==================== control_sequencer
**control_sequencer: routed metal per tile**

10 x 14 tiles, from white (low) to dark blue (high), scaled to the fullest tile. Values are wire area over tile area, all layers added.
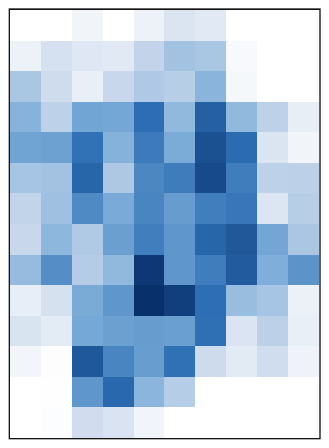

`src/rtl/control_sequencer.sv`:
```
// control_sequencer: fetch / decode / execute state sequencer for the
// ARM-subset datapath. Strobes are registered alongside the state register,
// so every output is a function of registered state only.
// Optional build macro: MOC_WATCHDOG_EN adds a moc timeout (MOC_TIMEOUT
// wait cycles) that aborts the access back to state 1 and sets sticky fault.
//
//  state | meaning
//  ------+-------------------------------------------------
//    0   | reset
//    1   | MAR <- PC
//    2   | PC <- PC+4, instruction read, wait for moc
//    3   | IR <- MDR
//    4   | decode (cond / enc_state)
//  10-12 | ADD variants: register file + flags
//   13   | CMP: flags only
//   14   | MOV: register file
//   20   | LDR address: MAR load
//   21   | LDR read, wait for moc
//   22   | LDR write-back to register file
//   25   | STR address: MAR load
//   26   | STR data: MDR load
//   27   | STR write, wait for moc
//   30   | B: PC load
module control_sequencer #(
    parameter int STATE_W     = 6,
    parameter int MOC_TIMEOUT = 15
) (
    input  logic               clk,
    input  logic               reset,
    input  logic [STATE_W-1:0] enc_state,
    input  logic               cond,
    input  logic               moc,
    output logic [STATE_W-1:0] state,
    output logic               ir_ld,
    output logic               pc_ld,
    output logic               mar_ld,
    output logic               mdr_ld,
    output logic               rf_ld,
    output logic               fr_ld,
    output logic               mem_en,
    output logic               mem_rw,
    output logic               illegal,
    output logic               fault
);

    typedef enum logic [STATE_W-1:0] {
        S_RESET     = 0,
        S_MAR_PC    = 1,
        S_FETCH     = 2,
        S_IR_LD     = 3,
        S_DECODE    = 4,
        S_ADD0      = 10,
        S_ADD1      = 11,
        S_ADD2      = 12,
        S_CMP       = 13,
        S_MOV       = 14,
        S_LDR_ADDR  = 20,
        S_LDR_READ  = 21,
        S_LDR_WB    = 22,
        S_STR_ADDR  = 25,
        S_STR_DATA  = 26,
        S_STR_WRITE = 27,
        S_BRANCH    = 30
    } state_t;

    typedef logic [$clog2(MOC_TIMEOUT+1)-1:0] wcnt_t;

    state_t state_q;
    state_t state_nxt;
    logic   illegal_nxt;
    logic   wait_abort;

`ifdef MOC_WATCHDOG_EN
    wcnt_t wcnt_q;
    logic  fault_q;

    assign wait_abort = !moc && (wcnt_q == wcnt_t'(MOC_TIMEOUT - 1));
    assign fault      = fault_q;
`else
    assign wait_abort = 1'b0;
    assign fault      = 1'b0;
`endif

    assign state = state_q;

    // next-state selection; wait states hold until moc (or watchdog abort)
    always_comb begin
        state_nxt   = S_MAR_PC;
        illegal_nxt = 1'b0;
        case (state_q)
            S_RESET:     state_nxt = S_MAR_PC;
            S_MAR_PC:    state_nxt = S_FETCH;
            S_FETCH:     state_nxt = moc ? S_IR_LD : (wait_abort ? S_MAR_PC : S_FETCH);
            S_IR_LD:     state_nxt = S_DECODE;
            S_DECODE: begin
                if (!cond) begin
                    state_nxt = S_MAR_PC;
                end else if (enc_state inside {S_ADD0, S_ADD1, S_ADD2, S_CMP, S_MOV,
                                               S_LDR_ADDR, S_STR_ADDR, S_BRANCH}) begin
                    state_nxt = state_t'(enc_state);
                end else begin
                    state_nxt   = S_MAR_PC;
                    illegal_nxt = 1'b1;
                end
            end
            S_LDR_ADDR:  state_nxt = S_LDR_READ;
            S_LDR_READ:  state_nxt = moc ? S_LDR_WB : (wait_abort ? S_MAR_PC : S_LDR_READ);
            S_STR_ADDR:  state_nxt = S_STR_DATA;
            S_STR_DATA:  state_nxt = S_STR_WRITE;
            S_STR_WRITE: state_nxt = (moc || wait_abort) ? S_MAR_PC : S_STR_WRITE;
            default:     state_nxt = S_MAR_PC;
        endcase
    end

    // state register with strobes registered from the state being entered
    always_ff @(posedge clk) begin
        if (reset) begin
            state_q <= S_RESET;
            ir_ld   <= 1'b0;
            pc_ld   <= 1'b0;
            mar_ld  <= 1'b0;
            mdr_ld  <= 1'b0;
            rf_ld   <= 1'b0;
            fr_ld   <= 1'b0;
            mem_en  <= 1'b0;
            mem_rw  <= 1'b1;
            illegal <= 1'b0;
        end else begin
            state_q <= state_nxt;
            ir_ld   <= (state_nxt == S_IR_LD);
            // PC increment only on the first cycle of the fetch wait
            pc_ld   <= ((state_nxt == S_FETCH) && (state_q != S_FETCH)) ||
                       (state_nxt == S_BRANCH);
            mar_ld  <= state_nxt inside {S_MAR_PC, S_LDR_ADDR, S_STR_ADDR};
            mdr_ld  <= state_nxt inside {S_FETCH, S_LDR_READ, S_STR_DATA};
            rf_ld   <= state_nxt inside {S_ADD0, S_ADD1, S_ADD2, S_MOV, S_LDR_WB};
            fr_ld   <= state_nxt inside {S_ADD0, S_ADD1, S_ADD2, S_CMP};
            mem_en  <= state_nxt inside {S_FETCH, S_LDR_READ, S_STR_WRITE};
            mem_rw  <= (state_nxt != S_STR_WRITE);
            illegal <= illegal_nxt;
        end
    end

`ifdef MOC_WATCHDOG_EN
    // wait-cycle counter (clears on any state change) and sticky timeout flag
    always_ff @(posedge clk) begin
        if (reset) begin
            wcnt_q  <= '0;
            fault_q <= 1'b0;
        end else begin
            wcnt_q <= (state_nxt != state_q) ? '0 : wcnt_q + 1'b1;
            if (wait_abort && (state_q inside {S_FETCH, S_LDR_READ, S_STR_WRITE}))
                fault_q <= 1'b1;
        end
    end
`endif

endmodule

```
`config.mk`:
```
export PLATFORM = sky130hd
export DESIGN_NAME = control_sequencer
export DESIGN_NICKNAME = d
export VERILOG_FILES = /design/src/rtl/control_sequencer.sv
export SDC_FILE = /design/constraint.sdc
export NUM_CORES = 1
export LEC_CHECK = 0
export ABC_CLOCK_PERIOD_IN_PS = 1800
export CAP_MARGIN = 20
export CORE_ASPECT_RATIO = 1.4
export CORE_UTILIZATION = 33
export DETAILED_ROUTE_END_ITERATION = 7
export PLACE_DENSITY = 0.69
export SETUP_SLACK_MARGIN = 0.1
export SYNTH_ARGS = -nofsm -noshare
export SYNTH_HDL_FRONTEND = slang
export SYNTH_SLANG_ARGS = --single-unit
```
`constraint.sdc`:
```
create_clock -name clk -period 1.8 [get_ports clk]
set_input_delay 0.36 -clock clk [delete_from_list [all_inputs] [get_ports clk]]
set_output_delay 0.36 -clock clk [all_outputs]
set_load 0.05 [all_outputs]
```
==================== mio_bus_arbiter
$ cat config.mk
export PLATFORM = sky130hd
export DESIGN_NAME = mio_bus_arbiter
export DESIGN_NICKNAME = d
export VERILOG_FILES = /design/src/rtl/mio_bus_arbiter.sv
export SDC_FILE = /design/constraint.sdc
export NUM_CORES = 1
export LEC_CHECK = 0
export CORE_MARGIN = 2
export CORE_UTILIZATION = 30
export DETAILED_ROUTE_END_ITERATION = 10
export SLEW_MARGIN = 30
export SYNTH_ARGS = -nofsm -noshare
export SYNTH_HDL_FRONTEND = slang
export SYNTH_SLANG_ARGS = --single-unit
$ cat constraint.sdc
create_clock -name clk -period 2.7 [get_ports clk]
set_clock_uncertainty 0.1 [all_clocks]
set_input_delay 0.54 -clock clk [delete_from_list [all_inputs] [get_ports clk]]
set_output_delay 0.54 -clock clk [all_outputs]
set_load 0.03 [all_outputs]
$ cat src/rtl/mio_bus_arbiter.sv
// Two-master round-robin arbiter that sequences one fixed-latency transaction
// at a time onto the shared memory/IO bus and returns a one-cycle ack.
module mio_bus_arbiter #(
    parameter int unsigned LAT = 1
) (
    input  logic        clk,
    input  logic        rst,
    input  logic        m0_req,
    input  logic        m0_we,
    input  logic [31:0] m0_addr,
    input  logic [31:0] m0_wdata,
    output logic [31:0] m0_rdata,
    output logic        m0_ack,
    input  logic        m1_req,
    input  logic        m1_we,
    input  logic [31:0] m1_addr,
    input  logic [31:0] m1_wdata,
    output logic [31:0] m1_rdata,
    output logic        m1_ack,
    output logic [31:0] bus_addr,
    output logic        bus_mem_w,
    output logic [31:0] bus_wdata,
    input  logic [31:0] bus_rdata,
    output logic        owner,
    output logic        busy
);

    localparam logic [3:0] LAT_C = 4'(LAT);

    typedef enum logic [1:0] {IDLE, ACCESS, DONE} state_t;

    state_t      state, state_nxt;
    logic [3:0]  cnt, cnt_nxt;
    logic        last, last_nxt;
    logic        owner_q, owner_nxt;
    logic        we_q, we_nxt;
    logic [31:0] addr_q, addr_nxt;
    logic [31:0] wdata_q, wdata_nxt;
    logic [31:0] rdata0_q, rdata0_nxt;
    logic [31:0] rdata1_q, rdata1_nxt;
    logic        grant;

    always_ff @(posedge clk or negedge rst) begin
        if (!rst) begin
            state    <= IDLE;
            cnt      <= 4'd0;
            last     <= 1'b1;
            owner_q  <= 1'b0;
            we_q     <= 1'b0;
            addr_q   <= 32'd0;
            wdata_q  <= 32'd0;
            rdata0_q <= 32'd0;
            rdata1_q <= 32'd0;
        end else begin
            state    <= state_nxt;
            cnt      <= cnt_nxt;
            last     <= last_nxt;
            owner_q  <= owner_nxt;
            we_q     <= we_nxt;
            addr_q   <= addr_nxt;
            wdata_q  <= wdata_nxt;
            rdata0_q <= rdata0_nxt;
            rdata1_q <= rdata1_nxt;
        end
    end

    always_comb begin
        state_nxt  = state;
        cnt_nxt    = cnt;
        last_nxt   = last;
        owner_nxt  = owner_q;
        we_nxt     = we_q;
        addr_nxt   = addr_q;
        wdata_nxt  = wdata_q;
        rdata0_nxt = rdata0_q;
        rdata1_nxt = rdata1_q;
        grant      = 1'b0;
        case (state)
            IDLE: begin
                if (m0_req || m1_req) begin
                    // On a tie the master that was not served last wins.
                    grant     = (m0_req && m1_req) ? ~last : m1_req;
                    owner_nxt = grant;
                    we_nxt    = grant ? m1_we    : m0_we;
                    addr_nxt  = grant ? m1_addr  : m0_addr;
                    wdata_nxt = grant ? m1_wdata : m0_wdata;
                    cnt_nxt   = LAT_C;
                    state_nxt = ACCESS;
                end
            end
            ACCESS: begin
                if (cnt != 4'd0) begin
                    cnt_nxt = cnt - 4'd1;
                end else begin
                    if (!we_q) begin
                        if (owner_q) rdata1_nxt = bus_rdata;
                        else         rdata0_nxt = bus_rdata;
                    end
                    state_nxt = DONE;
                end
            end
            DONE: begin
                last_nxt  = owner_q;
                state_nxt = IDLE;
            end
            default: state_nxt = IDLE;
        endcase
    end

    // Bus outputs decode only flops, so no req reaches the bus combinationally.
    // The write strobe is limited to the first ACCESS cycle (cnt still at LAT).
    assign bus_addr  = (state == ACCESS) ? addr_q  : 32'd0;
    assign bus_wdata = (state == ACCESS) ? wdata_q : 32'd0;
    assign bus_mem_w = (state == ACCESS) && (cnt == LAT_C) && we_q;
    assign m0_ack    = (state == DONE) && !owner_q;
    assign m1_ack    = (state == DONE) && owner_q;
    assign m0_rdata  = rdata0_q;
    assign m1_rdata  = rdata1_q;
    assign owner     = owner_q;
    assign busy      = (state != IDLE);

endmodule

==================== aes_word_loader
**src/rtl/aes_pkg.sv**
```systemverilog
// Shared definitions for the AES word-serial loader: block/word geometry,
// stream kind encodings, loader FSM states and a word-select helper.
package aes_pkg;

    localparam int AES_BLOCK_W = 128;
    localparam int AES_WORD_W  = 32;
    localparam int AES_WORDS   = AES_BLOCK_W / AES_WORD_W;

    // in_kind encodings on the input stream
    localparam logic KIND_DATA = 1'b0;
    localparam logic KIND_KEY  = 1'b1;

    typedef enum logic [1:0] {
        COLLECT = 2'd0,
        START   = 2'd1,
        WAIT    = 2'd2,
        DRAIN   = 2'd3
    } loader_state_t;

    // Big-endian word select: index 0 is the most significant word [127:96].
    function automatic logic [AES_WORD_W-1:0] block_word(
        input logic [AES_BLOCK_W-1:0] blk,
        input logic [1:0]             idx
    );
        logic [AES_WORD_W-1:0] w;
        unique case (idx)
            2'd0:    w = blk[127:96];
            2'd1:    w = blk[95:64];
            2'd2:    w = blk[63:32];
            default: w = blk[31:0];
        endcase
        return w;
    endfunction

endpackage

```
**src/rtl/aes_word_pack.sv**
```systemverilog
// Four-slot word register bank that assembles a 128-bit block from 32-bit
// words. Slot 0 lands in the most significant word (FIPS-197 byte order).
module aes_word_pack
    import aes_pkg::*;
(
    input  logic                   clk,
    input  logic                   reset,
    input  logic                   clr,
    input  logic                   wr_en,
    input  logic [1:0]             wr_idx,
    input  logic [AES_WORD_W-1:0]  wr_word,
    output logic [AES_BLOCK_W-1:0] block
);

    genvar gi;
    generate
        for (gi = 0; gi < AES_WORDS; gi++) begin : g_slot
            logic [AES_WORD_W-1:0] slot_reg;

            // Each slot loads only when addressed; clear wipes the whole bank.
            always_ff @(posedge clk or posedge reset) begin
                if (reset) begin
                    slot_reg <= '0;
                end else if (clr) begin
                    slot_reg <= '0;
                end else if (wr_en && (wr_idx == 2'(gi))) begin
                    slot_reg <= wr_word;
                end
            end

            assign block[AES_BLOCK_W-1-gi*AES_WORD_W -: AES_WORD_W] = slot_reg;
        end
    endgenerate

endmodule

```
**src/rtl/aes_word_loader.sv**
```systemverilog
// Word-serial front/back end for a 128-bit AES encryption core: gathers key
// and plaintext words, launches the core, waits for an edge-qualified done,
// and streams the cipher back out as four big-endian words.
module aes_word_loader
    import aes_pkg::*;
#(
    parameter int TIMEOUT = 63
)
(
    input  logic                   clk,
    input  logic                   reset,
    input  logic                   in_valid,
    output logic                   in_ready,
    input  logic [AES_WORD_W-1:0]  in_word,
    input  logic                   in_kind,
    output logic [AES_BLOCK_W-1:0] core_data,
    output logic [AES_BLOCK_W-1:0] core_key,
    output logic                   core_start,
    input  logic                   core_done,
    input  logic [AES_BLOCK_W-1:0] core_cipher,
    output logic                   out_valid,
    input  logic                   out_ready,
    output logic [AES_WORD_W-1:0]  out_word,
    output logic                   out_last,
    output logic                   err
);

    // WAIT lasts at most TIMEOUT cycles: timer values 0 .. TIMEOUT-1.
    localparam logic [7:0] TIMER_LAST = 8'(TIMEOUT - 1);

    loader_state_t           state_reg;
    logic                    core_start_reg;
    logic                    out_valid_reg;
    logic [1:0]              kcnt_reg;
    logic [1:0]              dcnt_reg;
    logic                    key_ok_reg;
    logic                    data_full_reg;
    logic [7:0]              timer_reg;
    logic                    done_low_reg;
    logic [AES_BLOCK_W-1:0]  result_reg;
    logic [1:0]              ocnt_reg;
    logic                    err_reg;

    logic in_collect;
    logic in_start;
    logic in_wait;
    logic in_drain;
    logic in_accept;
    logic key_wr;
    logic data_wr;
    logic launch;
    logic capture;
    logic timeout_hit;
    logic out_fire;
    logic drain_done;
    logic retire;

    // State decode and the handshake/event strobes shared by the datapath.
    always_comb begin
        in_collect  = (state_reg == COLLECT);
        in_start    = (state_reg == START);
        in_wait     = (state_reg == WAIT);
        in_drain    = (state_reg == DRAIN);
        // Key words are always welcome while collecting; data only until full.
        in_ready    = in_collect && !((in_kind == KIND_DATA) && data_full_reg);
        in_accept   = in_valid && in_ready;
        key_wr      = in_accept && (in_kind == KIND_KEY);
        data_wr     = in_accept && (in_kind == KIND_DATA);
        launch      = in_collect && data_full_reg && key_ok_reg;
        // A done that was already high on entry is stale; require a low sample first.
        capture     = in_wait && done_low_reg && core_done;
        timeout_hit = in_wait && !capture && (timer_reg == TIMER_LAST);
        out_fire    = in_drain && out_ready;
        drain_done  = out_fire && (ocnt_reg == 2'd3);
        // A block retires either by draining its cipher or by timing out.
        retire      = drain_done || timeout_hit;
    end

    aes_word_pack u_key_pack (
        .clk     (clk),
        .reset   (reset),
        .clr     (1'b0),
        .wr_en   (key_wr),
        .wr_idx  (kcnt_reg),
        .wr_word (in_word),
        .block   (core_key)
    );

    // The data bank is wiped when its block retires; the key bank persists.
    aes_word_pack u_data_pack (
        .clk     (clk),
        .reset   (reset),
        .clr     (retire),
        .wr_en   (data_wr),
        .wr_idx  (dcnt_reg),
        .wr_word (in_word),
        .block   (core_data)
    );

    // Main sequencer with registered start pulse and output-valid.
    always_ff @(posedge clk or posedge reset) begin
        if (reset) begin
            state_reg      <= COLLECT;
            core_start_reg <= 1'b0;
            out_valid_reg  <= 1'b0;
        end else begin
            core_start_reg <= 1'b0;
            unique case (state_reg)
                COLLECT: begin
                    if (launch) begin
                        state_reg      <= START;
                        core_start_reg <= 1'b1;
                    end
                end
                START: begin
                    state_reg <= WAIT;
                end
                WAIT: begin
                    if (capture) begin
                        state_reg     <= DRAIN;
                        out_valid_reg <= 1'b1;
                    end else if (timeout_hit) begin
                        state_reg <= COLLECT;
                    end
                end
                DRAIN: begin
                    if (drain_done) begin
                        state_reg     <= COLLECT;
                        out_valid_reg <= 1'b0;
                    end
                end
                default: begin
                    state_reg <= COLLECT;
                end
            endcase
        end
    end

    // Key word counter; key_ok drops on a fresh key and rises on its 4th word.
    always_ff @(posedge clk or posedge reset) begin
        if (reset) begin
            kcnt_reg   <= 2'd0;
            key_ok_reg <= 1'b0;
        end else if (key_wr) begin
            kcnt_reg <= kcnt_reg + 2'd1;
            if (kcnt_reg == 2'd0) begin
                key_ok_reg <= 1'b0;
            end
            if (kcnt_reg == 2'd3) begin
                key_ok_reg <= 1'b1;
            end
        end
    end

    // Data word counter and full flag, released when the block retires.
    always_ff @(posedge clk or posedge reset) begin
        if (reset) begin
            dcnt_reg      <= 2'd0;
            data_full_reg <= 1'b0;
        end else if (retire) begin
            dcnt_reg      <= 2'd0;
            data_full_reg <= 1'b0;
        end else if (data_wr) begin
            dcnt_reg <= dcnt_reg + 2'd1;
            if (dcnt_reg == 2'd3) begin
                data_full_reg <= 1'b1;
            end
        end
    end

    // WAIT timer and the low-sample qualifier for core_done.
    always_ff @(posedge clk or posedge reset) begin
        if (reset) begin
            timer_reg    <= 8'd0;
            done_low_reg <= 1'b0;
        end else if (in_start) begin
            timer_reg    <= 8'd0;
            done_low_reg <= 1'b0;
        end else if (in_wait) begin
            timer_reg <= timer_reg + 8'd1;
            if (!core_done) begin
                done_low_reg <= 1'b1;
            end
        end
    end

    // Cipher capture and output word index.
    always_ff @(posedge clk or posedge reset) begin
        if (reset) begin
            result_reg <= '0;
            ocnt_reg   <= 2'd0;
        end else if (capture) begin
            result_reg <= core_cipher;
            ocnt_reg   <= 2'd0;
        end else if (out_fire) begin
            ocnt_reg <= ocnt_reg + 2'd1;
        end
    end

    // Sticky error flag for an abandoned block.
    always_ff @(posedge clk or posedge reset) begin
        if (reset) begin
            err_reg <= 1'b0;
        end else if (timeout_hit) begin
            err_reg <= 1'b1;
        end
    end

    // Output mux; word and last are forced low whenever nothing is offered.
    always_comb begin
        out_word = '0;
        out_last = 1'b0;
        if (out_valid_reg) begin
            out_word = block_word(result_reg, ocnt_reg);
            out_last = (ocnt_reg == 2'd3);
        end
    end

    assign core_start = core_start_reg;
    assign out_valid  = out_valid_reg;
    assign err        = err_reg;

endmodule

```
**config.mk**
```make
export PLATFORM = sky130hd
export DESIGN_NAME = aes_word_loader
export DESIGN_NICKNAME = d
export VERILOG_FILES = /design/src/rtl/aes_pkg.sv /design/src/rtl/aes_word_pack.sv /design/src/rtl/aes_word_loader.sv
export SDC_FILE = /design/constraint.sdc
export NUM_CORES = 1
export LEC_CHECK = 0
export CAP_MARGIN = 20
export CORE_MARGIN = 10
export CORE_UTILIZATION = 44
export DETAILED_ROUTE_END_ITERATION = 10
export GPL_TIMING_DRIVEN = 0
export PLACE_DENSITY = 0.76
export SYNTH_ARGS = -nofsm -noshare
export SYNTH_HDL_FRONTEND = slang
export SYNTH_SLANG_ARGS = --single-unit
```
**constraint.sdc**
```tcl
create_clock -name clk -period 12.3 [get_ports clk]
set_clock_uncertainty 0.2 [all_clocks]
set_input_delay 1.845 -clock clk [delete_from_list [all_inputs] [get_ports clk]]
set_output_delay 1.845 -clock clk [all_outputs]
set_load 0.03 [all_outputs]
```
==================== serial_adder
`config.mk`:
```
export PLATFORM = sky130hd
export DESIGN_NAME = serial_adder
export DESIGN_NICKNAME = d
export VERILOG_FILES = /design/src/rtl/serial_adder.sv
export SDC_FILE = /design/constraint.sdc
export NUM_CORES = 1
export LEC_CHECK = 0
export ABC_AREA = 1
export CORE_AREA = 4 4 71 86
export DETAILED_ROUTE_END_ITERATION = 10
export DIE_AREA = 0 0 75 90
export PLACE_DENSITY_LB_ADDON = 0.12
export SETUP_SLACK_MARGIN = 0.5
export SLEW_MARGIN = 25
export SYNTH_ARGS = -nofsm -noshare
export SYNTH_HDL_FRONTEND = slang
export SYNTH_SLANG_ARGS = --single-unit
```
`constraint.sdc`:
```
create_clock -name clk -period 1.45 [get_ports clk]
set_input_delay 0.2175 -clock clk [delete_from_list [all_inputs] [get_ports clk]]
set_output_delay 0.2175 -clock clk [all_outputs]
set_load 0.1 [all_outputs]
```
`src/rtl/serial_adder.sv`:
```
// Digit-serial adder: adds two WIDTH-bit operands plus carry-in, DIGIT bits per
// clock, through one shared DIGIT-bit adder. Valid/ready handshakes on both sides.
// Optional feature: define SERIAL_ADDER_SUB_EN to add the 'sub' port (a - b).
module serial_adder #(
    parameter int WIDTH = 8,
    parameter int DIGIT = 1
) (
    input  logic             clk,
    input  logic             rst_n,
    input  logic             in_valid,
    output logic             in_ready,
    input  logic [WIDTH-1:0] a,
    input  logic [WIDTH-1:0] b,
    input  logic             cin,
`ifdef SERIAL_ADDER_SUB_EN
    input  logic             sub,
`endif
    output logic             out_valid,
    input  logic             out_ready,
    output logic [WIDTH-1:0] sum,
    output logic             co,
    output logic             ovf
);

    localparam int STEPS = WIDTH / DIGIT;
    localparam int CW    = (STEPS > 1) ? $clog2(STEPS) : 1;
    localparam logic [CW-1:0] LAST = CW'(STEPS - 1);

    typedef enum logic [1:0] {IDLE, RUN, DONE} state_t;

    state_t           state, state_next;
    logic [CW-1:0]    count;
    logic [WIDTH-1:0] a_sh, b_sh, acc, acc_next;
    logic             carry;
    logic             a_msb, b_msb;
    logic [WIDTH-1:0] b_eff;
    logic             carry_init;
    logic [DIGIT:0]   digit_sum;
    logic             accept, last_step;

    // Effective B operand and initial carry: subtraction is a + ~b + 1
`ifdef SERIAL_ADDER_SUB_EN
    assign b_eff      = sub ? ~b : b;
    assign carry_init = sub ? 1'b1 : cin;
`else
    assign b_eff      = b;
    assign carry_init = cin;
`endif

    assign in_ready  = (state == IDLE);
    assign out_valid = (state == DONE);
    assign accept    = (state == IDLE) && in_valid;
    assign last_step = (state == RUN) && (count == LAST);

    // The single shared digit adder; its top bit is the digit carry-out
    assign digit_sum = {1'b0, a_sh[DIGIT-1:0]} + {1'b0, b_sh[DIGIT-1:0]}
                     + {{DIGIT{1'b0}}, carry};

    // Result register shifts right, new digit enters at the top
    always_comb begin
        acc_next = acc >> DIGIT;
        acc_next[WIDTH-1 -: DIGIT] = digit_sum[DIGIT-1:0];
    end

    // State register
    always_ff @(posedge clk) begin
        if (!rst_n) state <= IDLE;
        else        state <= state_next;
    end

    // Next-state logic
    always_comb begin
        state_next = state;
        case (state)
            IDLE:    if (in_valid) state_next = RUN;
            RUN:     if (count == LAST) state_next = DONE;
            DONE:    if (out_ready) state_next = IDLE;
            default: state_next = IDLE;
        endcase
    end

    // Step counter: cleared on accept, stops at the last step
    always_ff @(posedge clk) begin
        if (!rst_n)                          count <= '0;
        else if (accept)                     count <= '0;
        else if (state == RUN && !last_step) count <= count + CW'(1);
    end

    // Published result: updated only on the final step, held otherwise
    always_ff @(posedge clk) begin
        if (!rst_n) begin
            sum <= '0;
            co  <= 1'b0;
            ovf <= 1'b0;
        end else if (last_step) begin
            sum <= acc_next;
            co  <= digit_sum[DIGIT];
            ovf <= (a_msb == b_msb) && (acc_next[WIDTH-1] != a_msb);
        end
    end

    // Operand shifters, running carry and captured sign bits (data only, no reset)
    always_ff @(posedge clk) begin
        if (accept) begin
            a_sh  <= a;
            b_sh  <= b_eff;
            carry <= carry_init;
            a_msb <= a[WIDTH-1];
            b_msb <= b_eff[WIDTH-1];
            acc   <= '0;
        end else if (state == RUN) begin
            a_sh  <= a_sh >> DIGIT;
            b_sh  <= b_sh >> DIGIT;
            carry <= digit_sum[DIGIT];
            acc   <= acc_next;
        end
    end

endmodule

```
**aes_word_loader: ports around the boundary**

Bar = 50 um. Pins as bars across the die edge, other pins in grey.
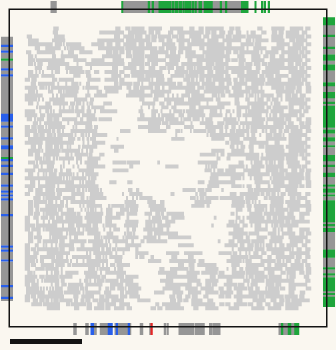
| port | colour | pins | direction | edge |
|---|---|---|---|---|
| `out_word` | blue | 32 | output | 25 left, 7 bottom |
| `core_data` | green | 128 | output | 77 right, 43 top, 6 bottom, 2 left |
| `reset` | red | 1 | input | bottom |
all pins by edge: 147 right, 134 left, 103 top, 75 bottom
width of the chip: 218 um
vertical die dimension: 218 um

==> results_tabular.tex, aes_word_loader <==
% Generated from flow reports
\begin{tabular}{lr}
\hline
Metric & Value \\
\hline
\multicolumn{2}{l}{\textbf{Placement}} \\
Count of port buffers added during placement & 458 \\
HPWL reported at the end of detailed placement & 44900 um \\
\multicolumn{2}{l}{\textbf{Worst setup path}} \\
Required time of the critical path & 10.26 ns \\
Largest driver fanout on the critical path & 3 \\
Critical path capture point type & primary output \\
\multicolumn{2}{l}{\textbf{GRT}} \\
Largest net degree at the start of global routing & 44 \\
Busiest layer in global routing & met2 \\
\multicolumn{2}{l}{\textbf{Flow run}} \\
Tally of max-capacitance violations & 0 \\
\multicolumn{2}{l}{\textbf{Yosys}} \\
Synth unique cells & 38 \\
Largest cells by area & sky130\_fd\_sc\_hd\_\_dfrtp\_1, sky130\_fd\_sc\_hd\_\_nand2\_1, sky130\_fd\_sc\_hd\_\_mux2\_2, sky130\_fd\_sc\_hd\_\_a21oi\_2, sky130\_fd\_sc\_hd\_\_mux2\_1 \\
Yosys stat cell total & 1654 \\
Post-synth area from yosys stat & 17300 um2 \\
\multicolumn{2}{l}{\textbf{Detailed routing}} \\
Via Count & 14300 \\
Met2 routed wirelength & 29700 um \\
\# DRC & 0 \\
Highest metal used & met5 \\
\multicolumn{2}{l}{\textbf{Final timing}} \\
Final hold vios & 0 \\
Worst hold slack & 0.275 ns \\
\multicolumn{2}{l}{\textbf{Worst hold path}} \\
Sink of the worst hold path & err \\
\multicolumn{2}{l}{\textbf{Cells and area}} \\
Final standard cell count with taps included and fillers excluded & 2719 \\
Logic inverters & 15 \\
\multicolumn{2}{l}{\textbf{Die}} \\
Initial core utilization & 0.446 \\
\multicolumn{2}{l}{\textbf{Pwr}} \\
Comb power & 0.00331 W \\
Cell area power density & 288 nW/um2 \\
\multicolumn{2}{l}{\textbf{CTS}} \\
Maximum buffer depth of the clock tree & 3 \\
Hold\_buf cts & 0 \\
\multicolumn{2}{l}{\textbf{Status}} \\
Result of the run & finished clean \\
\hline
\end{tabular}
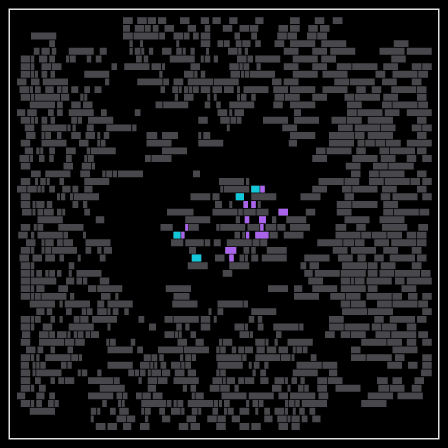
**Above:** mio_bus_arbiter (logic cells by family).
| family | colour | cells | most used | where |
|---|---|---|---|---|
| NOR gates | purple | 13 | nor3_1 | centre |
| AND-OR and OR-AND gates | cyan | 4 | a31o_2 | centre |
final standard cell count with taps included and fillers excluded: 1195
highest-count logic cell in the final layout: sky130_fd_sc_hd__clkdlybuf4s50_1

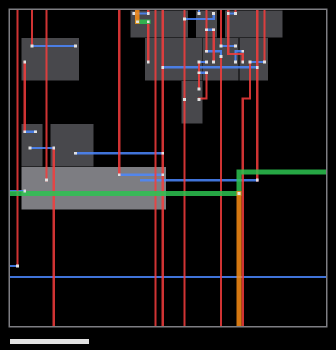
**Above:** mio_bus_arbiter (close-up of the layout).
Bar = 5 um. Window x 66 to 86, y 96 to 116 um. Cells in grey, sequential cells in the stronger grey; small squares are vias.
| layer | colour |
|---|---|
| met1 | blue |
| met3 | green |
| met2 | red |
| met4 | orange |
most frequent: clkdlybuf4s50_1 (4), nand2_1 (2)
sequential cells in the window: 1
cells with their middle in the window: 11
netlist names of flops here include: `wdata_q` (1)

==> results_tabular.tex, mio_bus_arbiter <==
% Generated from flow reports
\begin{tabular}{lr}
\hline
Metric & Value \\
\hline
\multicolumn{2}{l}{\textbf{Final timing}} \\
Period utilisation layout & 0.956 \\
Worst hold slack & 0.408 ns \\
Count of final max-slew check failures & 0 \\
Final hold vios & 0 \\
\multicolumn{2}{l}{\textbf{Cells and area}} \\
Layout net count & 1070 \\
MI comb cells & 428 \\
FF+latch count & 137 \\
Combinational gate area & 2860 um2 \\
\multicolumn{2}{l}{\textbf{Pwr}} \\
Part of the power in combinational logic & 0.570 \\
Internal & 0.00771 W \\
Sw frac & 0.443 \\
Power attributed to sequential cells & 0.00373 W \\
\multicolumn{2}{l}{\textbf{CTS}} \\
Clock tree from TritonCTS & done \\
\multicolumn{2}{l}{\textbf{Worst setup path}} \\
Critical path arrival & 1.94 ns \\
Required time of the critical path & 2.06 ns \\
\multicolumn{2}{l}{\textbf{GRT}} \\
GR met2 Demand/Resource & 0.288 \\
Met1 Resource Use GR & 0.210 \\
Busiest layer in global routing & met2 \\
\multicolumn{2}{l}{\textbf{Status}} \\
Result of the run & finished clean \\
\multicolumn{2}{l}{\textbf{Yosys}} \\
Fraction of registers with async set or reset after synthesis & 1.00 \\
Average cell area after synthesis & 10.6 um2 \\
Yosys stat cell total & 620 \\
\multicolumn{2}{l}{\textbf{Die}} \\
Overall die area & 23100 um2 \\
\multicolumn{2}{l}{\textbf{Placement}} \\
Routability congestion estimate & 0.760 \\
\hline
\end{tabular}
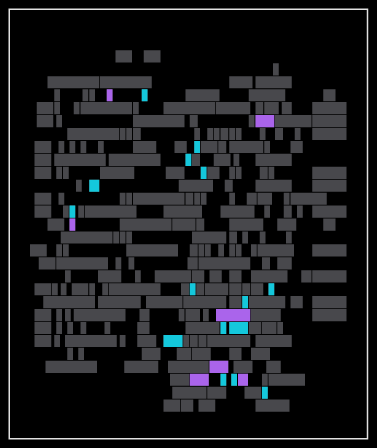
**Above:** serial_adder (logic cells by family).
| family | colour | cells | most used |
|---|---|---|---|
| inverters | cyan | 15 | inv_1 |
| NOR gates | purple | 7 | nor2_4 |

==> results_tabular.tex, serial_adder <==
% Generated from flow reports
\begin{tabular}{lr}
\hline
Metric & Value \\
\hline
\multicolumn{2}{l}{\textbf{Placement}} \\
Placement Cell Area & 2240 um2 \\
\multicolumn{2}{l}{\textbf{Status}} \\
Result of the run & finished clean \\
\multicolumn{2}{l}{\textbf{GRT}} \\
Total routing resource utilization after global routing & 0.116 \\
Wire length of the first global-routing pass & 5990 um \\
Largest net degree at the start of global routing & 18 \\
\multicolumn{2}{l}{\textbf{Worst setup path}} \\
Required time of the critical path & 1.65 ns \\
Critical path start-end classification & flip-flop to flip-flop \\
Type of element launching the critical path & flip-flop \\
\multicolumn{2}{l}{\textbf{Yosys}} \\
Portion of synthesized cell area occupied by the leading cell type & 0.340 \\
Synthesized flop and latch total & 41 \\
\multicolumn{2}{l}{\textbf{Pwr}} \\
Comb power & 0.000428 W \\
Biggest consumer & registers \\
Internal & 0.00213 W \\
\multicolumn{2}{l}{\textbf{CTS}} \\
Setup repair bufs after CTS & 6 \\
\multicolumn{2}{l}{\textbf{Flow run}} \\
Number of warnings the tools reported & 29 \\
\multicolumn{2}{l}{\textbf{Worst hold path}} \\
Class of the tightest hold or removal check & flip-flop to flip-flop \\
\multicolumn{2}{l}{\textbf{Cells and area}} \\
Synth-to-Final Area Change & 59.3\% \\
Final cell utilization of the core & 0.508 \\
\multicolumn{2}{l}{\textbf{Die}} \\
Vertical die dimension & 90 um \\
\multicolumn{2}{l}{\textbf{Detailed routing}} \\
Via Count & 1378 \\
\hline
\end{tabular}
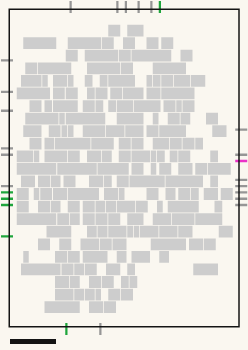
**Above:** control_sequencer (ports around the boundary).
Bar = 10 um. Pins as bars across the die edge, other pins in grey.
| port | colour | pins | direction | edge |
|---|---|---|---|---|
| `state` | green | 6 | output | 4 left, 1 top, 1 bottom |
| `cond` | magenta | 1 | input | right |

Notes on 'routed metal per tile' of control_sequencer above:
fullest tile: 0.44
tiles over half the peak: 34%
mean over tiles: 0.16
emptiest ninth of the die: lower right
nearly empty tiles: 17%
densest ninth of the die: centre

==> results_tabular.tex, control_sequencer <==
% Generated from flow reports
\begin{tabular}{lr}
\hline
Metric & Value \\
\hline
\multicolumn{2}{l}{\textbf{Detailed routing}} \\
DR pass1 iterations & 4 \\
M1 WL & 1240 um \\
Final routed wire length divided by cell count & 14.8 um \\
Initial detailed-routing violation count & 20 \\
Met2 routed wirelength & 1920 um \\
Post-DR vias/cell & 5.18 \\
\# DRC & 0 \\
\multicolumn{2}{l}{\textbf{Cells and area}} \\
MI comb cells & 96 \\
FF+latch count & 15 \\
Portion of the layout cell area used by non-clock buffers & 0.303 \\
Diode insertion count for antenna repair & 0 \\
Final cell utilization of the core & 0.636 \\
Combinational gate area & 866 um2 \\
Area-dominant class & combinational gates \\
\multicolumn{2}{l}{\textbf{Pwr}} \\
Total Power & 0.000882 W \\
Power attributed to sequential cells & 0.000346 W \\
Internal & 0.000614 W \\
Part of the total power dissipated in the clock network & 0.308 \\
\multicolumn{2}{l}{\textbf{Yosys}} \\
Average cell area after synthesis & 8.51 um2 \\
Post-synthesis cell type with the largest instance count & sky130\_fd\_sc\_hd\_\_dfxtp\_1 \\
Basic-gate share of the synthesized area counting and, or, nand and nor cells & 0.376 \\
Post-synth design cell area & 1040 um2 \\
Instance tally after logic synthesis & 122 \\
Largest non-sequential cell family by area & simple AND/OR/NAND/NOR gates \\
\multicolumn{2}{l}{\textbf{Worst setup path}} \\
Critical path arrival & 1.96 ns \\
Depth of the most critical reg-to-reg path & 8 \\
Critical Path Stages & 8 \\
Terminus of the critical flop-to-flop path & mem\_en \\
Reg2reg setup slack & -0.02 ns \\
Largest driver fanout on the critical path & 5 \\
Critical path capture point type & flip-flop \\
\multicolumn{2}{l}{\textbf{CTS}} \\
Setup repair bufs after CTS & 9 \\
\# resized after CTS & 35 \\
\multicolumn{2}{l}{\textbf{Flow run}} \\
Number of warnings the tools reported & 29 \\
Tally of max-capacitance violations & 0 \\
\multicolumn{2}{l}{\textbf{Final timing}} \\
Clock skew after layout & 0.00898 ns \\
Peak Freq & 551 MHz \\
Final critical-path setup slack & -0.0158 ns \\
Setup violators final & 3 \\
Period minus WS final & 1.82 ns \\
Final hold vios & 0 \\
\multicolumn{2}{l}{\textbf{Status}} \\
Violations in the final reports & setup timing \\
Result of the run & finished, violations left \\
\multicolumn{2}{l}{\textbf{GRT}} \\
Total routing resource utilization after global routing & 0.210 \\
Via count of the first global-routing pass & 1231 \\
Wire length of the first global-routing pass & 5350 um \\
Met1 Resource Use GR & 0.205 \\
\hline
\end{tabular}

==> layout pictures side by side <==
Clock nets.
image #1
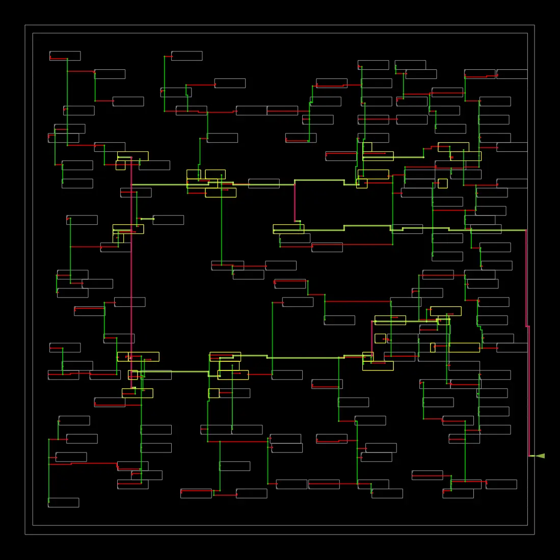
image #2
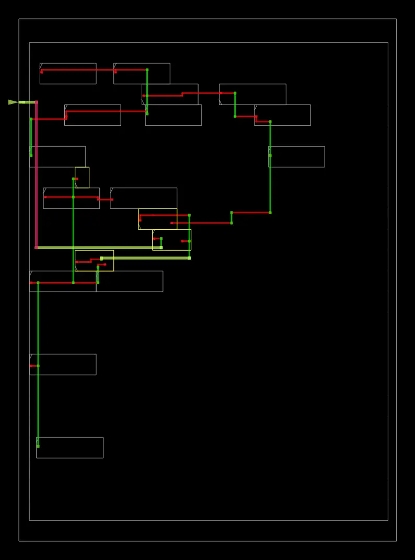
image #3
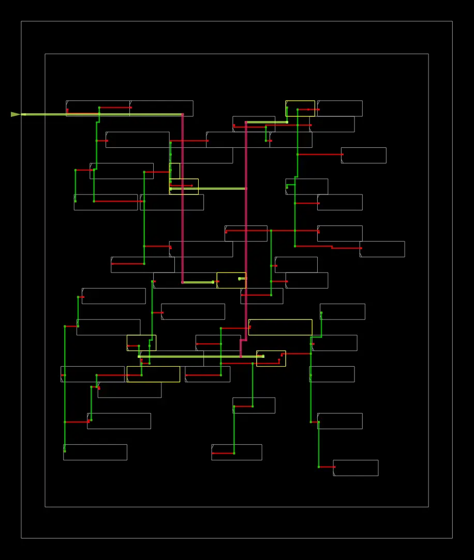
image #4
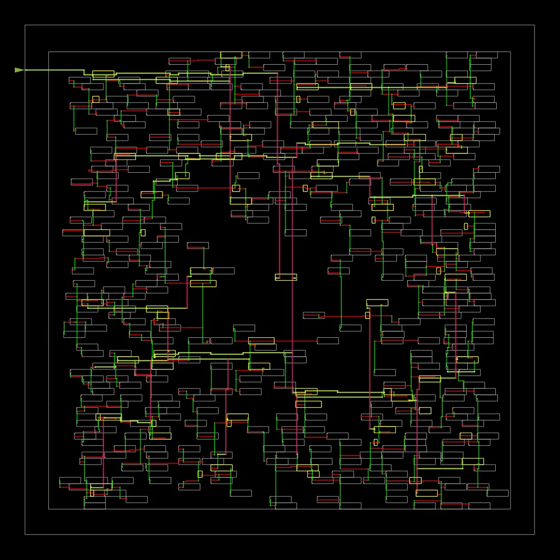
mio_bus_arbiter -> image #1
aes_word_loader -> image #4
serial_adder -> image #3
control_sequencer -> image #2


==================== full_hk_rx_flat
**full_hk_rx_flat: logic cells by family**

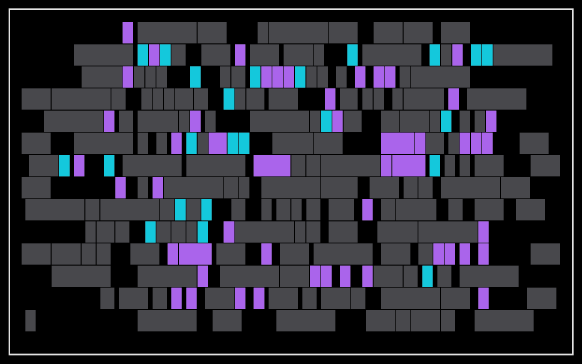

<file path="config.mk">
export PLATFORM = sky130hd
export DESIGN_NAME = full_hk_rx_flat
export DESIGN_NICKNAME = d
export VERILOG_FILES = /design/src/rtl/full_hk_pkg.sv /design/src/rtl/full_hk_rx_if.sv /design/src/rtl/full_hk_sync.sv /design/src/rtl/full_hk_rx.sv /design/src/flat_wrapper.sv
export SDC_FILE = /design/constraint.sdc
export NUM_CORES = 1
export LEC_CHECK = 0
export ABC_AREA = 1
export ABC_CLOCK_PERIOD_IN_PS = 3400
export CAP_MARGIN = 10
export CORE_ASPECT_RATIO = 0.6
export CORE_UTILIZATION = 50
export CTS_CLUSTER_DIAMETER = 50
export DETAILED_ROUTE_END_ITERATION = 16
export GPL_TIMING_DRIVEN = 1
export PLACE_DENSITY = 0.84
export SLEW_MARGIN = 10
export SYNTH_ARGS = -nofsm -noshare
export SYNTH_HDL_FRONTEND = slang
export SYNTH_HIERARCHICAL = 1
export SYNTH_SLANG_ARGS = --single-unit
</file>
<file path="constraint.sdc">
create_clock -name clk -period 3.4 [get_ports clk]
set_clock_uncertainty 0.05 [all_clocks]
set_input_delay 1.02 -clock clk [delete_from_list [all_inputs] [get_ports clk]]
set_output_delay 1.02 -clock clk [all_outputs]
set_load 0.02 [all_outputs]
</file>
<file path="src/rtl/full_hk_pkg.sv">
// Shared types and limits for the four-phase handshake receiver.
// State encoding plus the minimum synchroniser depth the receiver accepts.
package full_hk_pkg;

    typedef enum logic [1:0] {IDLE, HOLD, ACK} full_hk_state_t;

    localparam int FULL_HK_SYNC_MIN = 2;

endpackage

</file>
<file path="src/rtl/full_hk_rx_if.sv">
// Four-phase request/ack pair from the write domain plus the local valid/ready consumer port.
// master = write-domain sender and consumer side; slave = the receiver.
interface full_hk_rx_if #(
    parameter int DW = 8
);
    logic          wr_vld;
    logic [DW-1:0] wr_data;
    logic          rd_ack;
    logic          out_vld;
    logic [DW-1:0] out_data;
    logic          out_rdy;

    modport master (
        output wr_vld, wr_data, out_rdy,
        input  rd_ack, out_vld, out_data
    );

    modport slave (
        input  wr_vld, wr_data, out_rdy,
        output rd_ack, out_vld, out_data
    );
endinterface

</file>
<file path="src/rtl/full_hk_sync.sv">
// Multi-flop level synchroniser for a single asynchronous bit, reset to 0.
// Latency STAGES edges; no backpressure.
module full_hk_sync #(
    parameter int STAGES = 2
) (
    input  logic clk,
    input  logic rst,
    input  logic d,
    output logic q
);

    logic [STAGES-1:0] chain;

    always_ff @(posedge clk) begin
        if (rst) begin
            chain <= '0;
        end else begin
            chain <= {chain[STAGES-2:0], d};
        end
    end

    assign q = chain[STAGES-1];

endmodule

</file>
<file path="src/rtl/full_hk_rx.sv">
// Four-phase handshake receiver: syncs wr_vld, captures wr_data, hands it to a valid/ready consumer, then acks.
// out_vld rises SYNC_STAGES+1 edges after wr_vld; a stalled consumer holds the word and withholds rd_ack. Timeout: FULL_HK_TIMEOUT_EN.
module full_hk_rx
    import full_hk_pkg::*;
#(
    parameter int DW          = 8,
    parameter int SYNC_STAGES = 2,
    parameter int CNT_W       = 16,
    parameter int TIMEOUT_CYC = 1024
) (
    input  logic             clk,
    input  logic             rst,
    full_hk_rx_if.slave      hk,
    output logic [CNT_W-1:0] xfer_cnt,
    output logic             hk_err
);

    if (SYNC_STAGES < FULL_HK_SYNC_MIN) begin : g_bad_sync
        $error("full_hk_rx: SYNC_STAGES must be at least %0d", FULL_HK_SYNC_MIN);
    end
    if (TIMEOUT_CYC < 1) begin : g_bad_timeout
        $error("full_hk_rx: TIMEOUT_CYC must be at least 1");
    end

    full_hk_state_t state, state_nxt;
    logic           wr_vld_s;
    logic           rd_ack_q, rd_ack_nxt;
    logic           out_vld_q, out_vld_nxt;
    logic [DW-1:0]  out_data_q;
    logic           capture;
    logic           done;

    full_hk_sync #(.STAGES(SYNC_STAGES)) u_sync (
        .clk (clk),
        .rst (rst),
        .d   (hk.wr_vld),
        .q   (wr_vld_s)
    );

    // rd_ack and out_vld come straight off their own flops so the ack seen
    // by the write domain never glitches on a state decode.
    always_ff @(posedge clk) begin
        if (rst) begin
            state      <= IDLE;
            rd_ack_q   <= 1'b0;
            out_vld_q  <= 1'b0;
            out_data_q <= '0;
            xfer_cnt   <= '0;
        end else begin
            state     <= state_nxt;
            rd_ack_q  <= rd_ack_nxt;
            out_vld_q <= out_vld_nxt;
            if (capture) begin
                out_data_q <= hk.wr_data;
            end
            if (done) begin
                xfer_cnt <= xfer_cnt + CNT_W'(1);
            end
        end
    end

    always_comb begin
        state_nxt = state;
        case (state)
            IDLE:    if (wr_vld_s)                 state_nxt = HOLD;
            HOLD:    if (out_vld_q && hk.out_rdy)  state_nxt = ACK;
            ACK:     if (!wr_vld_s)                state_nxt = IDLE;
            default:                               state_nxt = IDLE;
        endcase
    end

    always_comb begin
        rd_ack_nxt  = 1'b0;
        out_vld_nxt = 1'b0;
        capture     = 1'b0;
        done        = 1'b0;
        rd_ack_nxt  = (state_nxt == ACK);
        out_vld_nxt = (state_nxt == HOLD);
        capture     = (state == IDLE) && wr_vld_s;
        done        = (state == ACK) && !wr_vld_s;
    end

    assign hk.rd_ack   = rd_ack_q;
    assign hk.out_vld  = out_vld_q;
    assign hk.out_data = out_data_q;

`ifdef FULL_HK_TIMEOUT_EN
    localparam int TW = $clog2(TIMEOUT_CYC + 1);

    logic [TW-1:0] to_cnt;
    logic          hk_err_q;

    // Saturating ACK-phase timer; the error is only reported, the FSM keeps waiting.
    always_ff @(posedge clk) begin
        if (rst) begin
            to_cnt   <= '0;
            hk_err_q <= 1'b0;
        end else if (state != ACK) begin
            to_cnt <= '0;
        end else begin
            if (to_cnt != TW'(TIMEOUT_CYC)) begin
                to_cnt <= to_cnt + TW'(1);
            end else begin
                hk_err_q <= 1'b1;
            end
        end
    end

    assign hk_err = hk_err_q;
`else
    assign hk_err = 1'b0;
`endif

endmodule

</file>
<file path="src/flat_wrapper.sv">
// flat-port wrapper written by rule: the top's interface ports become plain ports
module full_hk_rx_flat import full_hk_pkg::*;
#(
    parameter int DW          = 8,
    parameter int SYNC_STAGES = 2,
    parameter int CNT_W       = 16,
    parameter int TIMEOUT_CYC = 1024
)
  (clk, rst, xfer_cnt, hk_err, hk_wr_vld, hk_wr_data, hk_out_rdy, hk_rd_ack, hk_out_vld, hk_out_data);
  full_hk_rx_if #(.DW(DW)) hk_i ();
  input  logic clk;
  input  logic rst;
  output logic [CNT_W-1:0] xfer_cnt;
  output logic hk_err;
  input wire logic [$bits(hk_i.wr_vld)-1:0] hk_wr_vld;
  input wire logic [$bits(hk_i.wr_data)-1:0] hk_wr_data;
  input wire logic [$bits(hk_i.out_rdy)-1:0] hk_out_rdy;
  output wire logic [$bits(hk_i.rd_ack)-1:0] hk_rd_ack;
  output wire logic [$bits(hk_i.out_vld)-1:0] hk_out_vld;
  output wire logic [$bits(hk_i.out_data)-1:0] hk_out_data;
  assign hk_i.wr_vld = hk_wr_vld;
  assign hk_i.wr_data = hk_wr_data;
  assign hk_i.out_rdy = hk_out_rdy;
  assign hk_rd_ack = hk_i.rd_ack;
  assign hk_out_vld = hk_i.out_vld;
  assign hk_out_data = hk_i.out_data;
  full_hk_rx #(.DW(DW), .SYNC_STAGES(SYNC_STAGES), .CNT_W(CNT_W), .TIMEOUT_CYC(TIMEOUT_CYC)) u_core (.clk(clk), .rst(rst), .hk(hk_i), .xfer_cnt(xfer_cnt), .hk_err(hk_err));
endmodule
</file>
==================== bsg_sdr_link_packet_assembler
**src/rtl/bsg_link_pearl_pkg.sv**
```systemverilog
// Shared types and helpers for the SDR link pearl and its core-side packet assembler.
package bsg_link_pearl_pkg;

  // Assembler FSM: waiting for header, collecting payload, holding a finished packet.
  typedef enum logic [1:0] {
    PKT_ASM_IDLE = 2'd0,
    PKT_ASM_BODY = 2'd1,
    PKT_ASM_DONE = 2'd2
  } bsg_sdr_link_pkt_asm_state_e;

  // Length field sits in the low bits of the header flit.
  localparam int PKT_ASM_HDR_LEN_LSB = 0;

  // clog2 that never returns 0, so a 1-entry structure still gets a 1-bit index.
  function automatic int safe_clog2(input int x);
    return (x <= 1) ? 1 : $clog2(x);
  endfunction

endpackage

```
**src/rtl/bsg_sdr_link_packet_assembler.sv**
```systemverilog
// Reassembles header + N payload flits from the SDR link into one wide,
// zero-padded packet. Holds a single packet; the flit side stalls while it is held.
module bsg_sdr_link_packet_assembler
  import bsg_link_pearl_pkg::*;
#(
  parameter int flit_width_p        = 16,
  parameter int max_payload_flits_p = 4,
  parameter int len_width_p         = safe_clog2(max_payload_flits_p + 1)
) (
  input  logic                                      core_clk_i,
  input  logic                                      core_reset_n_i,
  input  logic [flit_width_p-1:0]                   flit_data_i,
  input  logic                                      flit_v_i,
  output logic                                      flit_ready_and_o,
  output logic [flit_width_p-1:0]                   pkt_header_o,
  output logic [max_payload_flits_p*flit_width_p-1:0] pkt_payload_o,
  output logic [len_width_p-1:0]                    pkt_len_o,
  output logic                                      pkt_v_o,
  input  logic                                      pkt_ready_and_i,
  output logic                                      len_err_o
);

  localparam int cnt_width_lp = safe_clog2(max_payload_flits_p);
  localparam logic [len_width_p-1:0] max_len_lp = len_width_p'(max_payload_flits_p);

  bsg_sdr_link_pkt_asm_state_e r_state, w_state_n;

  logic [flit_width_p-1:0]                          r_hdr;
  logic [max_payload_flits_p-1:0][flit_width_p-1:0] r_payload;
  logic [len_width_p-1:0]                           r_len;
  logic [cnt_width_lp-1:0]                          r_cnt;
  logic                                             r_len_err;

  logic [len_width_p-1:0] w_hdr_len;
  logic                   w_over;
  logic                   w_hdr_take;
  logic                   w_body_take;
  logic                   w_body_last;

  assign w_hdr_len   = flit_data_i[PKT_ASM_HDR_LEN_LSB +: len_width_p];
  assign w_over      = (w_hdr_len > max_len_lp);
  // cnt+1 == len marks the final payload flit; cnt therefore tops out at len-1.
  assign w_body_last = ((len_width_p'(r_cnt) + len_width_p'(1)) == r_len);

  // State register.
  always_ff @(posedge core_clk_i or negedge core_reset_n_i) begin
    if (!core_reset_n_i) r_state <= PKT_ASM_IDLE;
    else                 r_state <= w_state_n;
  end

  // Next state and handshake outputs; ready depends on registered state only.
  always_comb begin
    w_state_n        = r_state;
    flit_ready_and_o = 1'b0;
    pkt_v_o          = 1'b0;
    w_hdr_take       = 1'b0;
    w_body_take      = 1'b0;
    unique case (r_state)
      PKT_ASM_IDLE: begin
        flit_ready_and_o = 1'b1;
        if (flit_v_i) begin
          w_hdr_take = 1'b1;
          // An over-max length clamps to max, which is never 0.
          w_state_n  = (w_hdr_len == '0) ? PKT_ASM_DONE : PKT_ASM_BODY;
        end
      end
      PKT_ASM_BODY: begin
        flit_ready_and_o = 1'b1;
        if (flit_v_i) begin
          w_body_take = 1'b1;
          if (w_body_last) w_state_n = PKT_ASM_DONE;
        end
      end
      PKT_ASM_DONE: begin
        pkt_v_o = 1'b1;
        if (pkt_ready_and_i) w_state_n = PKT_ASM_IDLE;
      end
      default: w_state_n = PKT_ASM_IDLE;
    endcase
  end

  // Header, clamped length, payload counter and sticky length error.
  always_ff @(posedge core_clk_i or negedge core_reset_n_i) begin
    if (!core_reset_n_i) begin
      r_hdr     <= '0;
      r_len     <= '0;
      r_cnt     <= '0;
      r_len_err <= 1'b0;
    end else if (w_hdr_take) begin
      r_hdr <= flit_data_i;
      r_len <= w_over ? max_len_lp : w_hdr_len;
      r_cnt <= '0;
      if (w_over) r_len_err <= 1'b1;
    end else if (w_body_take) begin
      r_cnt <= r_cnt + cnt_width_lp'(1);
    end
  end

  // Payload slots: zeroed on each header so unused slots read as 0.
  always_ff @(posedge core_clk_i or negedge core_reset_n_i) begin
    if (!core_reset_n_i) begin
      r_payload <= '0;
    end else if (w_hdr_take) begin
      r_payload <= '0;
    end else if (w_body_take) begin
      for (int k = 0; k < max_payload_flits_p; k++)
        if (r_cnt == cnt_width_lp'(k)) r_payload[k] <= flit_data_i;
    end
  end

  assign pkt_header_o  = r_hdr;
  assign pkt_payload_o = r_payload;
  assign pkt_len_o     = r_len;
  assign len_err_o     = r_len_err;

endmodule

```
**config.mk**
```make
export PLATFORM = sky130hd
export DESIGN_NAME = bsg_sdr_link_packet_assembler
export DESIGN_NICKNAME = d
export VERILOG_FILES = /design/src/rtl/bsg_link_pearl_pkg.sv /design/src/rtl/bsg_sdr_link_packet_assembler.sv
export SDC_FILE = /design/constraint.sdc
export NUM_CORES = 1
export LEC_CHECK = 0
export CAP_MARGIN = 20
export CORE_MARGIN = 5
export CORE_UTILIZATION = 47
export DETAILED_ROUTE_END_ITERATION = 7
export PLACE_DENSITY_LB_ADDON = 0.3
export SYNTH_ARGS = -nofsm -noshare
export SYNTH_HDL_FRONTEND = slang
export SYNTH_SLANG_ARGS = --single-unit
```
**constraint.sdc**
```tcl
create_clock -name core_clk_i -period 1.6 [get_ports core_clk_i]
set_input_delay 0.32 -clock core_clk_i [delete_from_list [all_inputs] [get_ports core_clk_i]]
set_output_delay 0.32 -clock core_clk_i [all_outputs]
set_load 0.1 [all_outputs]
```

==> screenshots <==
Ports around the boundary.
Bar = 20 um. Pins as bars across the die edge, other pins in grey.
shot_01.png
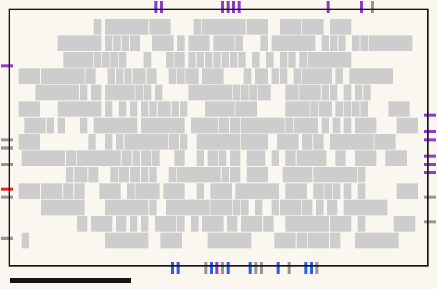
shot_02.png
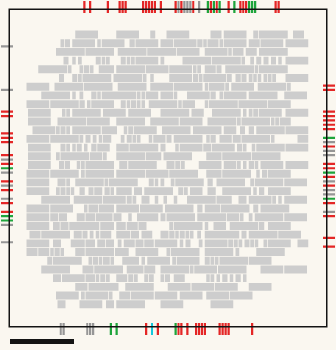
The one with the largest die is shot_02.png.
The one with the most pins is shot_02.png.
shot_01.png comes from full_hk_rx_flat.
shot_02.png comes from bsg_sdr_link_packet_assembler.

Key to shot_01.png:
| port | colour | pins | direction | edge |
|---|---|---|---|---|
| `hk_out_vld` | red | 1 | output | left |
| `hk_wr_data` | blue | 8 | input | bottom |
| `xfer_cnt` | purple | 16 | output | 8 top, 6 right, 1 bottom, 1 left |

**full_hk_rx_flat: clock nets**

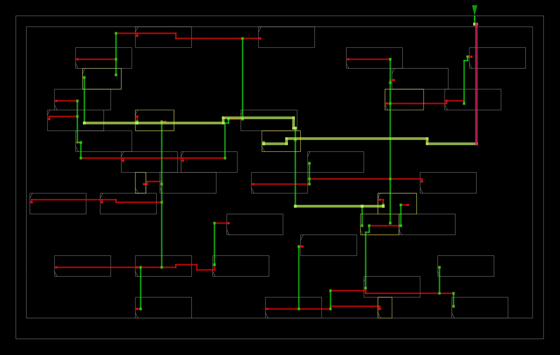
clk latency of the worst-skew pair: 0.27 ns
final-layout clock buffer total: 7
number of CTS-inserted buffers: 5
TritonCTS sink count: 30

About 'logic cells by family' of full_hk_rx_flat:
| family | colour | cells | most used |
|---|---|---|---|
| NOR gates | purple | 50 | nor2_1 |
| inverters | cyan | 23 | inv_1 |

==> results_tabular.tex, full_hk_rx_flat <==
% Generated from flow reports
\begin{tabular}{lr}
\hline
Metric & Value \\
\hline
\multicolumn{2}{l}{\textbf{Status}} \\
Result of the run & finished clean \\
\multicolumn{2}{l}{\textbf{Yosys}} \\
Synthesized flop and latch total & 30 \\
Synth unique cells & 21 \\
\multicolumn{2}{l}{\textbf{CTS}} \\
Clock tree from TritonCTS & done \\
Maximum buffer depth of the clock tree & 2 \\
Hold\_buf cts & 0 \\
\multicolumn{2}{l}{\textbf{GRT}} \\
Via count of the first global-routing pass & 1180 \\
Total routing resource utilization after global routing & 0.231 \\
\multicolumn{2}{l}{\textbf{Worst setup path}} \\
Reg2reg setup slack & 1.94 ns \\
\multicolumn{2}{l}{\textbf{Detailed routing}} \\
Final routed wire length divided by cell count & 11.9 um \\
\# DRC & 0 \\
\multicolumn{2}{l}{\textbf{Cells and area}} \\
Final cell utilization of the core & 0.719 \\
Final standard cell count with taps included and fillers excluded & 262 \\
\multicolumn{2}{l}{\textbf{Worst hold path}} \\
Class of the tightest hold or removal check & flip-flop to flip-flop \\
Sink of the worst hold path & u\_core/u\_sync/chain[1] \\
\hline
\end{tabular}
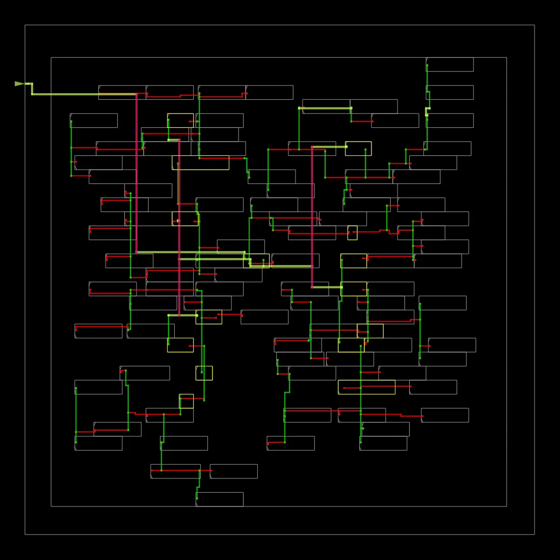
**Above:** bsg_sdr_link_packet_assembler (clock nets).
clk latency of the worst-skew pair: 0.34 ns
TritonCTS sink count: 88
clock skew after layout: 0.00496 ns
number of CTS-inserted buffers: 9

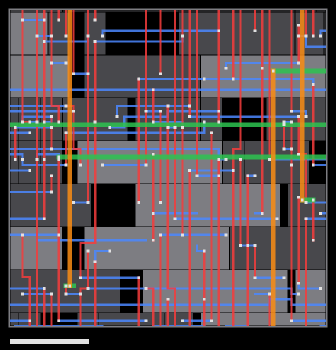
**Above:** bsg_sdr_link_packet_assembler (close-up of the layout).
Bar = 5 um. Window x 39 to 59, y 59 to 79 um. Cells in grey, sequential cells in the stronger grey; small squares are vias.
| layer | colour |
|---|---|
| met2 | red |
| met1 | blue |
| met4 | orange |
| met3 | green |
cells with their middle in the window: 24
sequential cells in the window: 5
most frequent: nand2_1 (8), buf_12 (6), dfrtp_1 (5)
netlist names of flops here include: `pkt_header_o` (3), `pkt_payload_o` (2)

==> results_tabular.tex, bsg_sdr_link_packet_assembler <==
% Generated from flow reports
\begin{tabular}{lr}
\hline
Metric & Value \\
\hline
\multicolumn{2}{l}{\textbf{Detailed routing}} \\
\# DRC & 0 \\
Final routed wire length divided by cell count & 18.0 um \\
DR pass1 iterations & 5 \\
\multicolumn{2}{l}{\textbf{Final timing}} \\
Final critical-path setup slack & 0.0407 ns \\
Setup violators final & 0 \\
\multicolumn{2}{l}{\textbf{GRT}} \\
Wire length of the first global-routing pass & 17200 um \\
Busiest layer in global routing & met2 \\
Total congestion overflow after global routing & 0 \\
Met3 Resource Use GR & 0.0403 \\
\multicolumn{2}{l}{\textbf{Yosys}} \\
Area leader, netlist & sky130\_fd\_sc\_hd\_\_dfrtp\_1 \\
Post-synthesis cell type with the largest instance count & sky130\_fd\_sc\_hd\_\_nand2\_1 \\
Yosys stat cell total & 371 \\
Average cell area after synthesis & 9.98 um2 \\
Fraction of registers with async set or reset after synthesis & 1.00 \\
Synth unique cells & 28 \\
Instance tally after logic synthesis & 371 \\
\multicolumn{2}{l}{\textbf{Cells and area}} \\
Layout net count & 514 \\
Final cell utilization of the core & 0.797 \\
Share of cell area taken by multi-input logic gates & 0.212 \\
Logic inverters & 8 \\
\multicolumn{2}{l}{\textbf{Placement}} \\
HPWL reported at the end of detailed placement & 7910 um \\
Count of port buffers added during placement & 105 \\
\multicolumn{2}{l}{\textbf{Worst setup path}} \\
Delay contributed by the slowest stage of the critical path & 0.41 ns \\
Critical Path Stages & 3 \\
End of the critical path & pkt\_v\_o \\
Critical path arrival & 1.24 ns \\
\multicolumn{2}{l}{\textbf{CTS}} \\
\# resized after CTS & 2 \\
Count of H-tree levels built during CTS & 3 \\
\multicolumn{2}{l}{\textbf{Die}} \\
Area of the core region & 7690 um2 \\
Tapcell Cnt & 102 \\
Vertical die dimension & 98.8 um \\
\multicolumn{2}{l}{\textbf{Status}} \\
Result of the run & finished clean \\
\multicolumn{2}{l}{\textbf{Flow run}} \\
Tally of max-capacitance violations & 0 \\
\hline
\end{tabular}

==================== div12u_seq_flat
### src/rtl/div12u_pkg.sv
// Shared types and constants for the sequential restoring divider.
// DIV12U_SAT_EN selects the saturated error quotient.
package div12u_pkg;

  localparam int DIV_W = 12;
  localparam int CNT_W = $clog2(DIV_W);

  typedef enum logic [1:0] {
    IDLE,
    BUSY,
    DONE
  } state_e;

  localparam logic [DIV_W-1:0] SAT_QUOT = {DIV_W{1'b1}};

endpackage

### src/rtl/div12u_if.sv
// Operand and result handshake bundle for div12u_seq.
// Macro DIV12U_SAT_EN does not affect this file.
interface div12u_if #(
  parameter int W = div12u_pkg::DIV_W
);

  logic           in_valid;
  logic           in_ready;
  logic [2*W-1:0] in_dividend;
  logic [W-1:0]   in_divisor;
  logic           out_valid;
  logic           out_ready;
  logic [W-1:0]   out_quot;
  logic [W-1:0]   out_rem;
  logic           out_err;

  modport master (
    output in_valid,
    output in_dividend,
    output in_divisor,
    output out_ready,
    input  in_ready,
    input  out_valid,
    input  out_quot,
    input  out_rem,
    input  out_err
  );

  modport slave (
    input  in_valid,
    input  in_dividend,
    input  in_divisor,
    input  out_ready,
    output in_ready,
    output out_valid,
    output out_quot,
    output out_rem,
    output out_err
  );

endinterface

### src/rtl/div12u_step.sv
// One combinational restoring-division iteration.
// Macro DIV12U_SAT_EN does not affect this file.
module div12u_step #(
  parameter int W = div12u_pkg::DIV_W
) (
  input  logic [W-1:0] rem_i,
  input  logic         bit_i,
  input  logic [W-1:0] div_i,
  output logic [W-1:0] rem_o,
  output logic         q_o
);

  logic [W:0] trial;

  // W+1-bit trial; the W-bit difference is exact whenever trial >= divisor
  always_comb begin
    trial = {rem_i, bit_i};
    q_o   = (trial >= {1'b0, div_i});
    rem_o = q_o ? (trial[W-1:0] - div_i) : trial[W-1:0];
  end

endmodule

### src/rtl/div12u_seq.sv
// Sequential restoring unsigned divider, 2W / W bits, one bit per clock.
// DIV12U_SAT_EN: error quotient saturates to all ones instead of zero.
module div12u_seq
  import div12u_pkg::*;
#(
  parameter int W = DIV_W
) (
  input  logic     clk,
  input  logic     rst,
  div12u_if.slave  bus,
  output logic     busy
);

  localparam int CW = $clog2(W);

`ifdef DIV12U_SAT_EN
  localparam logic [W-1:0] ERR_QUOT = W'(SAT_QUOT);
`else
  localparam logic [W-1:0] ERR_QUOT = '0;
`endif

  state_e        state_q, state_d;
  logic [W-1:0]  rem_q, rem_d;
  logic [W-1:0]  sh_q, sh_d;
  logic [W-1:0]  dvs_q, dvs_d;
  logic [CW-1:0] cnt_q, cnt_d;
  logic          err_q, err_d;
  logic          pend_q, pend_d;

  logic [W-1:0]  hi, lo;
  logic          ovf;
  logic [W-1:0]  step_rem;
  logic          step_q;

  assign hi  = bus.in_dividend[2*W-1:W];
  assign lo  = bus.in_dividend[W-1:0];
  assign ovf = (bus.in_divisor == '0) || (hi >= bus.in_divisor);

  div12u_step #(.W(W)) u_step (
    .rem_i (rem_q),
    .bit_i (sh_q[W-1]),
    .div_i (dvs_q),
    .rem_o (step_rem),
    .q_o   (step_q)
  );

  always_ff @(posedge clk or posedge rst) begin
    if (rst) begin
      state_q <= IDLE;
      rem_q   <= '0;
      sh_q    <= '0;
      dvs_q   <= '0;
      cnt_q   <= '0;
      err_q   <= 1'b0;
      pend_q  <= 1'b0;
    end else begin
      state_q <= state_d;
      rem_q   <= rem_d;
      sh_q    <= sh_d;
      dvs_q   <= dvs_d;
      cnt_q   <= cnt_d;
      err_q   <= err_d;
      pend_q  <= pend_d;
    end
  end

  // sh_q shifts dividend bits out of the top and quotient bits in at the bottom
  always_comb begin
    state_d = state_q;
    rem_d   = rem_q;
    sh_d    = sh_q;
    dvs_d   = dvs_q;
    cnt_d   = cnt_q;
    err_d   = err_q;
    pend_d  = pend_q;
    unique case (state_q)
      IDLE: begin
        if (pend_q) begin
          pend_d  = 1'b0;
          state_d = DONE;
        end else if (bus.in_valid) begin
          dvs_d = bus.in_divisor;
          if (ovf) begin
            // error result parks one cycle so it appears at E+1
            pend_d = 1'b1;
            err_d  = 1'b1;
            rem_d  = '0;
            sh_d   = ERR_QUOT;
          end else begin
            err_d   = 1'b0;
            rem_d   = hi;
            sh_d    = lo;
            cnt_d   = CW'(W-1);
            state_d = BUSY;
          end
        end
      end
      BUSY: begin
        rem_d = step_rem;
        sh_d  = {sh_q[W-2:0], step_q};
        if (cnt_q == '0) begin
          state_d = DONE;
        end else begin
          cnt_d = cnt_q - 1'b1;
        end
      end
      DONE: begin
        if (bus.out_ready) begin
          state_d = IDLE;
        end
      end
      default: state_d = IDLE;
    endcase
  end

  always_comb begin
    bus.in_ready  = (state_q == IDLE) && !pend_q && !rst;
    bus.out_valid = (state_q == DONE);
    bus.out_quot  = bus.out_valid ? sh_q : '0;
    bus.out_rem   = bus.out_valid ? rem_q : '0;
    bus.out_err   = bus.out_valid && err_q;
    busy          = (state_q == BUSY);
  end

endmodule

### src/flat_wrapper.sv
// flat-port wrapper written by rule: the top's interface ports become plain ports
module div12u_seq_flat import div12u_pkg::*;
#(
  parameter int W = DIV_W
)
  (clk, rst, busy, bus_in_valid, bus_in_dividend, bus_in_divisor, bus_out_ready, bus_in_ready, bus_out_valid, bus_out_quot, bus_out_rem, bus_out_err);
  div12u_if #(.W(W)) bus_i ();
  input  logic clk;
  input  logic rst;
  output logic busy;
  input wire logic [$bits(bus_i.in_valid)-1:0] bus_in_valid;
  input wire logic [$bits(bus_i.in_dividend)-1:0] bus_in_dividend;
  input wire logic [$bits(bus_i.in_divisor)-1:0] bus_in_divisor;
  input wire logic [$bits(bus_i.out_ready)-1:0] bus_out_ready;
  output wire logic [$bits(bus_i.in_ready)-1:0] bus_in_ready;
  output wire logic [$bits(bus_i.out_valid)-1:0] bus_out_valid;
  output wire logic [$bits(bus_i.out_quot)-1:0] bus_out_quot;
  output wire logic [$bits(bus_i.out_rem)-1:0] bus_out_rem;
  output wire logic [$bits(bus_i.out_err)-1:0] bus_out_err;
  assign bus_i.in_valid = bus_in_valid;
  assign bus_i.in_dividend = bus_in_dividend;
  assign bus_i.in_divisor = bus_in_divisor;
  assign bus_i.out_ready = bus_out_ready;
  assign bus_in_ready = bus_i.in_ready;
  assign bus_out_valid = bus_i.out_valid;
  assign bus_out_quot = bus_i.out_quot;
  assign bus_out_rem = bus_i.out_rem;
  assign bus_out_err = bus_i.out_err;
  div12u_seq #(.W(W)) u_core (.clk(clk), .rst(rst), .bus(bus_i), .busy(busy));
endmodule
### config.mk
export PLATFORM = sky130hd
export DESIGN_NAME = div12u_seq_flat
export DESIGN_NICKNAME = d
export VERILOG_FILES = /design/src/rtl/div12u_pkg.sv /design/src/rtl/div12u_if.sv /design/src/rtl/div12u_step.sv /design/src/rtl/div12u_seq.sv /design/src/flat_wrapper.sv
export SDC_FILE = /design/constraint.sdc
export NUM_CORES = 1
export LEC_CHECK = 0
export ABC_AREA = 1
export CAP_MARGIN = 40
export CELL_PAD_IN_SITES_DETAIL_PLACEMENT = 1
export CELL_PAD_IN_SITES_GLOBAL_PLACEMENT = 1
export CORE_MARGIN = 4
export CORE_UTILIZATION = 41
export CTS_CLUSTER_DIAMETER = 60
export DETAILED_ROUTE_END_ITERATION = 7
export DONT_BUFFER_PORTS = 1
export GPL_ROUTABILITY_DRIVEN = 0
export MAX_ROUTING_LAYER = met4
export PLACE_DENSITY = 0.78
export SYNTH_ARGS = -nofsm -noshare
export SYNTH_HDL_FRONTEND = slang
export SYNTH_HIERARCHICAL = 1
export SYNTH_SLANG_ARGS = --single-unit
### constraint.sdc
create_clock -name clk -period 1.8 [get_ports clk]
set_input_delay 0.36 -clock clk [delete_from_list [all_inputs] [get_ports clk]]
set_output_delay 0.36 -clock clk [all_outputs]
set_load 0.1 [all_outputs]
==================== fetch_stage
[src/rtl/fetch_stage.sv]
`default_nettype none
// ============================================================================
// Module   : fetch_stage
// Brief    : Instruction-fetch stage. Owns the PC, addresses the instruction
//            ROM combinationally and registers the PC/instruction pair into
//            the IF/ID pipeline register. Handles stall, redirect and the
//            misaligned-redirect fault.
// Revision : 1.0 - initial release
// ============================================================================
module fetch_stage #(
  parameter logic [31:0] PC_RESET = 32'h0000_0000,
  parameter logic [31:0] PC_STEP  = 32'd4,
  parameter logic [31:0] BUBBLE   = 32'h0000_0000
) (
  input  logic        clk,
  input  logic        reset,            // synchronous, active-low
  input  logic        stall,
  input  logic        redirect,
  input  logic [31:0] redirect_target,
  output logic [31:0] imem_addr,
  input  logic [31:0] imem_data,
  output logic [31:0] pc,
  output logic [31:0] id_pc,
  output logic [31:0] id_instr,
  output logic        id_valid,
  output logic        fault
);

  typedef enum logic [1:0] {
    S_START = 2'd0,
    S_RUN   = 2'd1,
    S_FAULT = 2'd2
  } state_t;

  state_t      r_state;
  logic [31:0] r_pc;
  logic [31:0] r_id_pc;
  logic [31:0] r_id_instr;
  logic        r_id_valid;
  logic        r_fault;

  logic [31:0] w_pc_next_seq;
  logic        w_target_misaligned;

  // Sequential next PC wraps modulo 2^32 with no overflow indication.
  assign w_pc_next_seq       = r_pc + PC_STEP;
  assign w_target_misaligned = (redirect_target[1:0] != 2'b00);

  // Fetch FSM: owns PC, IF/ID register and sticky fault flag.
  always_ff @(posedge clk) begin
    if (!reset) begin
      r_state    <= S_START;
      r_pc       <= PC_RESET;
      r_id_pc    <= 32'h0000_0000;
      r_id_instr <= BUBBLE;
      r_id_valid <= 1'b0;
      r_fault    <= 1'b0;
    end else begin
      case (r_state)
        // The ROM read of PC_RESET is already in flight; take it
        // unconditionally so the pipeline always starts with a real fetch.
        S_START: begin
          r_id_instr <= imem_data;
          r_id_pc    <= r_pc;
          r_id_valid <= 1'b1;
          r_pc       <= w_pc_next_seq;
          r_state    <= S_RUN;
        end
        S_RUN: begin
          if (redirect) begin
            // The word fetched this cycle is on the wrong path: flush it.
            r_id_valid <= 1'b0;
            r_id_instr <= BUBBLE;
            if (w_target_misaligned) begin
              r_fault <= 1'b1;
              r_state <= S_FAULT;
            end else begin
              r_pc <= redirect_target;
            end
          end else if (!stall) begin
            r_id_instr <= imem_data;
            r_id_pc    <= r_pc;
            r_id_valid <= 1'b1;
            r_pc       <= w_pc_next_seq;
          end
        end
        // Frozen until reset; IF/ID already invalidated on entry.
        S_FAULT: begin
          r_fault    <= 1'b1;
          r_id_valid <= 1'b0;
        end
        default: begin
          r_state <= S_FAULT;
          r_fault <= 1'b1;
        end
      endcase
    end
  end

  assign imem_addr = r_pc;
  assign pc        = r_pc;
  assign id_pc     = r_id_pc;
  assign id_instr  = r_id_instr;
  assign id_valid  = r_id_valid;
  assign fault     = r_fault;

endmodule
`default_nettype wire

[config.mk]
export PLATFORM = sky130hd
export DESIGN_NAME = fetch_stage
export DESIGN_NICKNAME = d
export VERILOG_FILES = /design/src/rtl/fetch_stage.sv
export SDC_FILE = /design/constraint.sdc
export NUM_CORES = 1
export LEC_CHECK = 0
export CAP_MARGIN = 10
export CORE_MARGIN = 2
export CORE_UTILIZATION = 30
export CTS_CLUSTER_DIAMETER = 40
export CTS_CLUSTER_SIZE = 24
export DETAILED_ROUTE_END_ITERATION = 7
export GPL_ROUTABILITY_DRIVEN = 0
export SLEW_MARGIN = 20
export SYNTH_ARGS = -nofsm -noshare
export SYNTH_HDL_FRONTEND = slang
export SYNTH_SLANG_ARGS = --single-unit
export TNS_END_PERCENT = 1
[constraint.sdc]
create_clock -name clk -period 4.65 [get_ports clk]
set_input_delay 0.465 -clock clk [delete_from_list [all_inputs] [get_ports clk]]
set_output_delay 0.465 -clock clk [all_outputs]
set_load 0.005 [all_outputs]

==> gallery <==
Close-up of the layout.
panel A
Bar = 5 um. Window x 41 to 61, y 62 to 82 um. Cells in grey, sequential cells in the stronger grey; small squares are vias.
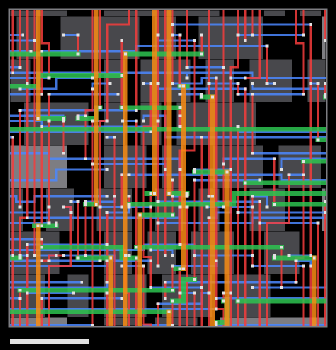
panel B
Bar = 5 um. Window x 54 to 74, y 80 to 100 um. Cells in grey, sequential cells in the stronger grey; small squares are vias.
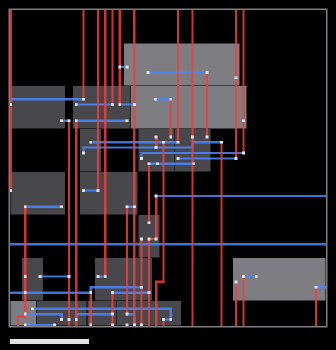
For fetch_stage, see panel B.
For div12u_seq_flat, see panel A.
Of these, largest die: panel B

Key to panel A:
| layer | colour |
|---|---|
| met3 | green |
| met1 | blue |
| met4 | orange |
| met2 | red |
sequential cells in the window: 0
most frequent: buf_4 (7), inv_1 (4)
cells with their middle in the window: 33

**div12u_seq_flat: clock nets**

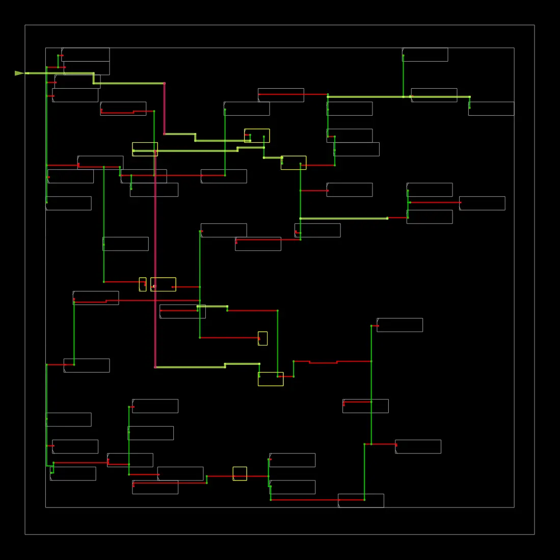
number of CTS-inserted buffers: 5
clk latency of the worst-skew pair: 0.32 ns
FF+latch count: 44

==> results_tabular.tex, div12u_seq_flat <==
% Generated from flow reports
\begin{tabular}{lr}
\hline
Metric & Value \\
\hline
\multicolumn{2}{l}{\textbf{Status}} \\
Result of the run & finished, violations left \\
Violations in the final reports & setup timing \\
\multicolumn{2}{l}{\textbf{Yosys}} \\
Portion of synthesized cell area occupied by the leading cell type & 0.301 \\
MUX share of area & 0 \\
Mapped Nets & 599 \\
Fraction of registers with async set or reset after synthesis & 1.00 \\
\multicolumn{2}{l}{\textbf{Worst setup path}} \\
End of the critical path & u\_core/rem\_q[5] \\
Required time of the critical path & 2.02 ns \\
Slowest cell on crit path & sky130\_fd\_sc\_hd\_\_dfrtp\_1 \\
\multicolumn{2}{l}{\textbf{Cells and area}} \\
Diode insertion count for antenna repair & 0 \\
Final standard cell count with taps included and fillers excluded & 747 \\
\multicolumn{2}{l}{\textbf{GRT}} \\
Wire length of the first global-routing pass & 26700 um \\
\multicolumn{2}{l}{\textbf{Final timing}} \\
Final critical-path setup slack & -0.512 ns \\
Setup violators final & 38 \\
\multicolumn{2}{l}{\textbf{Worst hold path}} \\
Sink of the worst hold path & u\_core/dvs\_q[0] \\
\hline
\end{tabular}
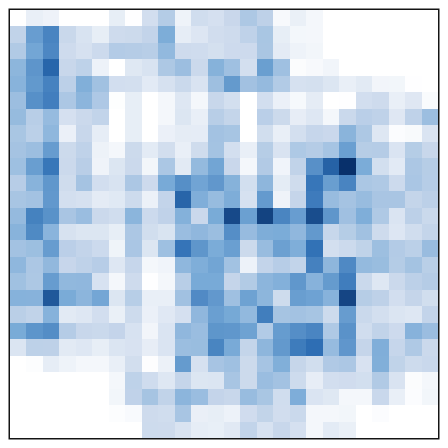
**Above:** fetch_stage (routed metal per tile).
26 x 26 tiles, from white (low) to dark blue (high), scaled to the fullest tile. Values are wire area over tile area, all layers added.
nearly empty tiles: 13%
fullest tile: 0.57
mean over tiles: 0.15
tiles over half the peak: 13%
emptiest ninth of the die: upper right

==> results_tabular.tex, fetch_stage <==
% Generated from flow reports
\begin{tabular}{lr}
\hline
Metric & Value \\
\hline
\multicolumn{2}{l}{\textbf{Yosys}} \\
Largest cells by area & sky130\_fd\_sc\_hd\_\_dfxtp\_1, sky130\_fd\_sc\_hd\_\_nand2\_1, sky130\_fd\_sc\_hd\_\_a21oi\_1, sky130\_fd\_sc\_hd\_\_buf\_4, sky130\_fd\_sc\_hd\_\_a22oi\_1 \\
Ys flop type & sky130\_fd\_sc\_hd\_\_dfxtp\_1 \\
Adder-cell share of the synthesized area & 0.00271 \\
Post-synth area from yosys stat & 4620 um2 \\
Instance tally after logic synthesis & 588 \\
Mapped Nets & 657 \\
\multicolumn{2}{l}{\textbf{GRT}} \\
Total congestion overflow after global routing & 0 \\
Via count of the first global-routing pass & 4580 \\
Largest net degree at the start of global routing & 45 \\
\multicolumn{2}{l}{\textbf{Worst setup path}} \\
Critical path start-end classification & primary input to flip-flop \\
Startpoint of the most critical register-to-register path & imem\_addr[9] \\
Slowest cell on crit path & sky130\_fd\_sc\_hd\_\_and2\_2 \\
Terminus of the critical flop-to-flop path & imem\_addr[29] \\
CP Launch Point & redirect \\
\multicolumn{2}{l}{\textbf{Die}} \\
Width of the chip & 128 um \\
Tapcell Cnt & 188 \\
\multicolumn{2}{l}{\textbf{Flow run}} \\
Tally of max-capacitance violations & 0 \\
Number of warnings the tools reported & 26 \\
\multicolumn{2}{l}{\textbf{Final timing}} \\
Period utilisation layout & 0.556 \\
Headroom to the max-slew limit & 0.291 \\
\multicolumn{2}{l}{\textbf{Cells and area}} \\
Highest-count logic cell in the final layout & sky130\_fd\_sc\_hd\_\_clkdlybuf4s50\_1 \\
Final cell utilization of the core & 0.447 \\
Share of cell area taken by multi-input logic gates & 0.320 \\
Post-route design area & 6770 um2 \\
Logic inverters & 7 \\
Share of layout cells above drive strength 1 & 0.0413 \\
Area-dominant class & combinational gates \\
\multicolumn{2}{l}{\textbf{CTS}} \\
Maximum buffer depth of the clock tree & 2 \\
Setup repair bufs after CTS & 0 \\
\multicolumn{2}{l}{\textbf{Detailed routing}} \\
M1 WL & 6560 um \\
WL final & 15100 um \\
\multicolumn{2}{l}{\textbf{Placement}} \\
Worst-case setup slack after placement & 1.70 ns \\
\multicolumn{2}{l}{\textbf{Status}} \\
Result of the run & finished clean \\
\hline
\end{tabular}

==================== dc1_xbit_wrq
## config.mk

```make
export PLATFORM = sky130hd
export DESIGN_NAME = dc1_xbit_wrq
export DESIGN_NICKNAME = d
export VERILOG_FILES = /design/src/rtl/dc1_xbit_wrq.sv
export SDC_FILE = /design/constraint.sdc
export NUM_CORES = 1
export LEC_CHECK = 0
export CAP_MARGIN = 10
export CORE_AREA = 2 2 142 213
export DETAILED_ROUTE_END_ITERATION = 12
export DIE_AREA = 0 0 144 215
export PLACE_DENSITY = 0.8
export SLEW_MARGIN = 10
export SYNTH_ARGS = -nofsm -noshare
export SYNTH_HDL_FRONTEND = slang
export SYNTH_SLANG_ARGS = --single-unit
```

## constraint.sdc

```tcl
create_clock -name clk -period 5.7 [get_ports clk]
set_input_delay 0.57 -clock clk [delete_from_list [all_inputs] [get_ports clk]]
set_output_delay 0.57 -clock clk [all_outputs]
set_load 0.02 [all_outputs]
```

## src/rtl/dc1_xbit_wrq.sv

```systemverilog
`default_nettype none
// ============================================================================
//  Module   : dc1_xbit_wrq
//  Purpose  : Write-request queue in front of the dcache pbit side array.
//             Accepts up to two pbit store updates per cycle into a circular
//             store queue. Line-fill inserts go into a one-entry hold register.
//             Each cycle it issues either the held insert or up to two stores
//             to the array's write0/write1/write_ins ports. All outputs are
//             registered. Two stores that read-modify-write the same RAM row
//             are never issued together.
//  Ports    : clk, rst (async, active-low)
//             st0_* / st1_*   : store requests (valid, addrE, addrO, odd,
//                               pbit, d128)
//             st_ready        : at least two free store entries
//             ins_*           : line-fill insert request (valid, mask,
//                               addrE, addrO, data)
//             ins_ready       : insert hold register is empty
//             write0_* / write1_* : array write ports (clkEn, addrE, addrO,
//                               odd, pbit, d128)
//             write_ins, write_data : insert bank mask and data to the array
//             count           : occupied store entries
//  Revision : 1.0  initial release
// ============================================================================
module dc1_xbit_wrq #(
    parameter int DEPTH = 8,
    parameter int AW    = 10
) (
    input  logic                    clk,
    input  logic                    rst,
    input  logic                    st0_valid,
    input  logic [AW-1:0]           st0_addrE,
    input  logic [AW-1:0]           st0_addrO,
    input  logic                    st0_odd,
    input  logic [1:0]              st0_pbit,
    input  logic                    st0_d128,
    input  logic                    st1_valid,
    input  logic [AW-1:0]           st1_addrE,
    input  logic [AW-1:0]           st1_addrO,
    input  logic                    st1_odd,
    input  logic [1:0]              st1_pbit,
    input  logic                    st1_d128,
    output logic                    st_ready,
    input  logic                    ins_valid,
    input  logic [1:0]              ins_mask,
    input  logic [AW-1:0]           ins_addrE,
    input  logic [AW-1:0]           ins_addrO,
    input  logic [15:0]             ins_data,
    output logic                    ins_ready,
    output logic                    write0_clkEn,
    output logic [AW-1:0]           write0_addrE,
    output logic [AW-1:0]           write0_addrO,
    output logic                    write0_odd,
    output logic [1:0]              write0_pbit,
    output logic                    write0_d128,
    output logic                    write1_clkEn,
    output logic [AW-1:0]           write1_addrE,
    output logic [AW-1:0]           write1_addrO,
    output logic                    write1_odd,
    output logic [1:0]              write1_pbit,
    output logic                    write1_d128,
    output logic [1:0]              write_ins,
    output logic [15:0]             write_data,
    output logic [$clog2(DEPTH):0]  count
);

    localparam int              c_PW        = $clog2(DEPTH);
    // Two free slots are needed so a dual enqueue can never overflow.
    localparam logic [c_PW:0]   c_READY_MAX = (c_PW+1)'(DEPTH - 2);

    typedef struct packed {
        logic [AW-1:0] addrE;
        logic [AW-1:0] addrO;
        logic          odd;
        logic [1:0]    pbit;
        logic          d128;
    } entry_t;

    entry_t             r_mem [DEPTH];
    logic [c_PW-1:0]    r_head;
    logic [c_PW-1:0]    r_tail;
    logic [c_PW:0]      r_count;

    logic               r_insValid;
    logic [1:0]         r_insMask;
    logic [AW-1:0]      r_insAddrE;
    logic [AW-1:0]      r_insAddrO;
    logic [15:0]        r_insData;

    entry_t             w_st0;
    entry_t             w_st1;
    entry_t             w_head;
    entry_t             w_next;
    logic               w_stReady;
    logic               w_acc0;
    logic               w_acc1;
    logic               w_headV;
    logic               w_nextV;
    logic               w_conflict;
    logic               w_pop0;
    logic               w_pop1;
    logic [c_PW-1:0]    w_st1Slot;
    logic [c_PW:0]      w_enqN;
    logic [c_PW:0]      w_popN;

    // Bank b is touched by the entry's own bank, and by the other bank too
    // when the selected chunk index is 0xf (the access spills into the next
    // chunk, which lives in the opposite bank).
    function automatic logic f_touch(input entry_t e, input logic bank);
        logic [AW-1:0] sel;
        sel = e.odd ? e.addrO : e.addrE;
        return (e.odd == bank) || (sel[3:0] == 4'hf);
    endfunction

    function automatic logic f_conflict(input entry_t a, input entry_t b);
        logic rowE;
        logic rowO;
        rowE = (a.addrE[AW-2:4] == b.addrE[AW-2:4]);
        rowO = (a.addrO[AW-2:4] == b.addrO[AW-2:4]);
        return (f_touch(a, 1'b0) && f_touch(b, 1'b0) && rowE) ||
               (f_touch(a, 1'b1) && f_touch(b, 1'b1) && rowO);
    endfunction

    assign w_st0      = {st0_addrE, st0_addrO, st0_odd, st0_pbit, st0_d128};
    assign w_st1      = {st1_addrE, st1_addrO, st1_odd, st1_pbit, st1_d128};

    assign w_stReady  = (r_count <= c_READY_MAX);
    assign w_acc0     = st0_valid & w_stReady;
    assign w_acc1     = st1_valid & w_stReady;
    // A lone st1 lands at the tail; behind st0 it takes the next slot.
    assign w_st1Slot  = r_tail + c_PW'(w_acc0);
    assign w_enqN     = (c_PW+1)'(w_acc0) + (c_PW+1)'(w_acc1);

    assign w_head     = r_mem[r_head];
    assign w_next     = r_mem[r_head + c_PW'(1)];
    assign w_headV    = (r_count != '0);
    assign w_nextV    = (r_count > (c_PW+1)'(1));
    assign w_conflict = f_conflict(w_head, w_next);

    // A held insert owns the cycle; stores wait behind it.
    assign w_pop0     = ~r_insValid & w_headV;
    assign w_pop1     = w_pop0 & w_nextV & ~w_conflict;
    assign w_popN     = (c_PW+1)'(w_pop0) + (c_PW+1)'(w_pop1);

    assign st_ready   = w_stReady;
    assign ins_ready  = ~r_insValid;
    assign count      = r_count;

    // Entry storage needs no reset: occupancy is tracked by r_count.
    always_ff @(posedge clk) begin
        if (w_acc0) begin
            r_mem[r_tail] <= w_st0;
        end
        if (w_acc1) begin
            r_mem[w_st1Slot] <= w_st1;
        end
    end

    always_ff @(posedge clk or negedge rst) begin
        if (!rst) begin
            r_head  <= '0;
            r_tail  <= '0;
            r_count <= '0;
        end else begin
            r_head  <= r_head + c_PW'(w_popN);
            r_tail  <= r_tail + c_PW'(w_enqN);
            r_count <= r_count + w_enqN - w_popN;
        end
    end

    // Insert hold: a held insert always issues in the cycle after capture,
    // so the register is empty again one cycle later.
    always_ff @(posedge clk or negedge rst) begin
        if (!rst) begin
            r_insValid <= 1'b0;
            r_insMask  <= '0;
            r_insAddrE <= '0;
            r_insAddrO <= '0;
            r_insData  <= '0;
        end else if (r_insValid) begin
            r_insValid <= 1'b0;
        end else if (ins_valid) begin
            r_insValid <= 1'b1;
            r_insMask  <= ins_mask;
            r_insAddrE <= ins_addrE;
            r_insAddrO <= ins_addrO;
            r_insData  <= ins_data;
        end
    end

    // Registered array-side outputs; fields of an idle port keep their value.
    always_ff @(posedge clk or negedge rst) begin
        if (!rst) begin
            write0_clkEn <= 1'b0;
            write0_addrE <= '0;
            write0_addrO <= '0;
            write0_odd   <= 1'b0;
            write0_pbit  <= '0;
            write0_d128  <= 1'b0;
            write1_clkEn <= 1'b0;
            write1_addrE <= '0;
            write1_addrO <= '0;
            write1_odd   <= 1'b0;
            write1_pbit  <= '0;
            write1_d128  <= 1'b0;
            write_ins    <= '0;
            write_data   <= '0;
        end else begin
            write0_clkEn <= w_pop0;
            write1_clkEn <= w_pop1;
            write_ins    <= r_insValid ? r_insMask : 2'b00;
            if (r_insValid) begin
                // The insert shares write0's address lines.
                write0_addrE <= r_insAddrE;
                write0_addrO <= r_insAddrO;
                write_data   <= r_insData;
            end else if (w_pop0) begin
                write0_addrE <= w_head.addrE;
                write0_addrO <= w_head.addrO;
                write0_odd   <= w_head.odd;
                write0_pbit  <= w_head.pbit;
                write0_d128  <= w_head.d128;
            end
            if (w_pop1) begin
                write1_addrE <= w_next.addrE;
                write1_addrO <= w_next.addrO;
                write1_odd   <= w_next.odd;
                write1_pbit  <= w_next.pbit;
                write1_d128  <= w_next.d128;
            end
        end
    end

endmodule
`default_nettype wire
```

==================== vga_timing_gen
## config.mk

```make
export PLATFORM = sky130hd
export DESIGN_NAME = vga_timing_gen
export DESIGN_NICKNAME = d
export VERILOG_FILES = /design/src/rtl/vga_timing_gen.sv
export SDC_FILE = /design/constraint.sdc
export NUM_CORES = 1
export LEC_CHECK = 0
export CAP_MARGIN = 25
export CORE_ASPECT_RATIO = 0.7
export CORE_MARGIN = 2
export CORE_UTILIZATION = 53
export DETAILED_ROUTE_END_ITERATION = 10
export PLACE_DENSITY_LB_ADDON = 0.12
export SLEW_MARGIN = 20
export SYNTH_ARGS = -nofsm -noshare
export SYNTH_HDL_FRONTEND = slang
export SYNTH_SLANG_ARGS = --single-unit
export TNS_END_PERCENT = 20
```

## constraint.sdc

```tcl
create_clock -name clk_in -period 2.79 [get_ports clk_in]
set_input_delay 0.837 -clock clk_in [delete_from_list [all_inputs] [get_ports clk_in]]
set_output_delay 0.837 -clock clk_in [all_outputs]
set_load 0.01 [all_outputs]
```

## src/rtl/vga_timing_gen.sv

```systemverilog
// ============================================================================
//  Module   : vga_timing_gen
//  Purpose  : 640x480@60 VGA raster timing. Holds position counters and
//             registered sync, blanking and coordinate outputs.
//  Revision : 1.0  initial release
// ============================================================================
`default_nettype none

module vga_timing_gen #(
    parameter int unsigned H_ACTIVE = 640,
    parameter int unsigned H_FP     = 16,
    parameter int unsigned H_SYNC   = 96,
    parameter int unsigned H_BP     = 48,
    parameter int unsigned V_ACTIVE = 480,
    parameter int unsigned V_FP     = 10,
    parameter int unsigned V_SYNC   = 2,
    parameter int unsigned V_BP     = 33,
    parameter logic        SYNC_POL = 1'b0
) (
    input  logic       clk_in,
    input  logic       reset,
    output logic       hsync,
    output logic       vsync,
    output logic       video_on,
    output logic [9:0] pixel_x,
    output logic [9:0] pixel_y,
    output logic       frame_start,
    output logic       line_end
);

    localparam int unsigned c_H_TOTAL    = H_ACTIVE + H_FP + H_SYNC + H_BP;
    localparam int unsigned c_V_TOTAL    = V_ACTIVE + V_FP + V_SYNC + V_BP;
    localparam logic [9:0]  c_H_MAX      = 10'(c_H_TOTAL - 1);
    localparam logic [9:0]  c_V_MAX      = 10'(c_V_TOTAL - 1);
    localparam logic [9:0]  c_H_ACT      = 10'(H_ACTIVE);
    localparam logic [9:0]  c_V_ACT      = 10'(V_ACTIVE);
    localparam logic [9:0]  c_HS_START   = 10'(H_ACTIVE + H_FP);
    localparam logic [9:0]  c_HS_END     = 10'(H_ACTIVE + H_FP + H_SYNC - 1);
    localparam logic [9:0]  c_VS_START   = 10'(V_ACTIVE + V_FP);
    localparam logic [9:0]  c_VS_END     = 10'(V_ACTIVE + V_FP + V_SYNC - 1);

    if (c_H_TOTAL > 1024 || c_V_TOTAL > 1024) begin : g_total_check
        $error("vga_timing_gen: H/V totals must not exceed 1024");
    end

    typedef enum logic [0:0] {
        S_HOLD = 1'b0,
        S_RUN  = 1'b1
    } state_t;

    state_t     r_state;
    state_t     w_state_nxt;
    logic [9:0] r_x;
    logic [9:0] r_y;
    logic [9:0] w_x_nxt;
    logic [9:0] w_y_nxt;
    logic       w_hs_nxt;
    logic       w_vs_nxt;
    logic       w_von_nxt;
    logic       w_fs_nxt;
    logic       w_le_nxt;

    always_ff @(posedge clk_in or posedge reset) begin
        if (reset) begin
            r_state <= S_HOLD;
        end else begin
            r_state <= w_state_nxt;
        end
    end

    // Any edge outside reset runs; HOLD only yields the (0,0) start point.
    always_comb begin
        w_state_nxt = S_RUN;
        w_x_nxt     = '0;
        w_y_nxt     = '0;
        if (r_state == S_RUN) begin
            if (r_x == c_H_MAX) begin
                w_x_nxt = '0;
                w_y_nxt = (r_y == c_V_MAX) ? 10'd0 : r_y + 10'd1;
            end else begin
                w_x_nxt = r_x + 10'd1;
                w_y_nxt = r_y;
            end
        end
    end

    // Decode from next-state counters so registered flags line up with coordinates.
    always_comb begin
        w_hs_nxt  = ((w_x_nxt >= c_HS_START) && (w_x_nxt <= c_HS_END)) ? SYNC_POL : ~SYNC_POL;
        w_vs_nxt  = ((w_y_nxt >= c_VS_START) && (w_y_nxt <= c_VS_END)) ? SYNC_POL : ~SYNC_POL;
        w_von_nxt = (w_x_nxt < c_H_ACT) && (w_y_nxt < c_V_ACT);
        w_fs_nxt  = (w_x_nxt == 10'd0) && (w_y_nxt == 10'd0);
        w_le_nxt  = (w_x_nxt == c_H_MAX);
    end

    always_ff @(posedge clk_in or posedge reset) begin
        if (reset) begin
            r_x         <= '0;
            r_y         <= '0;
            hsync       <= ~SYNC_POL;
            vsync       <= ~SYNC_POL;
            video_on    <= 1'b0;
            frame_start <= 1'b0;
            line_end    <= 1'b0;
        end else begin
            r_x         <= w_x_nxt;
            r_y         <= w_y_nxt;
            hsync       <= w_hs_nxt;
            vsync       <= w_vs_nxt;
            video_on    <= w_von_nxt;
            frame_start <= w_fs_nxt;
            line_end    <= w_le_nxt;
        end
    end

    assign pixel_x = r_x;
    assign pixel_y = r_y;

endmodule

`default_nettype wire

```

==================== fetch_queue
**config.mk**
```make
export PLATFORM = sky130hd
export DESIGN_NAME = fetch_queue
export DESIGN_NICKNAME = d
export VERILOG_FILES = /design/src/rtl/fetch_queue.sv
export SDC_FILE = /design/constraint.sdc
export NUM_CORES = 1
export LEC_CHECK = 0
export CORE_MARGIN = 8
export CORE_UTILIZATION = 45
export CTS_CLUSTER_DIAMETER = 100
export DETAILED_ROUTE_END_ITERATION = 8
export GPL_ROUTABILITY_DRIVEN = 0
export PLACE_DENSITY_LB_ADDON = 0.08
export SYNTH_ARGS = -nofsm -noshare
export SYNTH_HDL_FRONTEND = slang
export SYNTH_SLANG_ARGS = --single-unit
```
**constraint.sdc**
```tcl
create_clock -name clk -period 3.6 [get_ports clk]
set_clock_uncertainty 0.1 [all_clocks]
set_input_delay 1.08 -clock clk [delete_from_list [all_inputs] [get_ports clk]]
set_output_delay 1.08 -clock clk [all_outputs]
set_load 0.01 [all_outputs]
```
**src/rtl/fetch_queue.sv**
```systemverilog
// fetch_queue: owns the fetch PC, prefetches 16-bit instructions into a small FIFO and presents the head to Decode.
// Optional FETCHQ_BYPASS_EN: when the queue is empty, a returning word is forwarded to Decode in the same cycle.
module fetch_queue #(
    parameter int          DEPTH    = 4,
    parameter logic [15:0] RESET_PC = 16'h0000
) (
    input  logic                   clk,
    input  logic                   reset,
    output logic                   imem_req,
    output logic [15:0]            imem_addr,
    input  logic                   imem_ack,
    input  logic [15:0]            imem_rdata,
    input  logic                   redirect,
    input  logic [15:0]            redirect_pc,
    input  logic                   stall,
    output logic                   valid,
    output logic [15:0]            ir,
    output logic [15:0]            old_pc,
    output logic [15:0]            new_pc,
    output logic [$clog2(DEPTH):0] count
);
    localparam int PW = $clog2(DEPTH);
    localparam int CW = PW + 1;

    logic [15:0]   fetchPcReg;
    logic [15:0]   dropAddrReg;
    logic          dropReg;
    logic [PW-1:0] rdPtrReg;
    logic [PW-1:0] wrPtrReg;
    logic [CW-1:0] countReg;
    logic [15:0]   pcMem [DEPTH];
    logic [15:0]   irMem [DEPTH];

    logic        ackTake;
    logic        fifoValid;
    logic        bypassHit;
    logic        doPush;
    logic        doPop;
    logic [15:0] headPc;
    logic [15:0] headIr;

    // While a stale read is being drained the bus stays on its old address regardless of queue state.
    always_comb begin
        imem_req  = reset && (dropReg || (countReg < CW'(DEPTH)));
        imem_addr = dropReg ? dropAddrReg : fetchPcReg;
        ackTake   = imem_req && imem_ack;
        fifoValid = (countReg != '0);
`ifdef FETCHQ_BYPASS_EN
        bypassHit = ackTake && !dropReg && !redirect && !fifoValid;
`else
        bypassHit = 1'b0;
`endif
        doPush    = ackTake && !dropReg && !redirect && !(bypassHit && !stall);
        doPop     = fifoValid && !stall && !redirect;
    end

    assign headPc = pcMem[rdPtrReg];
    assign headIr = irMem[rdPtrReg];
    assign count  = countReg;

    always_comb begin
        valid  = 1'b0;
        old_pc = 16'h0000;
        ir     = 16'h0000;
        if (fifoValid) begin
            valid  = 1'b1;
            old_pc = headPc;
            ir     = headIr;
        end else if (bypassHit) begin
            valid  = 1'b1;
            old_pc = imem_addr;
            ir     = imem_rdata;
        end
        new_pc = old_pc + 16'd2;
    end

    always_ff @(posedge clk) begin
        if (!reset) begin
            fetchPcReg  <= RESET_PC;
            dropAddrReg <= RESET_PC;
            dropReg     <= 1'b0;
            rdPtrReg    <= '0;
            wrPtrReg    <= '0;
            countReg    <= '0;
        end else if (redirect) begin
            fetchPcReg <= redirect_pc;
            rdPtrReg   <= '0;
            wrPtrReg   <= '0;
            countReg   <= '0;
            // A read still in flight must be allowed to finish, then thrown away.
            if (dropReg) begin
                dropReg <= !imem_ack;
            end else if (imem_req && !imem_ack) begin
                dropReg     <= 1'b1;
                dropAddrReg <= fetchPcReg;
            end
        end else begin
            if (dropReg) begin
                if (imem_ack) begin
                    dropReg <= 1'b0;
                end
            end else if (ackTake) begin
                fetchPcReg <= fetchPcReg + 16'd2;
            end
            if (doPush) begin
                wrPtrReg <= wrPtrReg + PW'(1);
            end
            if (doPop) begin
                rdPtrReg <= rdPtrReg + PW'(1);
            end
            if (doPush && !doPop) begin
                countReg <= countReg + CW'(1);
            end else if (!doPush && doPop) begin
                countReg <= countReg - CW'(1);
            end
        end
    end

    always_ff @(posedge clk) begin
        if (doPush) begin
            pcMem[wrPtrReg] <= imem_addr;
            irMem[wrPtrReg] <= imem_rdata;
        end
    end
endmodule

```
**dc1_xbit_wrq: close-up of the layout**

Bar = 5 um. Window x 62 to 82, y 140 to 160 um. Cells in grey, sequential cells in the stronger grey; small squares are vias.
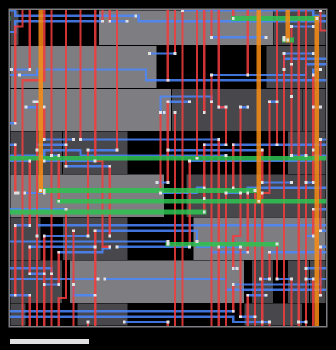
| layer | colour |
|---|---|
| met2 | red |
| met4 | orange |
| met3 | green |
| met1 | blue |
most frequent: mux2_2 (5), edfxtp_1 (5), xor2_1 (3)
netlist names of flops here include: `r_mem` (5), `write1_addrO` (1)
sequential cells in the window: 6
cells with their middle in the window: 20

==> results_tabular.tex, dc1_xbit_wrq <==
% Generated from flow reports
\begin{tabular}{lr}
\hline
Metric & Value \\
\hline
\multicolumn{2}{l}{\textbf{Cells and area}} \\
Portion of the layout cell area used by non-clock buffers & 0.0930 \\
Layout net count & 1312 \\
Post-route design area & 19600 um2 \\
\multicolumn{2}{l}{\textbf{GRT}} \\
Via count of the first global-routing pass & 10800 \\
Met3 Resource Use GR & 0.0354 \\
Total congestion overflow after global routing & 0 \\
\multicolumn{2}{l}{\textbf{Die}} \\
Tapcell Cnt & 395 \\
Ports & 165 \\
\multicolumn{2}{l}{\textbf{Yosys}} \\
Yosys stat cell total & 1051 \\
Post-synthesis cell type with the largest instance count & sky130\_fd\_sc\_hd\_\_mux2\_2 \\
Portion of synthesized cell area occupied by the leading cell type & 0.348 \\
Post-synth area from yosys stat & 16600 um2 \\
Ys flop type & sky130\_fd\_sc\_hd\_\_edfxtp\_1 \\
\multicolumn{2}{l}{\textbf{Worst setup path}} \\
Startpoint of the most critical register-to-register path & r\_head[0] \\
CP Launch Point & r\_head[0] \\
Critical path arrival & 5.26 ns \\
\multicolumn{2}{l}{\textbf{Detailed routing}} \\
Initial detailed-routing violation count & 876 \\
Highest metal used & met4 \\
\multicolumn{2}{l}{\textbf{Final timing}} \\
Peak Freq & 209 MHz \\
Period minus WS final & 4.78 ns \\
\multicolumn{2}{l}{\textbf{Pwr}} \\
Power attributed to sequential cells & 0.00349 W \\
Biggest consumer & combinational logic \\
\multicolumn{2}{l}{\textbf{Status}} \\
Result of the run & finished clean \\
\hline
\end{tabular}
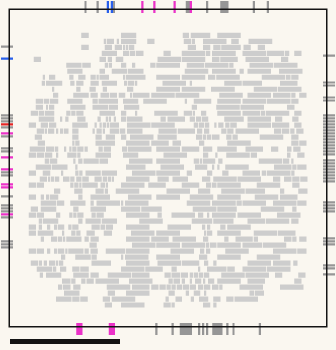
**Above:** fetch_queue (ports around the boundary).
Bar = 50 um. Pins as bars across the die edge, other pins in grey.
| port | colour | pins | direction | edge |
|---|---|---|---|---|
| `imem_addr` | magenta | 16 | output | 6 bottom, 6 left, 4 top |
| `reset` | red | 1 | input | left |
| `count` | blue | 3 | output | 2 top, 1 left |
vertical die dimension: 143 um
count of port buffers added during placement: 105
width of the chip: 143 um

==> results_tabular.tex, fetch_queue <==
% Generated from flow reports
\begin{tabular}{lr}
\hline
Metric & Value \\
\hline
\multicolumn{2}{l}{\textbf{Status}} \\
Result of the run & finished clean \\
\multicolumn{2}{l}{\textbf{Final timing}} \\
Setup repair after global routing missed its margin & yes \\
Period minus WS final & 3.52 ns \\
Period utilisation layout & 0.978 \\
\multicolumn{2}{l}{\textbf{Cells and area}} \\
FF+latch count & 170 \\
Diode insertion count for antenna repair & 0 \\
Filler cells & 1266 \\
MI comb cells & 273 \\
Post-route design area & 9500 um2 \\
Final cell utilization of the core & 0.598 \\
Final standard cell count with taps included and fillers excluded & 852 \\
\multicolumn{2}{l}{\textbf{Yosys}} \\
Largest cells by area & sky130\_fd\_sc\_hd\_\_edfxtp\_1, sky130\_fd\_sc\_hd\_\_dfxtp\_1, sky130\_fd\_sc\_hd\_\_mux4\_2, sky130\_fd\_sc\_hd\_\_mux4\_1, sky130\_fd\_sc\_hd\_\_and2\_1 \\
Post-synth design cell area & 7300 um2 \\
Largest non-sequential cell family by area & multiplexers \\
Synthesized flop and latch total & 170 \\
Sequential share of the synthesized area & 0.641 \\
\multicolumn{2}{l}{\textbf{Worst setup path}} \\
Type of element launching the critical path & flip-flop \\
Required time of the critical path & 2.42 ns \\
Critical path start-end classification & flip-flop to primary output \\
Ordered cell list for the critical path & mux4\_2, and2\_4, ha\_4, nand3\_2, buf\_4, xor2\_2, nor2\_1, clkdlybuf4s15\_2 \\
Slowest cell on crit path & sky130\_fd\_sc\_hd\_\_mux4\_2 \\
\multicolumn{2}{l}{\textbf{Flow run}} \\
Tally of max-capacitance violations & 0 \\
\multicolumn{2}{l}{\textbf{GRT}} \\
Wire length of the first global-routing pass & 23500 um \\
\multicolumn{2}{l}{\textbf{Pwr}} \\
Comb power & 0.000342 W \\
Part of the total power dissipated in the clock network & 0.421 \\
\multicolumn{2}{l}{\textbf{Die}} \\
Number of rows created at floorplan & 46 \\
Overall die area & 20600 um2 \\
Initial core utilization & 0.460 \\
Tapcell Cnt & 216 \\
\multicolumn{2}{l}{\textbf{CTS}} \\
TritonCTS sink count & 170 \\
CTS clk-pin slew, worst paths & 0.06 ns \\
\multicolumn{2}{l}{\textbf{Worst hold path}} \\
Hold-critical path depth & 2 \\
\hline
\end{tabular}
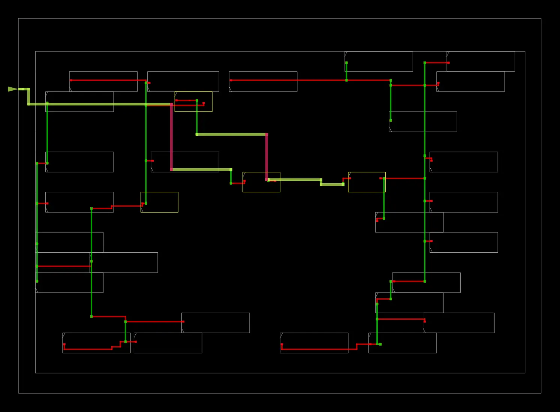
**Above:** vga_timing_gen (clock nets).
FF+latch count: 26
clock network power: 0.000248 W
number of CTS-inserted buffers: 3

==> results_tabular.tex, vga_timing_gen <==
% Generated from flow reports
\begin{tabular}{lr}
\hline
Metric & Value \\
\hline
\multicolumn{2}{l}{\textbf{Worst setup path}} \\
Number of buffers and inverters on the critical path & 1 \\
Critical Path Stages & 8 \\
Type of element launching the critical path & flip-flop \\
End of the critical path & frame\_start \\
Ordered cell list for the critical path & ha\_1, nand4\_4, o31ai\_4, a21o\_2, inv\_2, a2111oi\_4, nand4b\_1, nor4\_2 \\
\multicolumn{2}{l}{\textbf{CTS}} \\
Clock root cell & sky130\_fd\_sc\_hd\_\_clkbuf\_8 \\
\# resized after CTS & 0 \\
\multicolumn{2}{l}{\textbf{Cells and area}} \\
Area-dominant class & combinational gates \\
Combinational gate area & 923 um2 \\
Diode insertion count for antenna repair & 0 \\
Flop share of the area & 0.325 \\
Register area & 653 um2 \\
Filler cells & 236 \\
\multicolumn{2}{l}{\textbf{Detailed routing}} \\
Met2 routed wirelength & 1720 um \\
Via Count & 1446 \\
M1 WL & 1960 um \\
\# DRC & 0 \\
Highest metal used & met4 \\
WL final & 4030 um \\
\multicolumn{2}{l}{\textbf{Pwr}} \\
Maximum ir drop on the vdd rail & 208 uV \\
Part of the total power dissipated in the clock network & 0.360 \\
Net Switching & 0.000159 W \\
\multicolumn{2}{l}{\textbf{Yosys}} \\
Synthesized flop and latch total & 26 \\
Largest cells by area & sky130\_fd\_sc\_hd\_\_dfrtp\_1, sky130\_fd\_sc\_hd\_\_nand3\_1, sky130\_fd\_sc\_hd\_\_xor2\_1, sky130\_fd\_sc\_hd\_\_nor2\_1, sky130\_fd\_sc\_hd\_\_dfstp\_2 \\
Average cell area after synthesis & 9.49 um2 \\
Adder-cell share of the synthesized area & 0.0227 \\
Instance tally after logic synthesis & 174 \\
\multicolumn{2}{l}{\textbf{Worst hold path}} \\
Min-Delay Startpoint & pixel\_x[0] \\
\multicolumn{2}{l}{\textbf{Die}} \\
Initial core utilization & 0.573 \\
\multicolumn{2}{l}{\textbf{Placement}} \\
HPWL reported at the end of detailed placement & 3060 um \\
\multicolumn{2}{l}{\textbf{Status}} \\
Result of the run & finished clean \\
\hline
\end{tabular}

==================== mem_port_arbiter
**mem_port_arbiter: nets reached from selected ports**

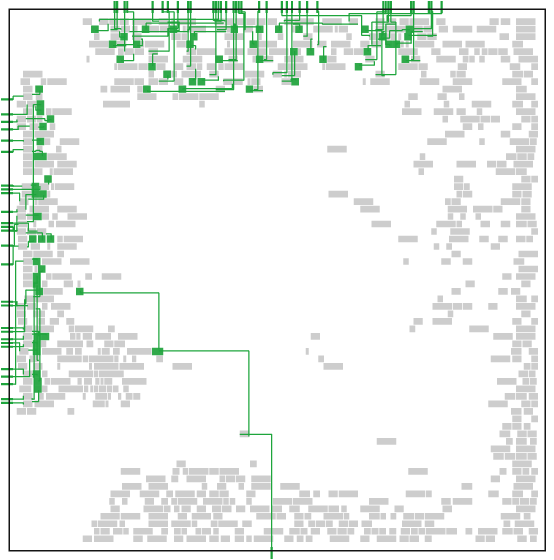
**mem_port_arbiter: routed metal per tile**

39 x 39 tiles, from white (low) to dark blue (high), scaled to the fullest tile. Values are wire area over tile area, all layers added.
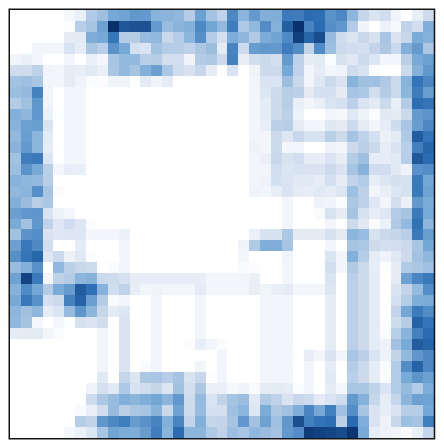
--- src/rtl/mem_port_arbiter.sv ---
// ============================================================================
// mem_port_arbiter
//
// Shares one single-ported 64-bit synchronous memory between the instruction
// fetch requester and the data load/store requester of the multicycle core.
// One access is granted at a time. Reads return after a fixed RD_LAT cycles
// with a one-cycle rvalid pulse to the side that issued them. Stores finish
// at the grant edge.
//
// Parameters
//   RD_LAT     memory read latency, from the issue edge to valid data (1..7)
//
// Ports
//   clk        single clock, rising edge
//   reset      asynchronous active-high reset
//   i_req      fetch request, held until i_gnt
//   i_addr     fetch byte address
//   i_gnt      fetch accepted this cycle (combinational from the requests)
//   i_rvalid   one-cycle pulse, i_rdata valid
//   i_rdata    fetched 32-bit word (the half of mem_rdata picked by addr[2])
//   d_req      data request, held until d_gnt
//   d_we       1 = store, 0 = load
//   d_addr     data byte address
//   d_wdata    store data
//   d_gnt      data access accepted this cycle
//   d_rvalid   one-cycle pulse, d_rdata valid
//   d_rdata    load data (mem_rdata passed straight through)
//   mem_addr   memory address, driven only in a grant cycle, else 0
//   mem_wdata  memory write data, driven only on a data grant, else 0
//   mem_wr     memory write strobe, one cycle per store grant
//   mem_rdata  memory read data
//   busy       a read is outstanding
// ============================================================================
module mem_port_arbiter #(
    parameter int RD_LAT = 2
) (
    input  logic        clk,
    input  logic        reset,
    input  logic        i_req,
    input  logic [63:0] i_addr,
    output logic        i_gnt,
    output logic        i_rvalid,
    output logic [31:0] i_rdata,
    input  logic        d_req,
    input  logic        d_we,
    input  logic [63:0] d_addr,
    input  logic [63:0] d_wdata,
    output logic        d_gnt,
    output logic        d_rvalid,
    output logic [63:0] d_rdata,
    output logic [63:0] mem_addr,
    output logic [63:0] mem_wdata,
    output logic        mem_wr,
    input  logic [63:0] mem_rdata,
    output logic        busy
);

    typedef enum logic {
        IDLE    = 1'b0,
        RD_WAIT = 1'b1
    } state_t;

    // Encoding shared by the owner and last-granted flags.
    localparam logic SIDE_I = 1'b0;
    localparam logic SIDE_D = 1'b1;

    localparam logic [2:0] LAT_LOAD = 3'(RD_LAT);

    state_t     state_q, state_d;
    logic [2:0] cnt_q,   cnt_d;
    logic       own_q,   own_d;
    logic       hsel_q,  hsel_d;
    logic       last_q,  last_d;

    logic       final_cyc;
    logic       arb_en;
    logic       i_win;
    logic       d_win;
    logic       rd_issue;

    // ------------------------------------------------------------------------
    // Arbitration. A new access may be granted while idle, or in the last
    // cycle of an outstanding read because the memory is free again at the
    // following edge. Reset gates the grants so requests held across reset
    // are not accepted until reset is released.
    // ------------------------------------------------------------------------
    always_comb begin
        final_cyc = (state_q == RD_WAIT) && (cnt_q == 3'd1);
        arb_en    = !reset && ((state_q == IDLE) || final_cyc);
        // On contention the side that did not win last time goes first.
        i_win     = arb_en && i_req && (!d_req || (last_q == SIDE_D));
        d_win     = arb_en && d_req && (!i_req || (last_q == SIDE_I));
        rd_issue  = i_win || (d_win && !d_we);
    end

    // ------------------------------------------------------------------------
    // Next-state logic.
    // ------------------------------------------------------------------------
    always_comb begin
        state_d = state_q;
        cnt_d   = cnt_q;
        own_d   = own_q;
        hsel_d  = hsel_q;
        last_d  = last_q;

        // Countdown of the outstanding read; cnt never sits at 0 in RD_WAIT,
        // but treat it like the final cycle so the FSM cannot get stuck.
        if (state_q == RD_WAIT) begin
            if (cnt_q <= 3'd1) begin
                state_d = IDLE;
                cnt_d   = 3'd0;
            end else begin
                cnt_d   = cnt_q - 3'd1;
            end
        end

        // A read granted in the final cycle overrides the return to IDLE.
        if (rd_issue) begin
            state_d = RD_WAIT;
            cnt_d   = LAT_LOAD;
            own_d   = i_win ? SIDE_I : SIDE_D;
            if (i_win) begin
                hsel_d = i_addr[2];
            end
        end

        if (i_win) begin
            last_d = SIDE_I;
        end else if (d_win) begin
            last_d = SIDE_D;
        end
    end

    // ------------------------------------------------------------------------
    // State registers.
    // ------------------------------------------------------------------------
    always_ff @(posedge clk or posedge reset) begin
        if (reset) begin
            state_q <= IDLE;
            cnt_q   <= 3'd0;
            own_q   <= SIDE_I;
            hsel_q  <= 1'b0;
            last_q  <= SIDE_D;
        end else begin
            state_q <= state_d;
            cnt_q   <= cnt_d;
            own_q   <= own_d;
            hsel_q  <= hsel_d;
            last_q  <= last_d;
        end
    end

    // ------------------------------------------------------------------------
    // Outputs. rvalid decodes registered state only, so there is no path
    // from mem_rdata to any grant; the memory latches its address at the
    // issue edge, so mem_addr is released right after the grant.
    // ------------------------------------------------------------------------
    always_comb begin
        i_gnt     = i_win;
        d_gnt     = d_win;
        mem_wr    = d_win && d_we;
        mem_addr  = 64'd0;
        mem_wdata = 64'd0;
        if (i_win) begin
            mem_addr = i_addr;
        end else if (d_win) begin
            mem_addr  = d_addr;
            mem_wdata = d_wdata;
        end
        i_rvalid = final_cyc && (own_q == SIDE_I);
        d_rvalid = final_cyc && (own_q == SIDE_D);
        i_rdata  = hsel_q ? mem_rdata[63:32] : mem_rdata[31:0];
        d_rdata  = mem_rdata;
        busy     = (state_q == RD_WAIT);
    end

endmodule

--- config.mk ---
export PLATFORM = sky130hd
export DESIGN_NAME = mem_port_arbiter
export DESIGN_NICKNAME = d
export VERILOG_FILES = /design/src/rtl/mem_port_arbiter.sv
export SDC_FILE = /design/constraint.sdc
export NUM_CORES = 1
export LEC_CHECK = 0
export CAP_MARGIN = 0
export CORE_AREA = 2 2 192 194
export CTS_CLUSTER_DIAMETER = 60
export CTS_CLUSTER_SIZE = 14
export DETAILED_ROUTE_END_ITERATION = 8
export DIE_AREA = 0 0 194 196
export HOLD_SLACK_MARGIN = 0.08
export SYNTH_ARGS = -nofsm -noshare
export SYNTH_HDL_FRONTEND = slang
export SYNTH_SLANG_ARGS = --single-unit
--- constraint.sdc ---
create_clock -name clk -period 3.6 [get_ports clk]
set_clock_uncertainty 0.1 [all_clocks]
set_input_delay 0.9 -clock clk [delete_from_list [all_inputs] [get_ports clk]]
set_output_delay 0.9 -clock clk [all_outputs]
set_load 0.1 [all_outputs]
==> results_tabular.tex <==
% Generated from flow reports
\begin{tabular}{lr}
\hline
Metric & Value \\
\hline
\multicolumn{2}{l}{\textbf{Cells and area}} \\
Flop share of the area & 0.0186 \\
Register area & 176 um2 \\
MI comb cells & 256 \\
Portion of the layout cell area used by non-clock buffers & 0.716 \\
Share of cell area taken by multi-input logic gates & 0.193 \\
Clock buffer and inverter area fraction after layout & 0.00832 \\
Flip-flop count of the largest register after layout & 3 \\
Area-dominant class & buffers \\
Final-layout clock buffer total & 4 \\
\multicolumn{2}{l}{\textbf{Final timing}} \\
Period minus WS final & 3.50 ns \\
Worst hold slack & 0.441 ns \\
\multicolumn{2}{l}{\textbf{Yosys}} \\
Ys flop type & sky130\_fd\_sc\_hd\_\_dfrtp\_1 \\
Post-synth design cell area & 2550 um2 \\
Largest cells by area & sky130\_fd\_sc\_hd\_\_a22oi\_1, sky130\_fd\_sc\_hd\_\_buf\_4, sky130\_fd\_sc\_hd\_\_and2\_1, sky130\_fd\_sc\_hd\_\_mux2\_2, sky130\_fd\_sc\_hd\_\_nor2\_1 \\
Adder-cell share of the synthesized area & 0.00979 \\
Mapped Nets & 628 \\
\multicolumn{2}{l}{\textbf{Worst setup path}} \\
Largest driver fanout on the critical path & 11 \\
CP Launch Point & i\_req \\
Required time of the critical path & 2.60 ns \\
Delay contributed by the slowest stage of the critical path & 0.50 ns \\
Largest delay share family, worst path & buffers and inverters \\
Critical path capture point type & primary output \\
\multicolumn{2}{l}{\textbf{Detailed routing}} \\
Post-DR vias/cell & 3.42 \\
DR pass1 iterations & 4 \\
M1 WL & 8290 um \\
\multicolumn{2}{l}{\textbf{Status}} \\
Result of the run & finished clean \\
\multicolumn{2}{l}{\textbf{GRT}} \\
Number of antenna violations at the first check in global routing & 1 \\
Via count of the first global-routing pass & 4290 \\
\multicolumn{2}{l}{\textbf{CTS}} \\
Number of CTS-inserted buffers & 3 \\
Setup repair bufs after CTS & 0 \\
Hold\_buf cts & 0 \\
\multicolumn{2}{l}{\textbf{Flow run}} \\
Number of warnings the tools reported & 28 \\
\multicolumn{2}{l}{\textbf{Worst hold path}} \\
Class of the tightest hold or removal check & flip-flop to flip-flop \\
\multicolumn{2}{l}{\textbf{Placement}} \\
Worst-case setup slack after placement & -0.0270 ns \\
Routability congestion estimate & 0.755 \\
\multicolumn{2}{l}{\textbf{Pwr}} \\
Part of the total power dissipated in the clock network & 0.033 \\
Power attributed to sequential cells & 0.000159 W \\
\multicolumn{2}{l}{\textbf{Die}} \\
Ports & 491 \\
Vertical die dimension & 196 um \\
\hline
\end{tabular}
## Picture notes: 'nets reached from selected ports' of mem_port_arbiter
| port | colour | bits | direction | end cells | wire |
|---|---|---|---|---|---|
| `i_addr` | green | 64 | input | 65 | 1780 um |

## Picture notes: 'routed metal per tile' of mem_port_arbiter
mean over tiles: 0.092
fullest tile: 0.48
nearly empty tiles: 34%
Via Count: 4276
total routing resource utilization after global routing: 0.108
WL final: 22100 um



==> screenshots <==
Clock nets.
Plate I
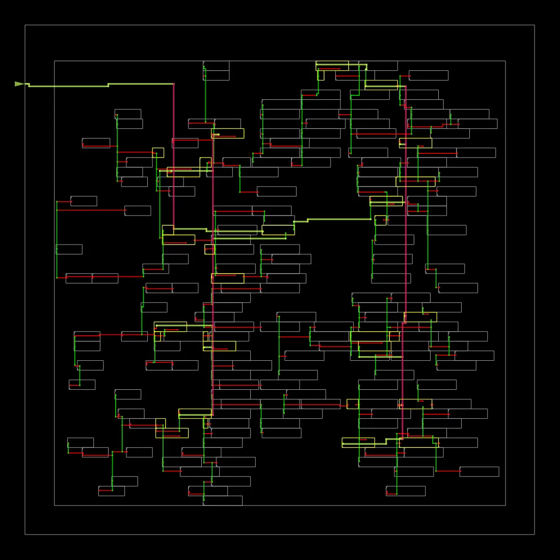
Plate II
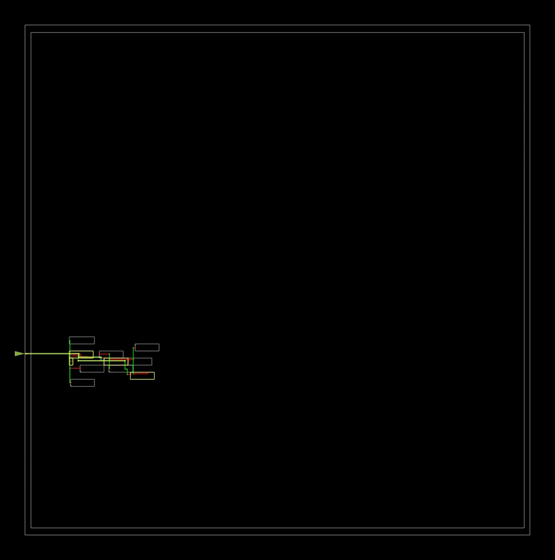
Plate III
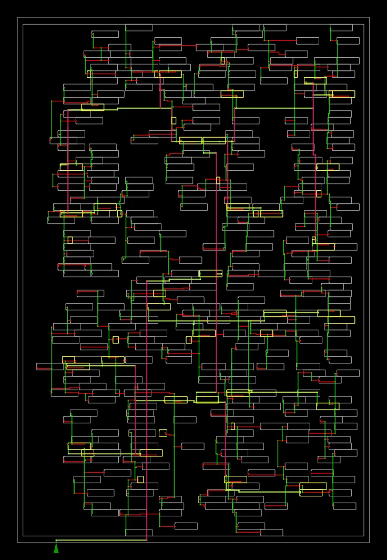
Plate IV
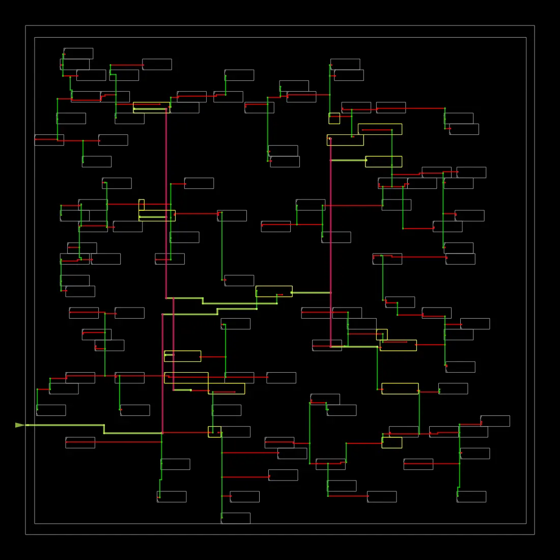
- most clock buffers: Plate III
- most sequential cells: Plate III
dc1_xbit_wrq: Plate III
fetch_stage: Plate IV
fetch_queue: Plate I
mem_port_arbiter: Plate II


## Gallery

Ports around the boundary.
picture 1
Bar = 50 um. Pins as bars across the die edge, other pins in grey.
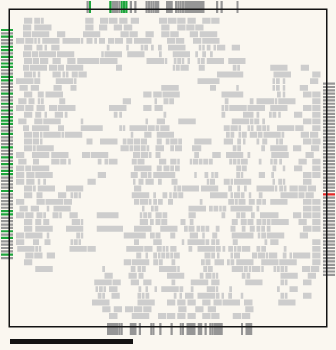
picture 2
Bar = 50 um. Pins as bars across the die edge, other pins in grey.
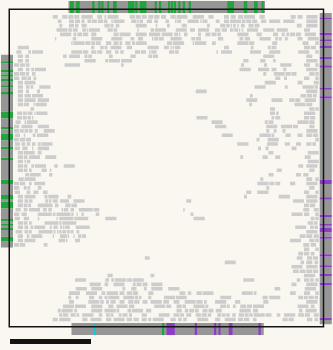
picture 3
Bar = 20 um. Pins as bars across the die edge, other pins in grey.
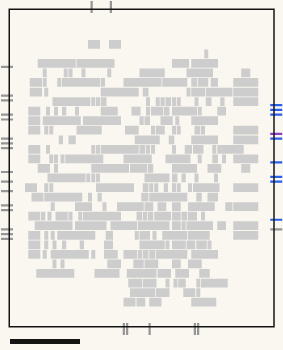
picture 4
Bar = 50 um. Pins as bars across the die edge, other pins in grey.
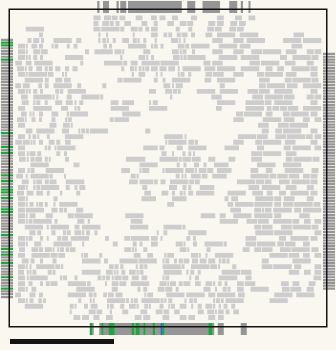
picture 5
Bar = 20 um. Pins as bars across the die edge, other pins in grey.
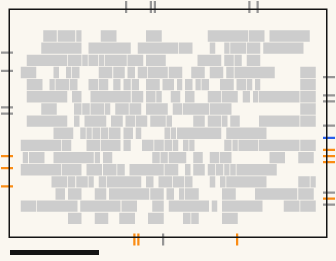
picture 6
Bar = 20 um. Pins as bars across the die edge, other pins in grey.
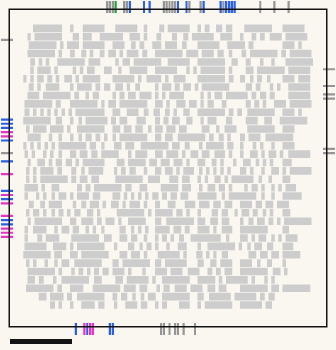
picture 3 -> serial_adder
picture 6 -> div12u_seq_flat
picture 2 -> mem_port_arbiter
picture 5 -> vga_timing_gen
picture 1 -> fetch_stage
picture 4 -> mio_bus_arbiter
The one with the smallest die is picture 5.

Key to picture 4:
| port | colour | pins | direction | edge |
|---|---|---|---|---|
| `m0_req` | blue | 1 | input | bottom |
| `m1_addr` | green | 32 | input | 19 left, 13 bottom |

Power figures rest on the tool's default switching activity, not on a simulated workload.
